=== hazard_int_ctrl ===
[src/rtl/hazard_int_ctrl.sv]
// Decode-stage sequencer: load-use stall, jump flush and interrupt entry (drain, push PC, vector).
// Optional statistics counters are built when HAZARD_STATS_EN is defined.
module hazard_int_ctrl #(
   parameter int REG_ADDR_W   = 3,
   parameter int DRAIN_CYCLES = 3
`ifdef HAZARD_STATS_EN
   ,
   parameter int CNT_W        = 16
`endif
) (
   input  logic                  clk,
   input  logic                  reset,
   input  logic [REG_ADDR_W-1:0] dec_rs1,
   input  logic [REG_ADDR_W-1:0] dec_rs2,
   input  logic                  dec_rs1_used,
   input  logic                  dec_rs2_used,
   input  logic [REG_ADDR_W-1:0] idex_rd,
   input  logic                  idex_mem_read,
   input  logic                  idex_reg_write,
   input  logic                  jump_taken,
   input  logic                  interrupt_signal,
   output logic                  pc_write_en,
   output logic                  ifid_write_en,
   output logic                  ifid_flush,
   output logic                  idex_bubble,
   output logic                  int_push,
   output logic                  int_push_hi,
   output logic                  int_vector_load,
   output logic                  int_ack,
   output logic                  int_busy
`ifdef HAZARD_STATS_EN
   ,
   output logic [CNT_W-1:0]      stall_count,
   output logic [CNT_W-1:0]      flush_count
`endif
);

   localparam int CW = (DRAIN_CYCLES > 1) ? $clog2(DRAIN_CYCLES) : 1;
   localparam logic [CW-1:0] DRAIN_LAST = CW'(DRAIN_CYCLES - 1);

   typedef enum logic [2:0] {S_RUN, S_DRAIN, S_PUSH_HI, S_PUSH_LO, S_VECTOR} state_t;

   state_t        state_reg;
   logic [CW-1:0] drain_cnt_reg;
   logic          int_pending_reg;
   logic          int_again_reg;

   logic load_hazard;
   logic pc_we_c, flush_c, bubble_c, push_c, push_hi_c, vload_c, ack_c, busy_c;

   assign load_hazard = idex_mem_read & idex_reg_write &
                        ((dec_rs1_used & (dec_rs1 == idex_rd)) |
                         (dec_rs2_used & (dec_rs2 == idex_rd)));

   always_comb begin
      pc_we_c   = 1'b0;
      flush_c   = 1'b0;
      bubble_c  = 1'b0;
      push_c    = 1'b0;
      push_hi_c = 1'b0;
      vload_c   = 1'b0;
      ack_c     = 1'b0;
      busy_c    = 1'b1;
      unique case (state_reg)
         S_RUN: begin
            busy_c = 1'b0;
            if (jump_taken) begin
               pc_we_c  = 1'b1;
               flush_c  = 1'b1;
               bubble_c = 1'b1;
            end else if (load_hazard) begin
               bubble_c = 1'b1;
            end else begin
               pc_we_c = 1'b1;
            end
         end
         // Jumps resolving during the drain still redirect the PC, so the pushed PC is the resume point.
         S_DRAIN: begin
            pc_we_c  = jump_taken;
            flush_c  = 1'b1;
            bubble_c = 1'b1;
         end
         S_PUSH_HI: begin
            push_c    = 1'b1;
            push_hi_c = 1'b1;
            bubble_c  = 1'b1;
         end
         S_PUSH_LO: begin
            push_c   = 1'b1;
            bubble_c = 1'b1;
         end
         S_VECTOR: begin
            vload_c = 1'b1;
            pc_we_c = 1'b1;
            ack_c   = 1'b1;
            flush_c = 1'b1;
         end
         default: busy_c = 1'b0;
      endcase
   end

   // IF/ID follows the PC: frozen together, loaded (or flushed) together.
   assign pc_write_en     = reset & pc_we_c;
   assign ifid_write_en   = reset & pc_we_c;
   assign ifid_flush      = reset & flush_c;
   assign idex_bubble     = reset & bubble_c;
   assign int_push        = reset & push_c;
   assign int_push_hi     = reset & push_hi_c;
   assign int_vector_load = reset & vload_c;
   assign int_ack         = reset & ack_c;
   assign int_busy        = reset & busy_c;

   always_ff @(posedge clk or negedge reset) begin
      if (!reset) begin
         state_reg       <= S_RUN;
         drain_cnt_reg   <= '0;
         int_pending_reg <= 1'b0;
         int_again_reg   <= 1'b0;
      end else begin
         // A request seen while busy survives the acknowledge of the sequence in progress.
         int_pending_reg <= interrupt_signal | (ack_c ? int_again_reg : int_pending_reg);
         int_again_reg   <= ~ack_c & (int_again_reg | (busy_c & interrupt_signal));
         unique case (state_reg)
            S_RUN: begin
               if (int_pending_reg && !jump_taken && !load_hazard) begin
                  state_reg     <= S_DRAIN;
                  drain_cnt_reg <= '0;
               end
            end
            S_DRAIN: begin
               if (drain_cnt_reg == DRAIN_LAST) state_reg <= S_PUSH_HI;
               else drain_cnt_reg <= drain_cnt_reg + 1'b1;
            end
            S_PUSH_HI: state_reg <= S_PUSH_LO;
            S_PUSH_LO: state_reg <= S_VECTOR;
            S_VECTOR:  state_reg <= S_RUN;
            default:   state_reg <= S_RUN;
         endcase
      end
   end

`ifdef HAZARD_STATS_EN
   logic [CNT_W-1:0] stall_count_reg;
   logic [CNT_W-1:0] flush_count_reg;
   logic             stall_c;

   assign stall_c = (state_reg == S_RUN) & ~jump_taken & load_hazard;

   always_ff @(posedge clk or negedge reset) begin
      if (!reset) begin
         stall_count_reg <= '0;
         flush_count_reg <= '0;
      end else begin
         if (stall_c && (stall_count_reg != '1)) stall_count_reg <= stall_count_reg + 1'b1;
         if (flush_c && (flush_count_reg != '1)) flush_count_reg <= flush_count_reg + 1'b1;
      end
   end

   assign stall_count = stall_count_reg;
   assign flush_count = flush_count_reg;
`endif

endmodule

[config.mk]
export PLATFORM = sky130hd
export DESIGN_NAME = hazard_int_ctrl
export DESIGN_NICKNAME = d
export VERILOG_FILES = /design/src/rtl/hazard_int_ctrl.sv
export SDC_FILE = /design/constraint.sdc
export NUM_CORES = 1
export LEC_CHECK = 0
export CORE_MARGIN = 5
export CORE_UTILIZATION = 35
export DETAILED_ROUTE_END_ITERATION = 8
export PLACE_DENSITY_LB_ADDON = 0.2
export SLEW_MARGIN = 5
export SYNTH_ARGS = -nofsm -noshare
export SYNTH_HDL_FRONTEND = slang
export SYNTH_SLANG_ARGS = --single-unit
[constraint.sdc]
create_clock -name clk -period 2.7 [get_ports clk]
set_input_delay 0.54 -clock clk [delete_from_list [all_inputs] [get_ports clk]]
set_output_delay 0.54 -clock clk [all_outputs]
set_load 0.02 [all_outputs]
=== serial_adder ===
[config.mk]
export PLATFORM = sky130hd
export DESIGN_NAME = serial_adder
export DESIGN_NICKNAME = d
export VERILOG_FILES = /design/src/rtl/serial_adder_pkg.sv /design/src/rtl/serial_adder_fa_cell.sv /design/src/rtl/serial_adder.sv
export SDC_FILE = /design/constraint.sdc
export NUM_CORES = 1
export LEC_CHECK = 0
export CAP_MARGIN = 20
export CORE_MARGIN = 3
export CORE_UTILIZATION = 40
export DETAILED_ROUTE_END_ITERATION = 16
export GPL_ROUTABILITY_DRIVEN = 0
export SLEW_MARGIN = 20
export SYNTH_ARGS = -nofsm -noshare
export SYNTH_HDL_FRONTEND = slang
export SYNTH_HIERARCHICAL = 1
export SYNTH_SLANG_ARGS = --single-unit
export TNS_END_PERCENT = 100
[constraint.sdc]
create_clock -name clk -period 2.39 [get_ports clk]
set_input_delay 0.717 -clock clk [delete_from_list [all_inputs] [get_ports clk]]
set_output_delay 0.717 -clock clk [all_outputs]
set_load 0.05 [all_outputs]
[src/rtl/serial_adder_pkg.sv]
// -----------------------------------------------------------------------------
// serial_adder_pkg
//   Shared constants for the serial adder slice:
//     - default operand width and bits-per-clock
//     - FSM state encoding (plain localparams so legacy tools can consume it)
//     - helper that sizes the chunk counter
//   No ports; imported by serial_adder.
// -----------------------------------------------------------------------------
package serial_adder_pkg;

    localparam int DEFAULT_WIDTH = 8;
    localparam int DEFAULT_BPC   = 1;

    localparam logic [1:0] ST_IDLE = 2'd0;
    localparam logic [1:0] ST_RUN  = 2'd1;
    localparam logic [1:0] ST_DONE = 2'd2;

    // Counter width for 'chunks' steps; never narrower than one bit so the
    // single-chunk configuration (BPC == WIDTH) still has a legal vector.
    function automatic int cnt_width(input int chunks);
        return (chunks > 1) ? $clog2(chunks) : 1;
    endfunction

endpackage

[src/rtl/serial_adder_fa_cell.sv]
// -----------------------------------------------------------------------------
// fa_cell
//   One-bit full adder used to build the per-clock chunk datapath.
//   Ports:
//     a, b  : addend bits
//     ci    : carry in
//     s     : sum bit
//     co    : carry out
// -----------------------------------------------------------------------------
module fa_cell (
    input  logic a,
    input  logic b,
    input  logic ci,
    output logic s,
    output logic co
);

    logic half_sum;

    assign half_sum = a ^ b;
    assign s        = half_sum ^ ci;
    assign co       = (a & b) | (ci & half_sum);

endmodule

[src/rtl/serial_adder.sv]
// -----------------------------------------------------------------------------
// serial_adder
//   Multi-cycle adder that processes BPC bits per clock, LSB chunk first.
//   An operation takes WIDTH/BPC RUN cycles followed by one DONE cycle, so a
//   new result is available every WIDTH/BPC + 2 cycles when start is held.
//
//   Parameters:
//     WIDTH : operand/result width (2..64)
//     BPC   : bits processed per clock, must divide WIDTH
//
//   Ports:
//     clk   : rising-edge clock
//     nrst  : asynchronous active-low reset
//     start : latch operands and begin (only honoured in IDLE)
//     a, b  : operands
//     cin   : carry into the LSB
//     sub   : (only with SERIAL_ADDER_SUB_EN) subtract; b is inverted at
//             latch time and cin=1 means "no borrow"
//     busy  : high in RUN and DONE
//     done  : one-cycle pulse, result registers just updated
//     sum   : registered result, held until the next done
//     cout  : registered carry out of the MSB (0 = borrow when subtracting)
//     ovf   : registered signed overflow
//
//   Build option: define SERIAL_ADDER_SUB_EN to add the sub port.
// -----------------------------------------------------------------------------
module serial_adder
    import serial_adder_pkg::*;
#(
    parameter int WIDTH = DEFAULT_WIDTH,
    parameter int BPC   = DEFAULT_BPC
) (
    input  logic             clk,
    input  logic             nrst,
    input  logic             start,
    input  logic [WIDTH-1:0] a,
    input  logic [WIDTH-1:0] b,
    input  logic             cin,
`ifdef SERIAL_ADDER_SUB_EN
    input  logic             sub,
`endif
    output logic             busy,
    output logic             done,
    output logic [WIDTH-1:0] sum,
    output logic             cout,
    output logic             ovf
);

    localparam int             NUM_CHUNKS = WIDTH / BPC;
    localparam int             CW         = cnt_width(NUM_CHUNKS);
    localparam logic [CW-1:0]  LAST_CHUNK = CW'(NUM_CHUNKS - 1);

    // Reject illegal configurations at elaboration time.
    generate
        if (WIDTH < 2 || WIDTH > 64) begin : g_bad_width
            $error("serial_adder: WIDTH must be in 2..64");
        end
        if (BPC < 1 || BPC > WIDTH || (WIDTH % BPC) != 0) begin : g_bad_bpc
            $error("serial_adder: BPC must divide WIDTH");
        end
    endgenerate

    logic [1:0]       state_reg;
    logic [CW-1:0]    cnt_reg;
    logic             carry_reg;
    logic [WIDTH-1:0] a_sh_reg;
    logic [WIDTH-1:0] b_sh_reg;
    logic [WIDTH-1:0] acc_reg;
    logic [WIDTH-1:0] sum_reg;
    logic             cout_reg;
    logic             ovf_reg;

    logic [WIDTH-1:0] b_eff;
    logic [BPC:0]     chain;
    logic [BPC-1:0]   chunk_sum;
    logic [WIDTH-1:0] acc_next;
    logic             last_chunk;

    // Subtraction is folded into the operand latch: inverting b once means
    // the datapath below never needs to know which operation is running.
`ifdef SERIAL_ADDER_SUB_EN
    assign b_eff = sub ? ~b : b;
`else
    assign b_eff = b;
`endif

    // ------------------------------------------------------------------
    // Chunk datapath: BPC full adders rippled, fed by the low BPC bits of
    // the operand shift registers and the carry flop.
    // ------------------------------------------------------------------
    assign chain[0] = carry_reg;

    generate
        for (genvar gi = 0; gi < BPC; gi++) begin : g_fa
            fa_cell u_fa (
                .a  (a_sh_reg[gi]),
                .b  (b_sh_reg[gi]),
                .ci (chain[gi]),
                .s  (chunk_sum[gi]),
                .co (chain[gi+1])
            );
        end
    endgenerate

    // The accumulator fills from the top: after NUM_CHUNKS shifts the first
    // (LSB) chunk has landed in bits [BPC-1:0].
    assign acc_next   = (acc_reg >> BPC) | (WIDTH'(chunk_sum) << (WIDTH - BPC));
    assign last_chunk = (cnt_reg == LAST_CHUNK);

    // ------------------------------------------------------------------
    // Control and state
    // ------------------------------------------------------------------
    always_ff @(posedge clk or negedge nrst) begin
        if (!nrst) begin
            state_reg <= ST_IDLE;
            cnt_reg   <= '0;
            carry_reg <= 1'b0;
            a_sh_reg  <= '0;
            b_sh_reg  <= '0;
            acc_reg   <= '0;
            sum_reg   <= '0;
            cout_reg  <= 1'b0;
            ovf_reg   <= 1'b0;
        end else begin
            case (state_reg)
                ST_IDLE: begin
                    if (start) begin
                        a_sh_reg  <= a;
                        b_sh_reg  <= b_eff;
                        carry_reg <= cin;
                        cnt_reg   <= '0;
                        acc_reg   <= '0;
                        state_reg <= ST_RUN;
                    end
                end

                ST_RUN: begin
                    a_sh_reg  <= a_sh_reg >> BPC;
                    b_sh_reg  <= b_sh_reg >> BPC;
                    carry_reg <= chain[BPC];
                    acc_reg   <= acc_next;
                    cnt_reg   <= cnt_reg + 1'b1;
                    if (last_chunk) begin
                        // All three result registers update on the same edge
                        // so observers never see a partially updated result.
                        sum_reg   <= acc_next;
                        cout_reg  <= chain[BPC];
                        ovf_reg   <= chain[BPC] ^ chain[BPC-1];
                        cnt_reg   <= '0;
                        state_reg <= ST_DONE;
                    end
                end

                ST_DONE: begin
                    state_reg <= ST_IDLE;
                end

                default: begin
                    state_reg <= ST_IDLE;
                end
            endcase
        end
    end

    assign busy = (state_reg != ST_IDLE);
    assign done = (state_reg == ST_DONE);
    assign sum  = sum_reg;
    assign cout = cout_reg;
    assign ovf  = ovf_reg;

endmodule

=== encoder_req_latch ===
==> src/rtl/encoder_req_latch.sv <==
// encoder_req_latch
// Request capture stage in front of the 8-to-3 encoder. Each request line is
// synchronised and its rising edge is detected. The edge is then held as a
// sticky pending bit until it is cleared by index or by clr_all. Lost events
// (an edge on a bit that is already pending) are flagged in a sticky overflow
// vector. All outputs are registered.
module encoder_req_latch #(
    parameter int N    = 8,
    parameter int IW   = 3,
    parameter int SYNC = 2
) (
    input  logic          i_clk,
    input  logic          i_rst,
    input  logic [N-1:0]  i_req,
    input  logic [N-1:0]  i_mask,
    input  logic          i_clr_valid,
    input  logic [IW-1:0] i_clr_idx,
    input  logic          i_clr_all,
    output logic [N-1:0]  o_pend,
    output logic          o_any_pend,
    output logic [N-1:0]  o_ovf
);

    logic [SYNC-1:0][N-1:0] r_sync;
    logic [N-1:0]           r_rp;
    logic [N-1:0]           r_pend;
    logic [N-1:0]           r_ovf;
    logic                   r_any_pend;

    logic [N-1:0]           w_rs;
    logic [N-1:0]           w_edge;
    logic [N-1:0]           w_clr_hit;
    logic [N-1:0]           w_pend_nxt;
    logic [N-1:0]           w_ovf_nxt;

    assign w_rs   = r_sync[SYNC-1];
    assign w_edge = w_rs & ~r_rp & i_mask;

    // Synchroniser chain for the asynchronous requests, plus the one-cycle delay used for edge detection
    always_ff @(posedge i_clk or posedge i_rst) begin
        if (i_rst) begin
            r_sync <= '0;
            r_rp   <= '0;
        end else begin
            r_sync[0] <= i_req;
            for (int k = 1; k < SYNC; k++) begin
                r_sync[k] <= r_sync[k-1];
            end
            r_rp <= w_rs;
        end
    end

    // One-hot decode of the clear index; an index at or beyond N matches no bit and is ignored
    always_comb begin
        w_clr_hit = '0;
        for (int i = 0; i < N; i++) begin
            w_clr_hit[i] = i_clr_valid && (i_clr_idx == IW'(i));
        end
    end

    // Next-state of pending and overflow: clr_all first, then set, then clear by index, otherwise hold
    always_comb begin
        w_pend_nxt = r_pend;
        w_ovf_nxt  = r_ovf;
        if (i_clr_all) begin
            w_pend_nxt = '0;
            w_ovf_nxt  = '0;
        end else begin
            w_pend_nxt = w_edge | (r_pend & ~w_clr_hit);
            w_ovf_nxt  = r_ovf | (w_edge & r_pend & ~w_clr_hit);
        end
    end

    // Pending, overflow and any_pend registers; any_pend uses next-state pend so it lines up with o_pend
    always_ff @(posedge i_clk or posedge i_rst) begin
        if (i_rst) begin
            r_pend     <= '0;
            r_ovf      <= '0;
            r_any_pend <= 1'b0;
        end else begin
            r_pend     <= w_pend_nxt;
            r_ovf      <= w_ovf_nxt;
            r_any_pend <= |w_pend_nxt;
        end
    end

    assign o_pend     = r_pend;
    assign o_ovf      = r_ovf;
    assign o_any_pend = r_any_pend;

endmodule
==> config.mk <==
export PLATFORM = sky130hd
export DESIGN_NAME = encoder_req_latch
export DESIGN_NICKNAME = d
export VERILOG_FILES = /design/src/rtl/encoder_req_latch.sv
export SDC_FILE = /design/constraint.sdc
export NUM_CORES = 1
export LEC_CHECK = 0
export CORE_MARGIN = 2
export CORE_UTILIZATION = 40
export CTS_CLUSTER_SIZE = 30
export DETAILED_ROUTE_END_ITERATION = 12
export GPL_ROUTABILITY_DRIVEN = 0
export MAX_ROUTING_LAYER = met4
export PLACE_DENSITY_LB_ADDON = 0.2
export SLEW_MARGIN = 20
export SYNTH_ARGS = -nofsm -noshare
export SYNTH_HDL_FRONTEND = slang
export SYNTH_SLANG_ARGS = --single-unit
export TNS_END_PERCENT = 1
==> constraint.sdc <==
create_clock -name i_clk -period 1.3 [get_ports i_clk]
set_clock_uncertainty 0.05 [all_clocks]
set_input_delay 0.325 -clock i_clk [delete_from_list [all_inputs] [get_ports i_clk]]
set_output_delay 0.325 -clock i_clk [all_outputs]
set_load 0.01 [all_outputs]
Figure 1. I/O nets highlighted (serial_adder).
Scale bar: 20 um.
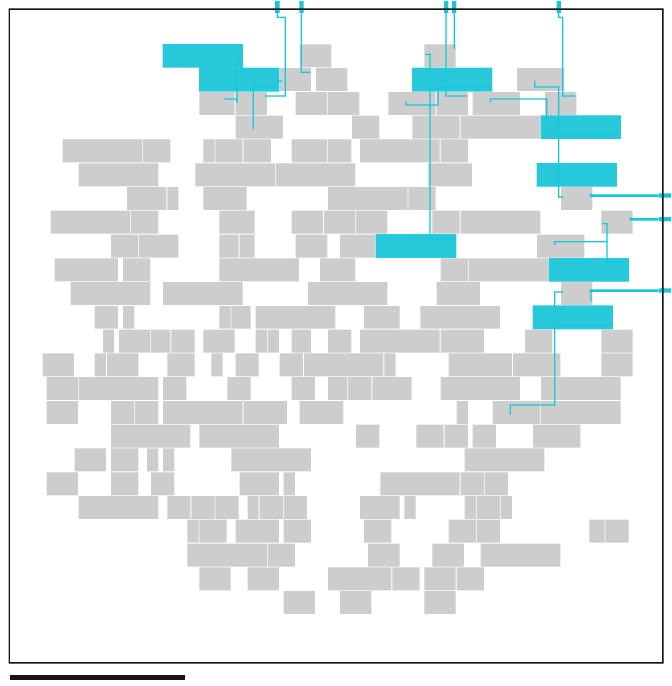
cyan -> `sum`  # bits 8, direction output, end cells 8, buffers 8, wire 202 um

==> run notes, serial_adder <==
Synthesis and PnR results.

- The slowest cell on the critical path is clkdlybuf4s50_1.
- The root buffer cell is clkbuf_8.
- The clock buffer count from CTS reads 5.
- Looking at area per cell type in the netlist, the leader is dfrtp_1.
- In the layout the tool counted multi-input logic cells amounting to between 80 and 90.
- The flow ran to the end, and the final reports show no timing, DRC or antenna violations.
- The number of enable flip-flop cells is 0.
- The total setup buffers inserted after CTS is 0.
- The top cell type in the final layout, fill and taps aside, is dfrtp_1.
- The commonest register cell is dfrtp_1.
- The row count reads 24.
- The power per cell area is around 1400 nW/um^2.
- The count of tool warnings is 26.
- The antenna violation net count after detailed routing reads 0.
- The maximum clock insertion buffer count reads 2.
- The pin slew with the least headroom to its limit is between 1 and 1.5 ns.
- The startpoint class of the critical path reads a flop.
- The sequential cell area in the final layout is between 900 and 1000 um^2.
- The headroom to the max-slew limit is approximately 33%.
- 0 antenna diodes ended up in the layout.
- The remaining global-route overflow reads 0.
- Counting instances in the post-synthesis netlist gives the leading cell types as dfrtp_1 (39), inv_1 (14), nor3b_1 (11), nor4b_1 (11), a22o_1 (10).
- The library cell with the highest instance count after synthesis reads dfrtp_1.
- The endpoint of the worst register-to-register path reads b_sh_reg[0].
## serial_adder: metal layers
| layer | track usage [%] | routed length (um) | vias up |
|---|---|---|---|
| li1 | - | - | 598 |
| met1 | 20.9 | 1760 | 612 |
| met2 | 22.5 | 1760 | 22 |
| met3 | 3.34 | 121 | 7 |
| met4 | 8.30 | 86 | 0 |
| met5 | 0 | 0 | - |
## serial_adder: power by group
part / internal (uW) / switching [uW] / leakage, uW / total (uW)
combinational: 682 / 776 / 0.000505 / 1460
clock: 263 / 227 / 0.0000515 / 490
sequential: 964 / 215 / 0.000473 / 1180
Figure 2. Wiring heat map (encoder_req_latch).
The die is cut into 13 by 13 equal tiles; dark blue is low, red is high, scaled to the fullest tile. Values are wire area over tile area, all layers added.
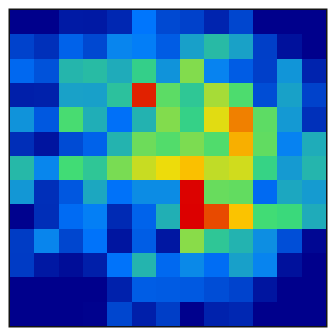
densest ninth of the die = middle
mean over tiles = 0.12
fullest tile = 0.43
nearly empty tiles = 14%
tiles over half the peak = 18%

Figure 3. Supply network (encoder_req_latch).
Scale bar: 20 um. Pins as bars on the die edge. Tap cells in grey.
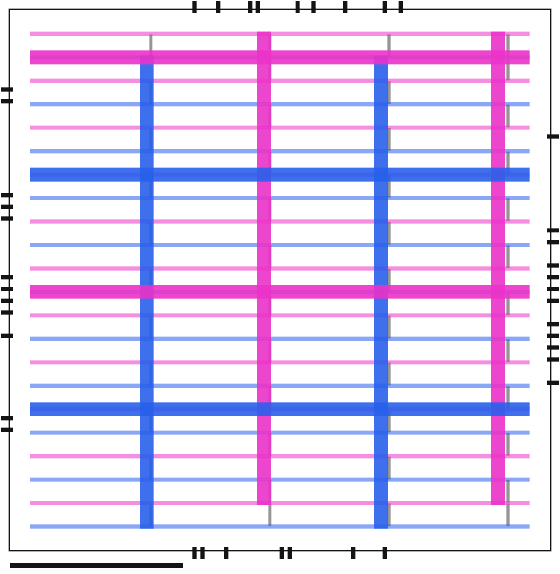
magenta -> VDD
blue -> VSS
signal pins = 40
met5 straps = 4
met4 straps = 4
met1 rails = 22

==> run notes, encoder_req_latch <==
Synthesis and PnR results.

- Grouping stages by cell kind, the critical path spends the most delay in simple AND/OR/NAND/NOR gates.
- The combinational fraction of design power reads 10.7%.
- The number of standard cells reported by yosys is around 100.
- The via count of the first global-routing pass reads 1071.
- The post-CTS resize count is slightly below 80.
- The maximum clock frequency reads between 700 and 800 MHz.
- The endpoint of the worst register-to-register path is o_any_pend.
- The run finished with clean final reports.
- The clock insertion delay at the later pin of the skew report reads 0.34 ns.
- Per the synth log, the flip-flop and latch total comes to 41.
- The iteration count of the initial detailed-routing pass is 4.
- The clock transition at the register clock pins on the worst setup and hold paths after CTS reads ~0.12 ns.
- The final critical path time including I/O delays and setup is 1.27 ns.
- The most common library cell in the layout ignoring fill and taps is dfrtp_1.
- Hold timing on the final database bottoms out at a slack of ~0.28 ns.
- The wire length of the first global-routing pass reads a little under 5000 um.
- The cell sequence reported for the critical path is buf_2 > or4b_4 > a21oi_2 > and4_1 > a41oi_2.
- The headroom to the max-slew limit reads 83.3%.
- The routed via count divided by cell count reads about 4.8.
- The final layout report lists a filler cell count of roughly 280.
- The share of synthesized cell area in and, or, nand and nor gates is 15.6%.
## encoder_req_latch: metal layers
layer	part of all wire, %	wire, um	vias to the layer above
li1	-	-	477
met1	43	1220	493
met2	48	1380	36
met3	7.7	220	6
met4	1.4	41	0
met5	0	0	-
## encoder_req_latch: layout make-up
cell class	count	area [um^2]	share of cell area (%)
clock buffer	7	55.1	2.73
clock inverter	1	30.0	1.49
inverter	2	7.51	0.372
multi-input combinational	53	354	17.5
sequential	41	1030	50.8
tap	46	57.6	2.85
timing repair buffer	61	488	24.2
Figure 4. Cell outlines without signal wires (hazard_int_ctrl).
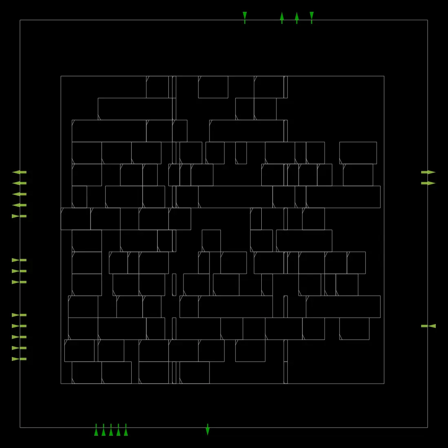
share of the final layout cell area in sequential cells: 19.5%
Cell Rows: 14
post-route non-filler standard cell count: 110
number of fillers in the final layout: 150
layout sequential cell count: 7

==> run notes, hazard_int_ctrl <==
Synthesis and PnR results.

- The post-placement worst setup slack is -0.172 ns.
- The detail-routed net length per standard cell is around 13 um.
- Hold timing on the final database bottoms out at a slack of between 0.5 and 0.6 ns.
- The critical path is of the input port to output pin type.
- In this run, the synthesized area fraction spent on xor and xnor cells is recorded as under 10%.
- The routed via count divided by cell count reads between 5 and 6.
- The kind of capture point of the worst setup path reads an output pin.
- The number of diodes added for antenna fixing is 0.
- Including well taps, the total number of placed cells is about 110.
- The share of the yosys chip area belonging to registers reads a little under a third.
- The global routing report lists combined usage of all routing layers as a little under an eighth.
- The number of warnings issued by yosys is 0.
- The least setup slack across all paths after layout reads approximately 0.10 ns.
- The iteration count of the initial detailed-routing pass reads 4.
- The combinational fraction of design power reads 59.8%.
- The most area-hungry cell class in the final design reads logic gates.
- The number of standard cells reported by yosys reads approximately 64.
- The predominant post-synthesis flop cell is dfrtp_1.
- The total routed wire length on the met1 layer reads slightly below 700 um.
- The flow ran to the end, and the final reports show no timing, DRC or antenna violations.
- The global-route met1 utilization is roughly 14%.
- The core utilization of the finished layout reads 58.9%.
- The starting DRC count in detailed routing reads 4.
- The final critical path time including I/O delays and setup is around 2.6 ns.
- Yosys attributes the largest share of cell area to dfrtp_1 (31%), xnor2_1 (9.2%), and3_1 (4.4%), o31ai_1 (3.9%), nor2_1 (3.3%).
- The final standard cell area without fillers reads ~900 um^2.
- The clock buffer count from CTS reads 3.
- The placer's final routability congestion estimate is around 0.78.
- The maximum clock insertion buffer count is 2.
- The number of nets in the synthesized netlist reads between 80 and 90.
- The root buffer cell is clkbuf_4.
- The sequential cell area in the final layout is 175 um^2.
- In this run, synthesis produced a sequential element count of 7.
- The wire length after detailed routing reads around 1400 um.
- The floorplan step defined a die boundary enclosing 2550 um^2.
- A synthesized cell averages roughly 9.0 um^2.
hazard_int_ctrl: logic make-up after synthesis:
kind of cell / count (synthesis)
buffers and inverters: 7
XOR/XNOR: 6
multiplexers: 1
AND-OR/OR-AND: 17
adder cells (fa/ha/maj): 1
flip-flops: 7
AND/OR/NAND/NOR: 25
hazard_int_ctrl: repair_timing:
action / 4_1_cts / 5_1_grt
gates resized: 3 / 8
endpoints found under the setup margin: 3 / 4
buffers inserted: 0 / 0
hold endpoints to repair: 0 / 0
pin swaps: 0 / 2

==> gallery <==
Cells coloured by class.
Fill, decap, tap and diode cells in grey.
image #1
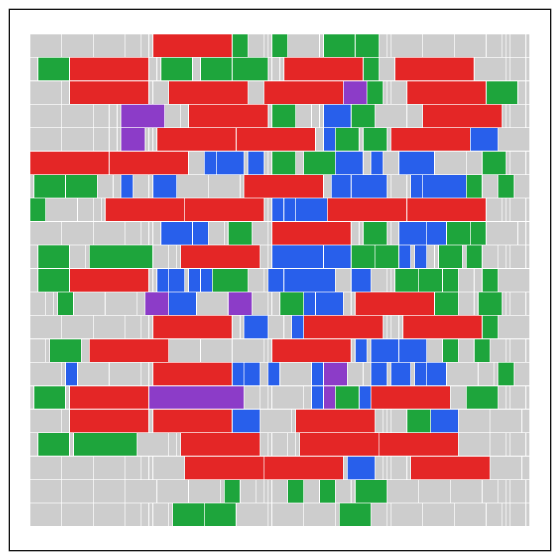
image #2
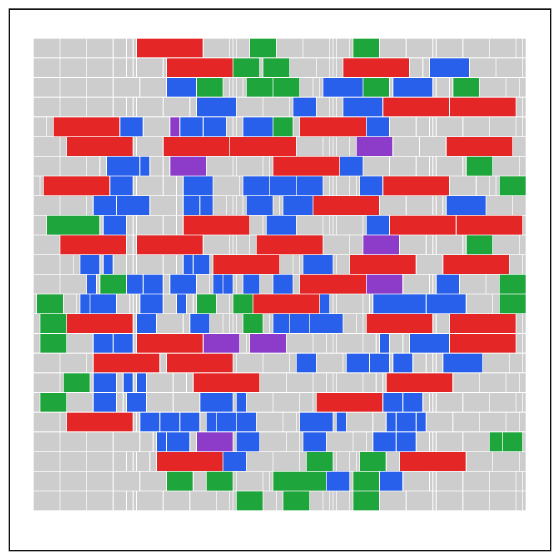
image #3
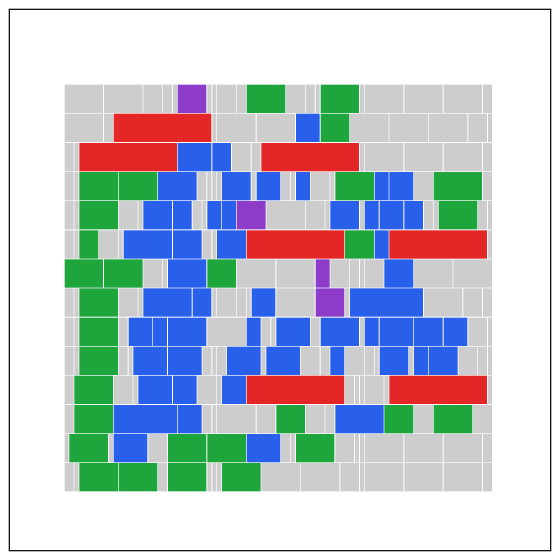
Image #2 comes from serial_adder.
Image #3 comes from hazard_int_ctrl.
Image #1 comes from encoder_req_latch.
Of these, fewest sequential cells: image #3
Of these, fewest cells: image #3


=== seri_toplayici_flat ===
Figure 5. I/O nets highlighted (seri_toplayici_flat).
Scale bar: 20 um.
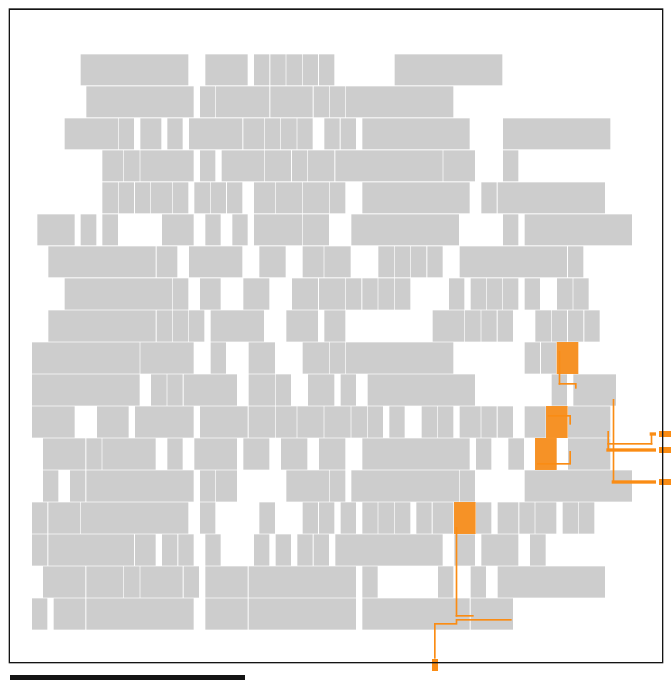

--- src/rtl/seri_toplayici_if.sv ---
// Serial-in / word-out bus for the receive stage: serial bits and abort in,
// queued words out through a valid/ready handshake.
interface seri_toplayici_if #(
    parameter int BIT      = 4,
    parameter int DERINLIK = 4
);
    logic                          bit_girisi;
    logic                          gecerli_giris;
    logic                          iptal;
    logic                          cikis_hazir;
    logic [BIT-1:0]                kelime;
    logic                          kelime_gecerli;
    logic [$clog2(DERINLIK):0]     doluluk;
    logic                          tasma;

    modport master (
        output bit_girisi, gecerli_giris, iptal, cikis_hazir,
        input  kelime, kelime_gecerli, doluluk, tasma
    );

    modport slave (
        input  bit_girisi, gecerli_giris, iptal, cikis_hazir,
        output kelime, kelime_gecerli, doluluk, tasma
    );
endinterface

--- src/rtl/seri_toplayici.sv ---
// Assembles LSB-first serial bits into BIT-wide words and queues them in a
// DERINLIK-deep FIFO with sticky overflow and partial-word abort.
module seri_toplayici #(
    parameter int BIT      = 4,
    parameter int DERINLIK = 4
) (
    input  logic             saat,
    input  logic             reset_n,
    seri_toplayici_if.slave  bus
);
    localparam int IW = $clog2(BIT);
    localparam int AW = $clog2(DERINLIK);
    localparam int CW = AW + 1;

    logic [IW-1:0]  idx_q, idx_d;
    logic [BIT-1:0] partial_q, partial_d;
    logic [BIT-1:0] mem_q [DERINLIK];
    logic [BIT-1:0] mem_d [DERINLIK];
    logic [AW-1:0]  wr_ptr_q, wr_ptr_d, rd_ptr_q, rd_ptr_d;
    logic [CW-1:0]  cnt_q, cnt_d;
    logic           tasma_q, tasma_d;

    logic [BIT-1:0] word;
    logic           accept, last, full, pop, push_ok;

    always_comb begin
        word          = partial_q;
        word[idx_q]   = bus.bit_girisi;
        accept        = bus.gecerli_giris && !bus.iptal;
        last          = accept && (idx_q == IW'(BIT-1));
        full          = (cnt_q == CW'(DERINLIK));
        pop           = (cnt_q != '0) && bus.cikis_hazir;
        // A full FIFO still takes a word when the head leaves on the same edge
        push_ok       = last && (!full || pop);

        idx_d     = idx_q;
        partial_d = partial_q;
        mem_d     = mem_q;
        wr_ptr_d  = wr_ptr_q;
        rd_ptr_d  = rd_ptr_q;
        cnt_d     = cnt_q;
        tasma_d   = tasma_q;

        if (bus.iptal) begin
            idx_d     = '0;
            partial_d = '0;
        end else if (accept) begin
            if (last) begin
                idx_d     = '0;
                partial_d = '0;
            end else begin
                idx_d     = idx_q + IW'(1);
                partial_d = word;
            end
        end

        if (push_ok) begin
            mem_d[wr_ptr_q] = word;
            wr_ptr_d        = wr_ptr_q + AW'(1);
        end
        if (pop)
            rd_ptr_d = rd_ptr_q + AW'(1);

        case ({push_ok, pop})
            2'b10:   cnt_d = cnt_q + CW'(1);
            2'b01:   cnt_d = cnt_q - CW'(1);
            default: cnt_d = cnt_q;
        endcase

        if (last && full && !pop)
            tasma_d = 1'b1;
    end

    always_ff @(posedge saat or negedge reset_n) begin
        if (!reset_n) begin
            idx_q     <= '0;
            partial_q <= '0;
            mem_q     <= '{default: '0};
            wr_ptr_q  <= '0;
            rd_ptr_q  <= '0;
            cnt_q     <= '0;
            tasma_q   <= 1'b0;
        end else begin
            idx_q     <= idx_d;
            partial_q <= partial_d;
            mem_q     <= mem_d;
            wr_ptr_q  <= wr_ptr_d;
            rd_ptr_q  <= rd_ptr_d;
            cnt_q     <= cnt_d;
            tasma_q   <= tasma_d;
        end
    end

    // Head is masked while empty so stale storage never shows on kelime
    assign bus.kelime         = (cnt_q != '0) ? mem_q[rd_ptr_q] : '0;
    assign bus.kelime_gecerli = (cnt_q != '0);
    assign bus.doluluk        = cnt_q;
    assign bus.tasma          = tasma_q;
endmodule
--- src/flat_wrapper.sv ---
// flat-port wrapper written by rule: the top's interface ports become plain ports
module seri_toplayici_flat 
#(
    parameter int BIT      = 4,
    parameter int DERINLIK = 4
)
  (saat, reset_n, bus_bit_girisi, bus_gecerli_giris, bus_iptal, bus_cikis_hazir, bus_kelime, bus_kelime_gecerli, bus_doluluk, bus_tasma);
  seri_toplayici_if #(.BIT(BIT), .DERINLIK(DERINLIK)) bus_i ();
  input  logic saat;
  input  logic reset_n;
  input wire logic [$bits(bus_i.bit_girisi)-1:0] bus_bit_girisi;
  input wire logic [$bits(bus_i.gecerli_giris)-1:0] bus_gecerli_giris;
  input wire logic [$bits(bus_i.iptal)-1:0] bus_iptal;
  input wire logic [$bits(bus_i.cikis_hazir)-1:0] bus_cikis_hazir;
  output wire logic [$bits(bus_i.kelime)-1:0] bus_kelime;
  output wire logic [$bits(bus_i.kelime_gecerli)-1:0] bus_kelime_gecerli;
  output wire logic [$bits(bus_i.doluluk)-1:0] bus_doluluk;
  output wire logic [$bits(bus_i.tasma)-1:0] bus_tasma;
  assign bus_i.bit_girisi = bus_bit_girisi;
  assign bus_i.gecerli_giris = bus_gecerli_giris;
  assign bus_i.iptal = bus_iptal;
  assign bus_i.cikis_hazir = bus_cikis_hazir;
  assign bus_kelime = bus_i.kelime;
  assign bus_kelime_gecerli = bus_i.kelime_gecerli;
  assign bus_doluluk = bus_i.doluluk;
  assign bus_tasma = bus_i.tasma;
  seri_toplayici #(.BIT(BIT), .DERINLIK(DERINLIK)) u_core (.saat(saat), .reset_n(reset_n), .bus(bus_i));
endmodule
--- config.mk ---
export PLATFORM = sky130hd
export DESIGN_NAME = seri_toplayici_flat
export DESIGN_NICKNAME = d
export VERILOG_FILES = /design/src/rtl/seri_toplayici_if.sv /design/src/rtl/seri_toplayici.sv /design/src/flat_wrapper.sv
export SDC_FILE = /design/constraint.sdc
export NUM_CORES = 1
export LEC_CHECK = 0
export ABC_AREA = 1
export CAP_MARGIN = 20
export CORE_MARGIN = 1.5
export CORE_UTILIZATION = 60
export DETAILED_ROUTE_END_ITERATION = 6
export HOLD_SLACK_MARGIN = 0.05
export PLACE_DENSITY = 0.89
export SYNTH_ARGS = -nofsm -noshare
export SYNTH_HDL_FRONTEND = slang
export SYNTH_SLANG_ARGS = --single-unit
--- constraint.sdc ---
create_clock -name saat -period 4.8 [get_ports saat]
set_input_delay 1.2 -clock saat [delete_from_list [all_inputs] [get_ports saat]]
set_output_delay 1.2 -clock saat [all_outputs]
set_load 0.03 [all_outputs]
=== mem_arbiter ===
$ cat config.mk
export PLATFORM = sky130hd
export DESIGN_NAME = mem_arbiter
export DESIGN_NICKNAME = d
export VERILOG_FILES = /design/src/rtl/mem_arbiter.sv
export SDC_FILE = /design/constraint.sdc
export NUM_CORES = 2
export LEC_CHECK = 0
export ABC_CLOCK_PERIOD_IN_PS = 4100
export CORE_AREA = 2 2 624 626
export DETAILED_ROUTE_END_ITERATION = 7
export DIE_AREA = 0 0 626 628
export SLEW_MARGIN = 20
export SYNTH_ARGS = -nofsm -noshare
export SYNTH_HDL_FRONTEND = slang
export SYNTH_SLANG_ARGS = --single-unit
export TNS_END_PERCENT = 50
$ cat constraint.sdc
create_clock -name clk -period 4.1 [get_ports clk]
set_input_delay 1.025 -clock clk [delete_from_list [all_inputs] [get_ports clk]]
set_output_delay 1.025 -clock clk [all_outputs]
set_load 0.05 [all_outputs]
$ cat src/rtl/mem_arbiter.sv
// mem_arbiter
// Two-port arbiter that shares one line-wide main memory between the
// instruction cache (port 0) and the data cache (port 1). It serialises
// line reads and write-backs with round-robin fairness. Each transaction is
// latched at arbitration time, so main_mem sees stable request, address and
// data even if the requester misbehaves. Read data is registered per port.
//
// Ports
//   clk, rst                   clock, synchronous active-high reset
//   pN_rd_req / pN_wr_req      line read / write request, held until pN_gnt
//   pN_addr, pN_wr_line        line address and write data for port N
//   pN_gnt                     transaction-complete pulse (combinational)
//   pN_rd_line                 last line read for port N (registered)
//   pN_cnt                     completed transactions for port N, saturating
//   mem_rd_req / mem_wr_req    request to main_mem (exactly one high in BUSY)
//   mem_addr, mem_wr_line      latched address / write line (0 outside BUSY)
//   mem_gnt, mem_rd_line       completion and read data from main_mem
//
// State | Meaning
// ------+-----------------------------------------------------------------
// IDLE  | arbitrate between pending requests, latch the winner
// BUSY  | latched transaction outstanding at main_mem, wait for mem_gnt
// GAP   | one forced idle cycle so the served port can drop its request

module mem_arbiter #(
    parameter int LINE_ADDR_LEN = 3,
    parameter int ADDR_LEN      = 8,
    parameter int CNT_W         = 16
) (
    input  logic                              clk,
    input  logic                              rst,

    input  logic                              p0_rd_req,
    input  logic                              p0_wr_req,
    input  logic [ADDR_LEN-1:0]               p0_addr,
    input  logic [(32<<LINE_ADDR_LEN)-1:0]    p0_wr_line,
    output logic                              p0_gnt,
    output logic [(32<<LINE_ADDR_LEN)-1:0]    p0_rd_line,
    output logic [CNT_W-1:0]                  p0_cnt,

    input  logic                              p1_rd_req,
    input  logic                              p1_wr_req,
    input  logic [ADDR_LEN-1:0]               p1_addr,
    input  logic [(32<<LINE_ADDR_LEN)-1:0]    p1_wr_line,
    output logic                              p1_gnt,
    output logic [(32<<LINE_ADDR_LEN)-1:0]    p1_rd_line,
    output logic [CNT_W-1:0]                  p1_cnt,

    output logic                              mem_rd_req,
    output logic                              mem_wr_req,
    output logic [ADDR_LEN-1:0]               mem_addr,
    output logic [(32<<LINE_ADDR_LEN)-1:0]    mem_wr_line,
    input  logic                              mem_gnt,
    input  logic [(32<<LINE_ADDR_LEN)-1:0]    mem_rd_line
);

    localparam int LINE_W = 32 << LINE_ADDR_LEN;

    typedef enum logic [1:0] {
        IDLE = 2'd0,
        BUSY = 2'd1,
        GAP  = 2'd2
    } state_t;

    state_t              state;
    state_t              state_nxt;

    // Transaction latch
    logic                owner;
    logic                op_wr;
    logic [ADDR_LEN-1:0] lat_addr;
    logic [LINE_W-1:0]   lat_line;

    // Port that completed the previous transaction; reset to 1 so that
    // port 0 wins the very first tie.
    logic                last_owner;

    logic                req0;
    logic                req1;
    logic                pick;
    logic                latch_en;
    logic                done;

    assign req0 = p0_rd_req | p0_wr_req;
    assign req1 = p1_rd_req | p1_wr_req;

    always_comb begin
        state_nxt   = state;
        pick        = 1'b0;
        latch_en    = 1'b0;
        done        = 1'b0;
        mem_rd_req  = 1'b0;
        mem_wr_req  = 1'b0;
        mem_addr    = '0;
        mem_wr_line = '0;
        p0_gnt      = 1'b0;
        p1_gnt      = 1'b0;

        // On a tie the port that was not served last goes next.
        if (req0 && req1) begin
            pick = ~last_owner;
        end else if (req1) begin
            pick = 1'b1;
        end

        case (state)
            IDLE: begin
                if (req0 || req1) begin
                    latch_en  = 1'b1;
                    state_nxt = BUSY;
                end
            end
            BUSY: begin
                mem_rd_req  = ~op_wr;
                mem_wr_req  = op_wr;
                mem_addr    = lat_addr;
                mem_wr_line = lat_line;
                if (mem_gnt) begin
                    done      = 1'b1;
                    state_nxt = GAP;
                end
            end
            GAP: begin
                state_nxt = IDLE;
            end
            default: begin
                state_nxt = IDLE;
            end
        endcase

        // A completion that coincides with reset is abandoned, so the
        // requester never sees a grant for it.
        p0_gnt = done & ~owner & ~rst;
        p1_gnt = done &  owner & ~rst;
    end

    always_ff @(posedge clk) begin
        if (rst) begin
            state      <= IDLE;
            owner      <= 1'b0;
            op_wr      <= 1'b0;
            lat_addr   <= '0;
            lat_line   <= '0;
            last_owner <= 1'b1;
            p0_rd_line <= '0;
            p1_rd_line <= '0;
            p0_cnt     <= '0;
            p1_cnt     <= '0;
        end else begin
            state <= state_nxt;

            if (latch_en) begin
                owner    <= pick;
                // A write request takes precedence over a simultaneous read.
                op_wr    <= pick ? p1_wr_req  : p0_wr_req;
                lat_addr <= pick ? p1_addr    : p0_addr;
                lat_line <= pick ? p1_wr_line : p0_wr_line;
            end

            if (done) begin
                last_owner <= owner;
                if (!owner) begin
                    if (p0_cnt != {CNT_W{1'b1}}) begin
                        p0_cnt <= p0_cnt + 1'b1;
                    end
                    if (!op_wr) begin
                        p0_rd_line <= mem_rd_line;
                    end
                end else begin
                    if (p1_cnt != {CNT_W{1'b1}}) begin
                        p1_cnt <= p1_cnt + 1'b1;
                    end
                    if (!op_wr) begin
                        p1_rd_line <= mem_rd_line;
                    end
                end
            end
        end
    end

endmodule
=== ps2_key_sender ===
$ cat src/rtl/ps2_key_sender.sv
`default_nettype none
// ============================================================================
// Module   : ps2_key_sender
// Brief    : Device-side PS/2 keyboard emulator. It turns press/release
//            events into Set-2 scancode frames on ps2_clk/ps2_data.
//            Define TYPEMATIC_EN to build in the make-code auto-repeat.
// Revision : 1.0
// ============================================================================
module ps2_key_sender #(
    parameter int CLK_DIV    = 2500,
    parameter int GAP        = 5000,
    parameter int TYPE_DELAY = 25_000_000,
    parameter int TYPE_RATE  = 5_000_000
) (
    input  logic       clk_50,
    input  logic       rst,
    input  logic       key_valid,
    input  logic [7:0] key_code,
    input  logic       key_release,
    output logic       key_ready,
    output logic       ps2_clk,
    output logic       ps2_data,
    output logic       busy,
    output logic       byte_done
);

    localparam int DIV_W = $clog2(CLK_DIV);
    localparam int GAP_W = $clog2(GAP + 1);
    localparam logic [DIV_W-1:0] DIV_LAST  = DIV_W'(CLK_DIV - 1);
    localparam logic [GAP_W-1:0] GAP_LAST  = GAP_W'(GAP - 1);
    localparam logic [3:0]       LAST_CELL = 4'd10;

    if (CLK_DIV < 2 || GAP < 1 || TYPE_DELAY < 1 || TYPE_RATE < 1) begin : g_param_check
        $error("ps2_key_sender: parameter out of range");
    end

    typedef enum logic [1:0] {
        S_IDLE  = 2'd0,
        S_FRAME = 2'd1,
        S_GAP   = 2'd2
    } state_t;

    state_t             state_q, state_d;
    logic [DIV_W-1:0]   div_q, div_d;
    logic               ps2_clk_q, ps2_clk_d;
    logic [3:0]         cell_q, cell_d;
    logic [GAP_W-1:0]   gap_q, gap_d;
    logic [10:0]        frame_q, frame_d;
    logic               pending_q, pending_d;
    logic [7:0]         saved_q, saved_d;

    logic               w_accept;
    logic               w_rep_start;
    logic [7:0]         w_rep_code;

    // Whole frame held as an 11-bit shift register; bit 0 is the cell on the wire.
    function automatic logic [10:0] frame_of(input logic [7:0] b);
        return {1'b1, ~^b, b, 1'b0};
    endfunction

    assign key_ready = (state_q == S_IDLE) && !pending_q;
    assign busy      = (state_q != S_IDLE);
    assign byte_done = (state_q == S_FRAME) && !ps2_clk_q && (div_q == DIV_LAST)
                       && (cell_q == LAST_CELL);
    assign ps2_clk   = ps2_clk_q;
    assign ps2_data  = frame_q[0];
    assign w_accept  = key_valid && key_ready;

    always_ff @(posedge clk_50 or posedge rst) begin
        if (rst) begin
            state_q   <= S_IDLE;
            div_q     <= '0;
            ps2_clk_q <= 1'b1;
            cell_q    <= '0;
            gap_q     <= '0;
            frame_q   <= '1;
            pending_q <= 1'b0;
            saved_q   <= '0;
        end else begin
            state_q   <= state_d;
            div_q     <= div_d;
            ps2_clk_q <= ps2_clk_d;
            cell_q    <= cell_d;
            gap_q     <= gap_d;
            frame_q   <= frame_d;
            pending_q <= pending_d;
            saved_q   <= saved_d;
        end
    end

    always_comb begin
        state_d   = state_q;
        div_d     = div_q;
        ps2_clk_d = ps2_clk_q;
        cell_d    = cell_q;
        gap_d     = gap_q;
        frame_d   = frame_q;
        pending_d = pending_q;
        saved_d   = saved_q;
        case (state_q)
            S_IDLE: begin
                if (w_accept) begin
                    state_d   = S_FRAME;
                    div_d     = '0;
                    ps2_clk_d = 1'b1;
                    cell_d    = '0;
                    if (key_release) begin
                        frame_d   = frame_of(8'hF0);
                        pending_d = 1'b1;
                        saved_d   = key_code;
                    end else begin
                        frame_d   = frame_of(key_code);
                    end
                end else if (w_rep_start) begin
                    state_d   = S_FRAME;
                    div_d     = '0;
                    ps2_clk_d = 1'b1;
                    cell_d    = '0;
                    frame_d   = frame_of(w_rep_code);
                end
            end
            S_FRAME: begin
                if (div_q == DIV_LAST) begin
                    div_d = '0;
                    if (ps2_clk_q) begin
                        ps2_clk_d = 1'b0;
                    end else begin
                        // Cell ends: raise the clock and present the next bit together.
                        ps2_clk_d = 1'b1;
                        frame_d   = {1'b1, frame_q[10:1]};
                        if (cell_q == LAST_CELL) begin
                            state_d = S_GAP;
                            gap_d   = '0;
                        end else begin
                            cell_d  = cell_q + 4'd1;
                        end
                    end
                end else begin
                    div_d = div_q + 1'b1;
                end
            end
            S_GAP: begin
                if (gap_q == GAP_LAST) begin
                    if (pending_q) begin
                        state_d   = S_FRAME;
                        pending_d = 1'b0;
                        div_d     = '0;
                        ps2_clk_d = 1'b1;
                        cell_d    = '0;
                        frame_d   = frame_of(saved_q);
                    end else begin
                        state_d   = S_IDLE;
                    end
                end else begin
                    gap_d = gap_q + 1'b1;
                end
            end
            default: state_d = S_IDLE;
        endcase
    end

`ifdef TYPEMATIC_EN
    localparam int REP_MAX = (TYPE_DELAY > TYPE_RATE) ? TYPE_DELAY : TYPE_RATE;
    localparam int REP_W   = $clog2(REP_MAX + 1);
    localparam logic [REP_W-1:0] DELAY_LAST = REP_W'(TYPE_DELAY - 1);
    localparam logic [REP_W-1:0] RATE_LAST  = REP_W'(TYPE_RATE - 1);

    logic             armed_q, armed_d;
    logic             counting_q, counting_d;
    logic             first_q, first_d;
    logic             fire_pend_q, fire_pend_d;
    logic [7:0]       rep_code_q, rep_code_d;
    logic [REP_W-1:0] rep_cnt_q, rep_cnt_d;
    logic             w_fire;

    assign w_fire      = counting_q && (rep_cnt_q == (first_q ? DELAY_LAST : RATE_LAST));
    assign w_rep_start = (w_fire || fire_pend_q) && (state_q == S_IDLE) && !w_accept;
    assign w_rep_code  = rep_code_q;

    always_ff @(posedge clk_50 or posedge rst) begin
        if (rst) begin
            armed_q     <= 1'b0;
            counting_q  <= 1'b0;
            first_q     <= 1'b1;
            fire_pend_q <= 1'b0;
            rep_code_q  <= '0;
            rep_cnt_q   <= '0;
        end else begin
            armed_q     <= armed_d;
            counting_q  <= counting_d;
            first_q     <= first_d;
            fire_pend_q <= fire_pend_d;
            rep_code_q  <= rep_code_d;
            rep_cnt_q   <= rep_cnt_d;
        end
    end

    // Later assignments take priority: an accepted event overrides everything.
    always_comb begin
        armed_d     = armed_q;
        counting_d  = counting_q;
        first_d     = first_q;
        fire_pend_d = fire_pend_q;
        rep_code_d  = rep_code_q;
        rep_cnt_d   = rep_cnt_q;
        if (counting_q) begin
            rep_cnt_d = rep_cnt_q + 1'b1;
        end
        if (w_fire) begin
            counting_d  = 1'b0;
            fire_pend_d = 1'b1;
        end
        if (byte_done && armed_q) begin
            counting_d = 1'b1;
            rep_cnt_d  = '0;
        end
        if (w_rep_start) begin
            fire_pend_d = 1'b0;
            first_d     = 1'b0;
        end
        if (w_accept) begin
            armed_d     = !key_release;
            counting_d  = 1'b0;
            fire_pend_d = 1'b0;
            first_d     = 1'b1;
            rep_code_d  = key_code;
        end
    end
`else
    assign w_rep_start = 1'b0;
    assign w_rep_code  = 8'h00;
`endif

endmodule
`default_nettype wire
$ cat config.mk
export PLATFORM = sky130hd
export DESIGN_NAME = ps2_key_sender
export DESIGN_NICKNAME = d
export VERILOG_FILES = /design/src/rtl/ps2_key_sender.sv
export SDC_FILE = /design/constraint.sdc
export NUM_CORES = 1
export LEC_CHECK = 0
export ABC_CLOCK_PERIOD_IN_PS = 2600
export CORE_MARGIN = 2
export CORE_UTILIZATION = 60
export DETAILED_ROUTE_END_ITERATION = 8
export PLACE_DENSITY = 0.8
export SLEW_MARGIN = 5
export SYNTH_ARGS = -nofsm -noshare
export SYNTH_HDL_FRONTEND = slang
export SYNTH_SLANG_ARGS = --single-unit
$ cat constraint.sdc
create_clock -name clk_50 -period 2.6 [get_ports clk_50]
set_input_delay 0.39 -clock clk_50 [delete_from_list [all_inputs] [get_ports clk_50]]
set_output_delay 0.39 -clock clk_50 [all_outputs]
set_load 0.005 [all_outputs]
=== mem_port_arbiter ===
$ cat src/rtl/mem_defs.sv
// rtl/mem_defs.sv - shared funct3 codes, FSM encoding and reset instruction for the memory port
package mem_defs;
    localparam logic [2:0] F3_B  = 3'b000;
    localparam logic [2:0] F3_H  = 3'b001;
    localparam logic [2:0] F3_W  = 3'b010;
    localparam logic [2:0] F3_BU = 3'b100;
    localparam logic [2:0] F3_HU = 3'b101;

    localparam logic [31:0] NOP_INSN = 32'h00000013;

    typedef enum logic {
        IDLE   = 1'b0,
        RMW_WR = 1'b1
    } state_t;
endpackage

$ cat src/rtl/ls_align.sv
// rtl/ls_align.sv - load sub-word extract/extend and store byte-lane merge
module ls_align
    import mem_defs::*;
(
    input  logic [2:0]  funct3,
    input  logic [1:0]  byte_off,
    input  logic [31:0] load_word,
    input  logic [31:0] base_word,
    input  logic [15:0] store_data,
    output logic [31:0] load_data,
    output logic [31:0] merge_data
);
    logic [7:0]  sel_byte;
    logic [15:0] sel_half;

    always_comb begin
        case (byte_off)
            2'd0:    sel_byte = load_word[7:0];
            2'd1:    sel_byte = load_word[15:8];
            2'd2:    sel_byte = load_word[23:16];
            default: sel_byte = load_word[31:24];
        endcase
        sel_half = byte_off[1] ? load_word[31:16] : load_word[15:0];

        case (funct3)
            F3_B:    load_data = {{24{sel_byte[7]}}, sel_byte};
            F3_BU:   load_data = {24'h0, sel_byte};
            F3_H:    load_data = {{16{sel_half[15]}}, sel_half};
            F3_HU:   load_data = {16'h0, sel_half};
            F3_W:    load_data = load_word;
            default: load_data = 32'h0;
        endcase

        // Only SB/SH reach the merge; anything else passes the old word through
        merge_data = base_word;
        if (funct3 == F3_B) begin
            case (byte_off)
                2'd0:    merge_data[7:0]   = store_data[7:0];
                2'd1:    merge_data[15:8]  = store_data[7:0];
                2'd2:    merge_data[23:16] = store_data[7:0];
                default: merge_data[31:24] = store_data[7:0];
            endcase
        end else if (funct3 == F3_H) begin
            if (byte_off[1]) merge_data[31:16] = store_data;
            else             merge_data[15:0]  = store_data;
        end
    end
endmodule

$ cat src/rtl/mem_port_arbiter.sv
// rtl/mem_port_arbiter.sv - shared DataMem front-end: data-first arbitration, load extend, SB/SH RMW
module mem_port_arbiter
    import mem_defs::*;
#(
    parameter int          ADDR_W   = 6,
    parameter int          XLEN     = 32,
    parameter logic [31:0] NOP_INSN = mem_defs::NOP_INSN
) (
    input  logic              clk,
    input  logic              rst,
    input  logic              if_req,
    input  logic [XLEN-1:0]   if_addr,
    output logic [XLEN-1:0]   if_rdata,
    output logic              if_ready,
    output logic              stall_if,
    input  logic              d_read,
    input  logic              d_write,
    input  logic [2:0]        d_funct3,
    input  logic [XLEN-1:0]   d_addr,
    input  logic [XLEN-1:0]   d_wdata,
    output logic [XLEN-1:0]   d_rdata,
    output logic              d_ready,
    output logic              access_fault,
    output logic [ADDR_W-1:0] mem_addr,
    output logic              mem_read,
    output logic              mem_write,
    output logic [XLEN-1:0]   mem_wdata,
    input  logic [XLEN-1:0]   mem_rdata
);
    state_t          state, next_state;
    logic [XLEN-1:0] rmw_q, if_hold_q;
    logic [XLEN-1:0] load_data, merge_data;
    logic            d_req, illegal_f3, misaligned, fault;
    logic            rmw_capture, fetch_served;
    logic            unused_addr_bits;

    assign unused_addr_bits = ^{if_addr[XLEN-1:ADDR_W+2], if_addr[1:0], d_addr[XLEN-1:ADDR_W+2]};

    ls_align u_align (
        .funct3     (d_funct3),
        .byte_off   (d_addr[1:0]),
        .load_word  (mem_rdata),
        .base_word  (rmw_q),
        .store_data (d_wdata[15:0]),
        .load_data  (load_data),
        .merge_data (merge_data)
    );

    assign d_req = d_read | d_write;

    always_comb begin
        if (d_write) illegal_f3 = !(d_funct3 inside {F3_B, F3_H, F3_W});
        else         illegal_f3 = !(d_funct3 inside {F3_B, F3_H, F3_W, F3_BU, F3_HU});
        misaligned = ((d_funct3[1:0] == 2'b10) && (d_addr[1:0] != 2'b00)) ||
                     ((d_funct3[1:0] == 2'b01) && d_addr[0]);
        fault = d_req && (illegal_f3 || misaligned);
    end

    always_comb begin
        next_state   = state;
        if_rdata     = if_hold_q;
        if_ready     = 1'b0;
        d_rdata      = '0;
        d_ready      = 1'b0;
        access_fault = 1'b0;
        mem_addr     = d_addr[ADDR_W+1:2];
        mem_read     = 1'b0;
        mem_write    = 1'b0;
        mem_wdata    = '0;
        rmw_capture  = 1'b0;
        fetch_served = 1'b0;

        case (state)
            IDLE: begin
                if (d_req) begin
                    if (fault) begin
                        access_fault = 1'b1;
                        d_ready      = 1'b1;
                    end else if (d_write) begin
                        if (d_funct3 == F3_W) begin
                            mem_write = 1'b1;
                            mem_wdata = d_wdata;
                            d_ready   = 1'b1;
                        end else begin
                            mem_read    = 1'b1;
                            rmw_capture = 1'b1;
                            next_state  = RMW_WR;
                        end
                    end else begin
                        mem_read = 1'b1;
                        d_ready  = 1'b1;
                        d_rdata  = load_data;
                    end
                end else if (if_req) begin
                    mem_read     = 1'b1;
                    mem_addr     = if_addr[ADDR_W+1:2];
                    if_ready     = 1'b1;
                    if_rdata     = mem_rdata;
                    fetch_served = 1'b1;
                end
            end
            RMW_WR: begin
                mem_write  = 1'b1;
                mem_wdata  = merge_data;
                d_ready    = 1'b1;
                next_state = IDLE;
            end
            default: next_state = IDLE;
        endcase

        // Reset silences the port combinationally so an in-flight RMW write never commits
        if (rst) begin
            next_state   = IDLE;
            if_rdata     = NOP_INSN;
            if_ready     = 1'b0;
            d_rdata      = '0;
            d_ready      = 1'b0;
            access_fault = 1'b0;
            mem_addr     = '0;
            mem_read     = 1'b0;
            mem_write    = 1'b0;
            mem_wdata    = '0;
            rmw_capture  = 1'b0;
            fetch_served = 1'b0;
        end
        stall_if = if_req && !if_ready && !rst;
    end

    always_ff @(posedge clk) begin
        if (rst) begin
            state     <= IDLE;
            rmw_q     <= '0;
            if_hold_q <= NOP_INSN;
        end else begin
            state <= next_state;
            if (rmw_capture)  rmw_q     <= mem_rdata;
            if (fetch_served) if_hold_q <= mem_rdata;
        end
    end
endmodule

$ cat config.mk
export PLATFORM = sky130hd
export DESIGN_NAME = mem_port_arbiter
export DESIGN_NICKNAME = d
export VERILOG_FILES = /design/src/rtl/mem_defs.sv /design/src/rtl/ls_align.sv /design/src/rtl/mem_port_arbiter.sv
export SDC_FILE = /design/constraint.sdc
export NUM_CORES = 1
export LEC_CHECK = 0
export ABC_CLOCK_PERIOD_IN_PS = 3220
export CAP_MARGIN = 40
export CORE_MARGIN = 5
export CORE_UTILIZATION = 55
export CTS_BUF_LIST = sky130_fd_sc_hd__clkbuf_4
export CTS_CLUSTER_DIAMETER = 200
export CTS_CLUSTER_SIZE = 24
export DETAILED_ROUTE_END_ITERATION = 10
export DONT_BUFFER_PORTS = 1
export HOLD_SLACK_MARGIN = 0.03
export PLACE_DENSITY = 0.7
export SLEW_MARGIN = 20
export SYNTH_ARGS = -nofsm -noshare
export SYNTH_HDL_FRONTEND = slang
export SYNTH_HIERARCHICAL = 1
export SYNTH_SLANG_ARGS = --single-unit
$ cat constraint.sdc
create_clock -name clk -period 3.22 [get_ports clk]
set_input_delay 0.805 -clock clk [delete_from_list [all_inputs] [get_ports clk]]
set_output_delay 0.805 -clock clk [all_outputs]
set_load 0.1 [all_outputs]

==> gallery <==
Supply network.
picture 1
Scale bar: 20 um. Pins as bars on the die edge. Tap cells in grey.
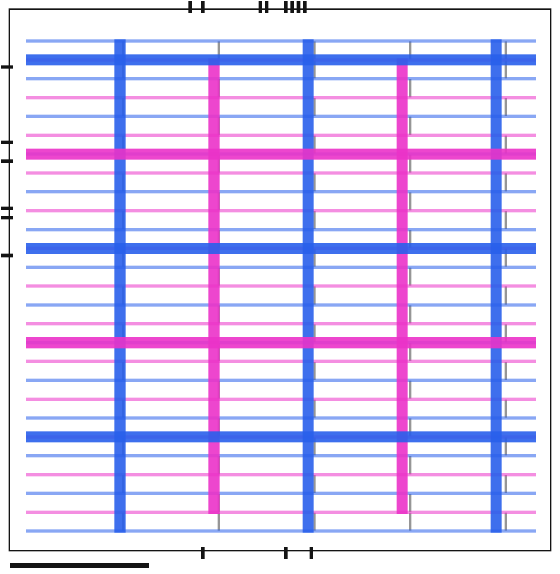
picture 2
Scale bar: 20 um. Pins as bars on the die edge. Tap cells in grey.
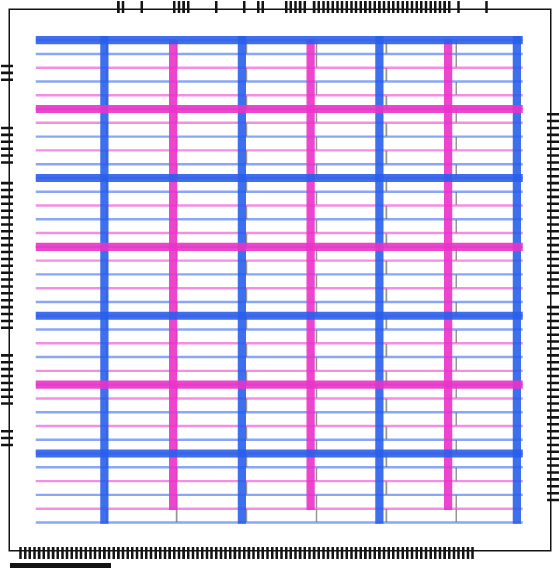
picture 3
Scale bar: 200 um. Pins as bars on the die edge. Tap cells in grey.
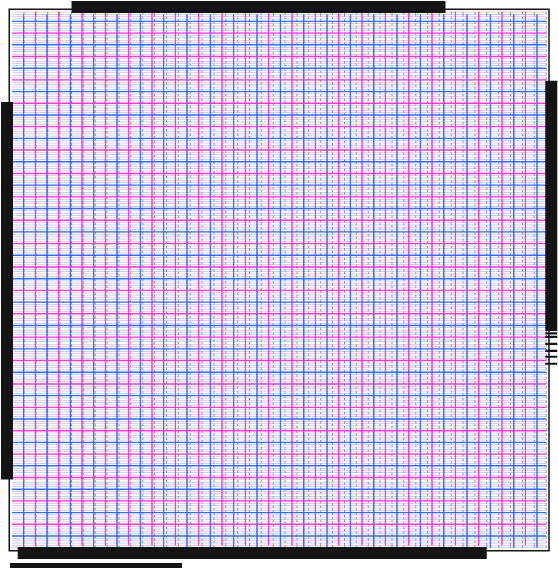
picture 4
Scale bar: 20 um. Pins as bars on the die edge. Tap cells in grey.
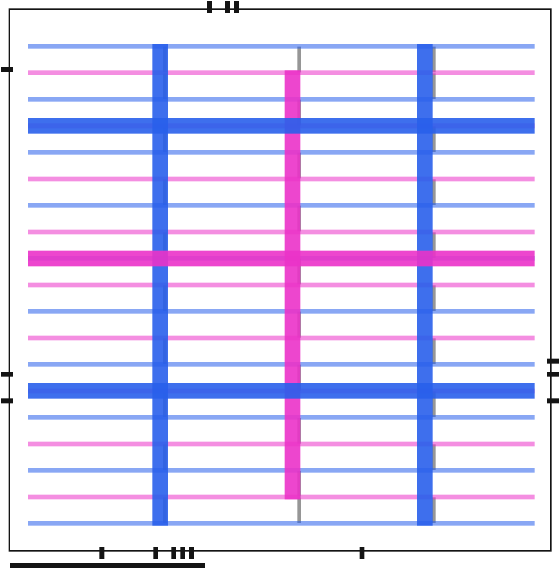
The one with the smallest die is picture 4.
The one with the largest die is picture 3.
| from | picture |
|---|---|
| mem_arbiter | picture 3 |
| ps2_key_sender | picture 1 |
| seri_toplayici_flat | picture 4 |
| mem_port_arbiter | picture 2 |

Figure 6. I/O nets highlighted (ps2_key_sender).
Scale bar: 20 um.
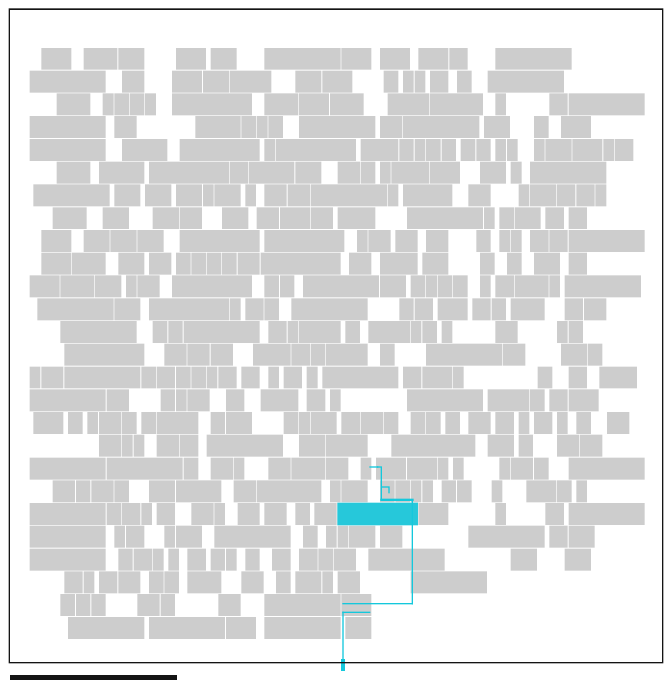
cyan -> `ps2_data`  # bits 1, direction output, end cells 1, buffers 1, wire 40.1 um

==> run notes, ps2_key_sender <==
Synthesis and PnR results.

- The count of tool warnings is 30.
- The detail-routed net length per standard cell reads between 15 and 20 um.
- Between clock sinks in the finished design, the worst skew comes to approximately 0.012 ns.
- After global routing the overflow that remains totals 0.
- The fraction of area in multi-input gates reads about half.
- The predominant post-synthesis flop cell reads dfrtp_1.
- By count the netlist is led by dfrtp_1 (40), o21ai_0 (30), nand2_1 (29), nor2_1 (26), nand3_1 (22).
- The depth of the worst register-to-register path reads 7.
- The power group with the highest consumption reads registers.
- By area the synthesized netlist is led by dfrtp_1 (31%), dfstp_2 (8.8%), o21ai_0 (4.6%), nand3_1 (3.4%), nand2_1 (3.3%).
- The flow ran to the end, and the final reports show no timing, DRC or antenna violations.
- The share of total power in the clock network is a little under two fifths.
- The highest clock rate this design can be run at is 397 MHz.
- The layout report lists the combined flip-flop and latch area as between 1000 and 1500 um^2.
- The stage delay of the slowest cell on the critical path reads around 0.49 ns.
- TritonCTS built the clock tree.
- Per the final layout report, the fraction of cells sized above drive strength 1 comes to between 10% and 20%.
- The timing startpoint of the critical path reads div_q[0].
- Power spread over the standard cell area amounts to 358 nW/um^2.
- The core region area is between 5000 and 6000 um^2.
- The iteration count recorded for the first detailed-route pass is 5.
- The cell accounting for the most synthesized area reads dfrtp_1.
- The number of diodes added for antenna fixing reads 0.
- For this design, Yosys synthesis ends with a cell count of 358.
- The count of final hold-check violations reads 0.
- The most common library cell in the layout ignoring fill and taps is dfrtp_1.
- STA lists the startpoint of the worst hold path as frame_q[1].
- The cell total after placement reads roughly 450.
- The row count is 26.
- The number of max-cap violations is 0.
- The power dissipated by switching net loads reads ~300 uW.
- The number of synthesized register bits reads 51.
- Per the power-grid run, VDD falls by no more than around 0.30 mV.
- The number of clock-tree buffers in the layout reads 8.
ps2_key_sender: metal layers:
metal  track usage (%)  share of wire, %
met2              46.3                50
met3              4.42               4.2
met4              8.25               1.8
met1              34.7                44
met5                 0                 0
ps2_key_sender: worst max-delay path, delay by kind of cell, from the launching register on:
family | cells | cell delay (ns)
AND-OR/OR-AND | 1 | 0.16
AND/OR/NAND/NOR | 4 | 1.54
flip-flops | 1 | 0.41
buffers and inverters | 1 | 0.16
adder cells (fa/ha/maj) | 1 | 0.17
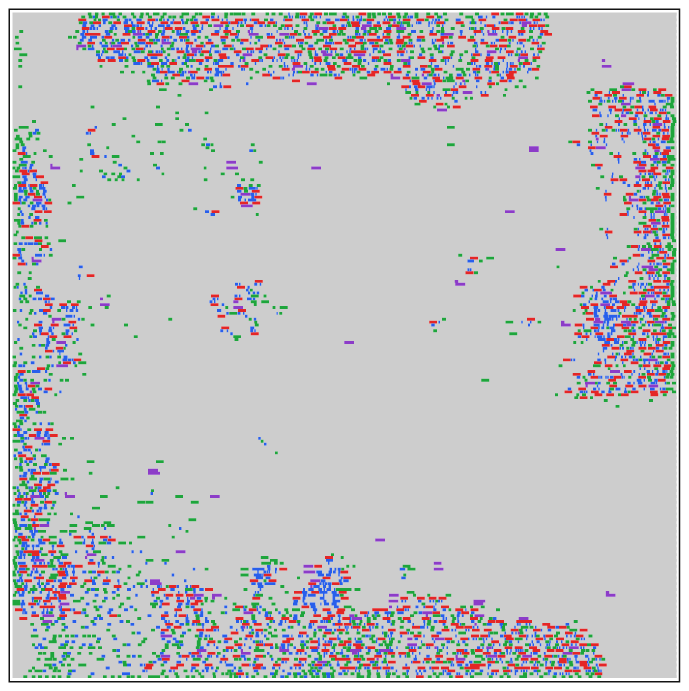
Figure 7: mem_arbiter, cells coloured by class.
Fill, decap, tap and diode cells in grey.
blue -> combinational and other logic  # cells 2784, share of their area 29%
purple -> clock drivers and dummy loads  # cells 194, share of their area 7.0%
red -> sequential cells  # cells 813, share of their area 31%
green -> remaining buffers and delay cells  # cells 1702, share of their area 33%

==> run notes, mem_arbiter <==
Synthesis and PnR results.

- For the final database, setup skew stands at 0.0627 ns.
- The core region area is 387000 um^2.
- The number of clock sinks seen by CTS is slightly above 800.
- The source of the worst hold timing path is p0_rd_line[166].
- The data required time of the worst path is between 3 and 4 ns.
- The biggest area contributor in the post-synthesis netlist is dfxtp_1.
- On the worst setup and hold paths after CTS, the clock-pin slew comes to 0.06 ns.
- In this run, flip-flops and latches consume between 30% and 40% of the power.
- The endpoint of the worst register-to-register path reads p1_cnt[0].
- The antenna violation net count after detailed routing is 0.
- The least setup slack across all paths after layout is approximately 0.24 ns.
- The buffering stage count on the worst path with inverters included reads 3.
- The slack of the worst reg-to-reg path reads between 1.5 and 2 ns.
- Of all power groups, the one with the highest power is clock.
- Total global-route track usage over all layers is ~15%.
- The dominant non-sequential cell family after synthesis is simple AND/OR/NAND/NOR gates.
- After synthesis, the netlist uses 39 different library cells.
- The library cell used most frequently in the layout, excluding fill and tap cells, is clkdlybuf4s50_1.
- The share of the yosys chip area belonging to registers reads about 50%.
- Counting flops with an async set or reset pin after synthesis yields a share of 0%.
- The number of standard cells reported by yosys is 3920.
- Summed over all nets, the half-perimeter wirelength after detailed placement is approximately 250000 um.
- The flow ran to the end, and the final reports show no timing, DRC or antenna violations.
- The number of hold buffers added after cts reads 0.
- The static power due to leakage is approximately 0.020 uW.
- The number of gates resized after CTS was approximately 82.
mem_arbiter: cell type report:
type,count,area (um^2)
multi-input combinational,2774,14900
timing repair buffer,1702,17000
sequential,813,16300
inverter,10,37.5
fill,44100,329000
tap,5197,6500
antenna,56,140
clock buffer,148,3030
clock inverter,46,586
mem_arbiter: worst max-delay path by stage:
stage                     cells after the start  startpoint          endpoint
after floorplan                               4         rst            p0_gnt
after global placement                        7   p0_rd_req      lat_line[61]
after detailed placement                      7   p0_rd_req      lat_line[28]
after CTS                                     5    state[0]  mem_wr_line[207]
after global routing                          5    state[0]  mem_wr_line[188]
final                                         5    state[0]  mem_wr_line[207]
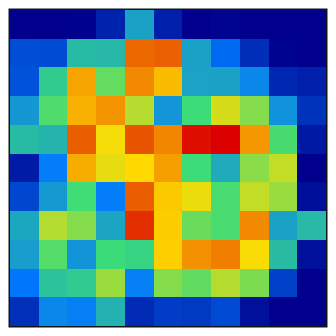
Figure 8: seri_toplayici_flat, wiring heat map.
The die is cut into 11 by 11 equal tiles; dark blue is low, red is high, scaled to the fullest tile. Values are wire area over tile area, all layers added.
densest ninth of the die = middle
tiles over half the peak = 41%
emptiest ninth of the die = top right
nearly empty tiles = 12%

## Picture notes: Figure 5
orange -> `bus_kelime`  # bits 4, direction output, end cells 4, buffers 4, wire 49.9 um

==> run notes, seri_toplayici_flat <==
Synthesis and PnR results.

- The flow ran to the end, and the final reports show no timing, DRC or antenna violations.
- The post-CTS resize count reads 0.
- The share of synthesized cell area in and, or, nand and nor gates is 33.7%.
- After floorplanning, the die was sized to cover roughly 3100 um^2.
- The critical path goes through clkinv_1 > o21ai_0 > a21oi_1 > clkdlybuf4s50_1.
- The die is about 55 um wide.
- The wire length after detailed routing reads between 3000 and 4000 um.
- The routed via count divided by cell count is roughly 5.4.
- The worst hold path depth reads 2.
- The wire length of the first global-routing pass reads about 5400 um.
- The setup skew after layout is slightly above 0.004 ns.
- The cell area that synthesis handed to floorplanning was between 1500 and 2000 um^2.
- STA on the placed design reports a worst setup slack of ~1.3 ns.
- The share of flip-flops with an asynchronous set or reset is 100%.
- The critical path capture point reads bus_kelime[3].
- For this run the aggregate overflow at the end of global routing stands at 0.
- The endpoint of the worst register-to-register path is u_core.bus.doluluk[2].
- The headroom to the max-slew limit is a little over half.
- Power comes to approximately 800 uW.
- The total internal power reads around 460 uW.
- The register with the most flip-flops in the final layout is u_core.mem_q.
- The final layout contains roughly 240 nets.
- The share of the yosys chip area belonging to registers is between 40% and 50%.
- The number of flip-flops under the largest register name reads 16.
- The end point of the worst hold path reads u_core.mem_q[1].
- According to the timing report, the arrival time at the worst endpoint equals ~2.1 ns.
- The number of nets in the synthesized netlist reads between 200 and 250.
- The root buffer cell reads clkbuf_4.
- Row generation in the floorplan step produced 18 rows.
- Among cell families on the critical path, the largest total delay comes from buffers and inverters.
- The clock buffer count from CTS is 5.
- The max-slew violation count is 0.
- The number of unique standard cell types used by synthesis reads 20.
- The flow reports that sequential cells draw approximately two fifths of the design power.
- The worst setup path is of the flop to output pin kind.
- In this run the standard cell core region covers 2540 um^2.
- The least setup slack across all paths after layout reads 1.47 ns.
- The number of standard cells reported by yosys is 206.
- The depth of the worst register-to-register path reads 9.
- The buffering stage count on the worst path with inverters included reads 2.
- The H-tree depth is 2.
- Combinational cells consume a total of a little over 300 uW.
- The number of hold buffers added after cts reads 0.
- The number of diodes added for antenna fixing is 0.
- In this run the static leakage power is between 0.0009 and 0.001 uW.
seri_toplayici_flat: metal layers:
| metal | GRT usage [%] | vias up | routed length (um) |
|---|---|---|---|
| met5 | 0 | - | 0 |
| met4 | 10.1 | 0 | 52 |
| met3 | 5.62 | 8 | 150 |
| met2 | 36.4 | 36 | 1540 |
| met1 | 28.3 | 625 | 1490 |
| li1 | - | 694 | - |
seri_toplayici_flat: layout make-up:
cell class,instances,area (um^2)
Timing Repair Buffer,15,148
Clock inverter,1,5.00
Inverter,21,78.8
Multi-Input combinational cell,150,774
Tap cell,30,37.5
Fill cell,192,696
Clock buffer,7,55.1
Sequential cell,30,751
Figure 9. Wiring heat map (mem_port_arbiter).
The die is cut into 21 by 21 equal tiles; dark blue is low, red is high, scaled to the fullest tile. Values are wire area over tile area, all layers added.
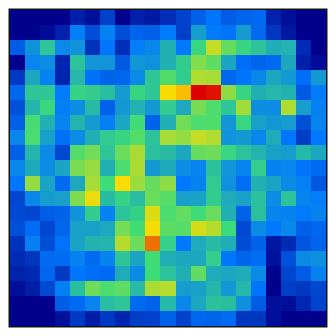
densest ninth of the die = middle
fullest tile = 0.86
tiles over half the peak = 16%
nearly empty tiles = 5.4%
mean over tiles = 0.27

==> run notes, mem_port_arbiter <==
Synthesis and PnR results.

- The flow ran to the end, and the final reports show no timing, DRC or antenna violations.
- According to the report, the first pass of detailed routing completed in 6 iterations.
- For reference, the clock transition at the flip-flops on the worst setup and hold paths is 0.13 ns.
- According to the timing report, the data required time at the worst endpoint equals ~2.4 ns.
- The post-synthesis share of cell area spent on and-or and or-and gates reads about 29%.
- Across the routed clock network, the largest skew measured is about 0.018 ns.
- The wire length after detailed routing is roughly 19000 um.
- The relative area of non-clock buffer cells in the final design is around 28%.
- In the per-layer breakdown of the detailed-route log, met1 shows a little over 7000 um.
- The number of nets in the synthesized netlist reads 703.
- The worst path arrival time reads between 2 and 2.5 ns.
- The worst min-delay path class reads flop to flop.
- The worst hold-check slack is just under 0.5 ns.
- The peak supply drop reads roughly 0.4 mV.
- The critical path in this run is classified as input port to output pin.
- The cell area after placement reads around 7300 um^2.
- The power dissipated in the clock network is around 600 uW.
- The max-slew violation count is 0.
- The final critical path time including I/O delays and setup reads 3.13 ns.
- Listed in order, past its start point the critical path passes nor3b_1 > nor2b_1 > a221o_1 > a32o_2 > buf_12.
- The area added between synthesis and finish reads 45.7%.
- The sequential cell area in the final layout is approximately 1300 um^2.
- The most critical setup path has its startpoint at d_addr[1].
- Per the synthesis report, the simple-gate share of the synthesized area is roughly 23%.
- The maximum clock frequency is approximately 320 MHz.
- The post-CTS resize count reads 0.
- The predominant post-synthesis flop cell is dfxtp_1.
- The topmost layer with routed signal wires is met4.
- The final power report lists total power as approximately 2100 uW.
- The final layout report lists a non-clock buffer count of about 120.
- The core utilization of the finished layout is between 80% and 90%.
- Counting instances, the worst hold path has a depth of 2.
- The number of nets in the layout is slightly below 800.
- Across all setup checks in the final design, the least slack found is approximately 0.090 ns.
- Per report_power, the sequential group accounts for between 40% and 50% of the total.
- The number of diodes added for antenna fixing is 0.
- The power consumed by sequential cells is ~850 uW.
- The routed via count divided by cell count is 6.91.
- The number of multi-input combinational cells is between 400 and 500.
- The final layout report lists a filler cell count of around 550.
- The setup TNS after final layout is 0 ns.
- The area of the mapped netlist reads approximately 5100 um^2.
==> mem_port_arbiter: critical path, delay by kind of cell <==
family                 cells  cell delay [ns]
and+or+nand+nor            2             0.86
buffers and inverters      1             0.18
AOI/OAI and AO/OA          2             0.46
==> mem_port_arbiter: sequential cells by signal (all words and copies together) (netlist names) <==
signal / count
if_hold_q: 32
rmw_q: 32
state: 1
==> mem_port_arbiter: final timing paths <==
kind / endpoint / slack, ns
max: mem_wdata[24] / 0.09
min: rmw_q[20] / 0.49
max reg2reg: if_hold_q[6] / 1.66
min reg2reg: rmw_q[20] / 0.49


==> layout pictures side by side <==
Cell outlines without signal wires.
Plate I
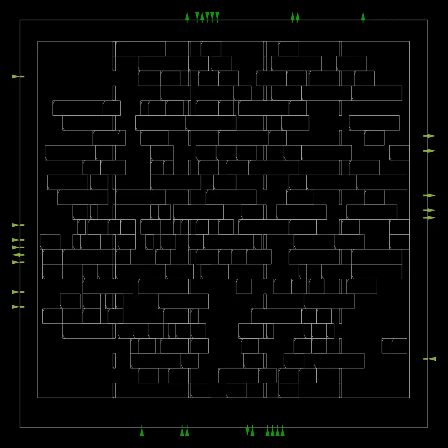
Plate II
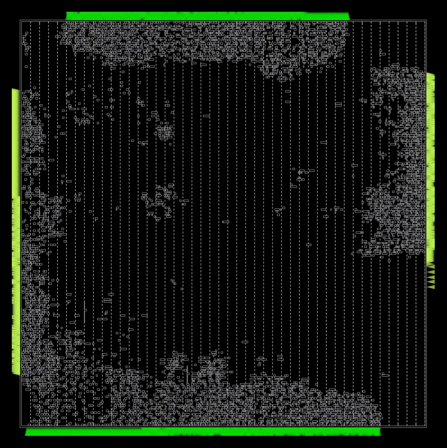
Plate III
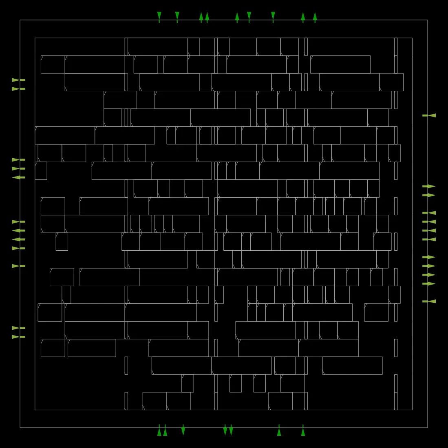
Plate IV
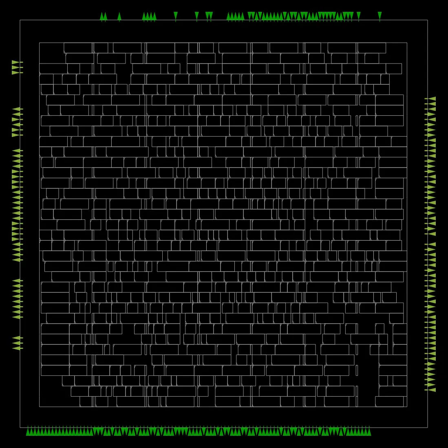
Plate V
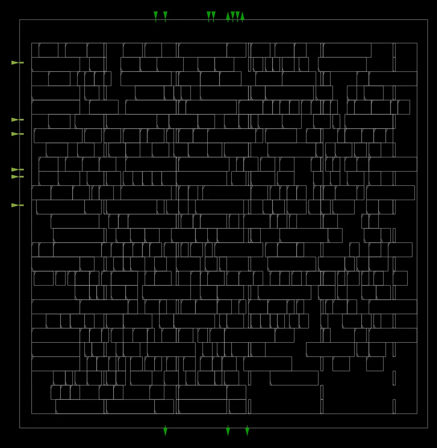
Plate VI
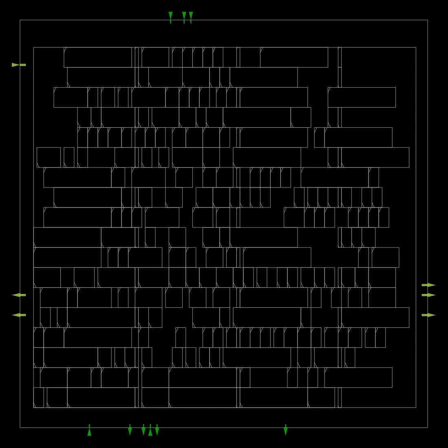
For serial_adder, see Plate I.
For seri_toplayici_flat, see Plate VI.
For mem_port_arbiter, see Plate IV.
For ps2_key_sender, see Plate V.
For encoder_req_latch, see Plate III.
For mem_arbiter, see Plate II.
The one with the lowest utilization is Plate II.


==> gallery <==
Cells coloured by class.
Fill, decap, tap and diode cells in grey.
shot_01.png
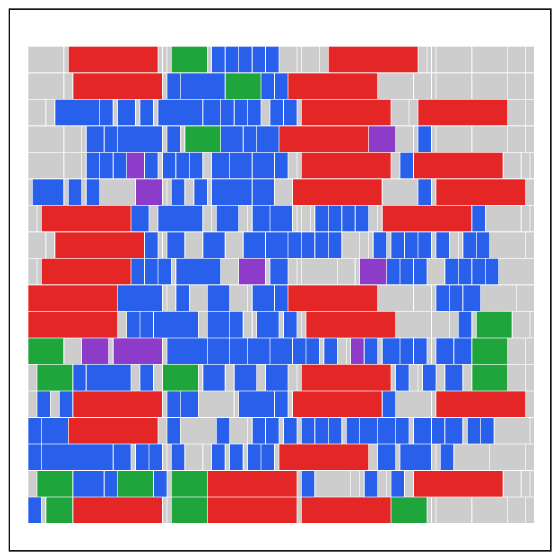
shot_02.png
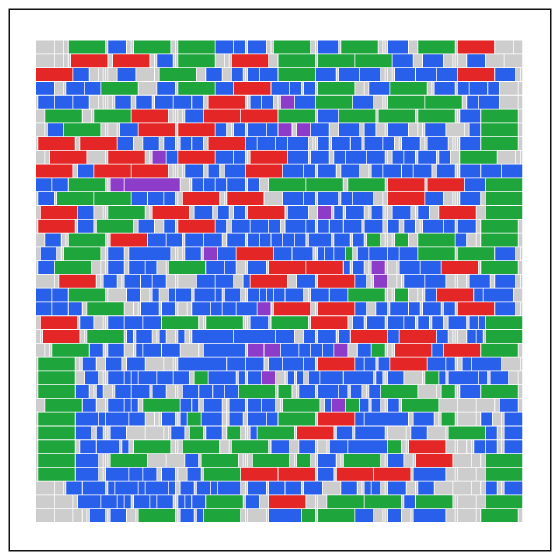
shot_03.png
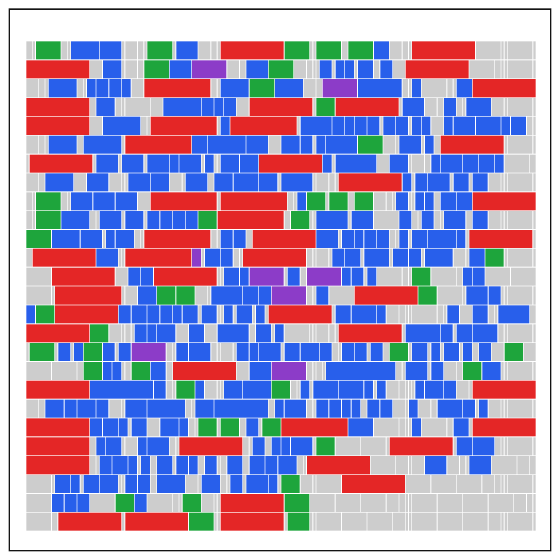
The one with the most sequential cells is shot_02.png.
The one with the fewest cells is shot_01.png.
For mem_port_arbiter, see shot_02.png.
For ps2_key_sender, see shot_03.png.
For seri_toplayici_flat, see shot_01.png.

Key to shot_03.png:
purple -> clock drivers and dummy loads  # cells 8, share of their area 2.7%
green -> remaining buffers and delay cells  # cells 44, share of their area 10%
blue -> combinational and other logic  # cells 289, share of their area 52%
red -> sequential cells  # cells 51, share of their area 35%

Power figures rest on the tool's default switching activity, not on a simulated workload.
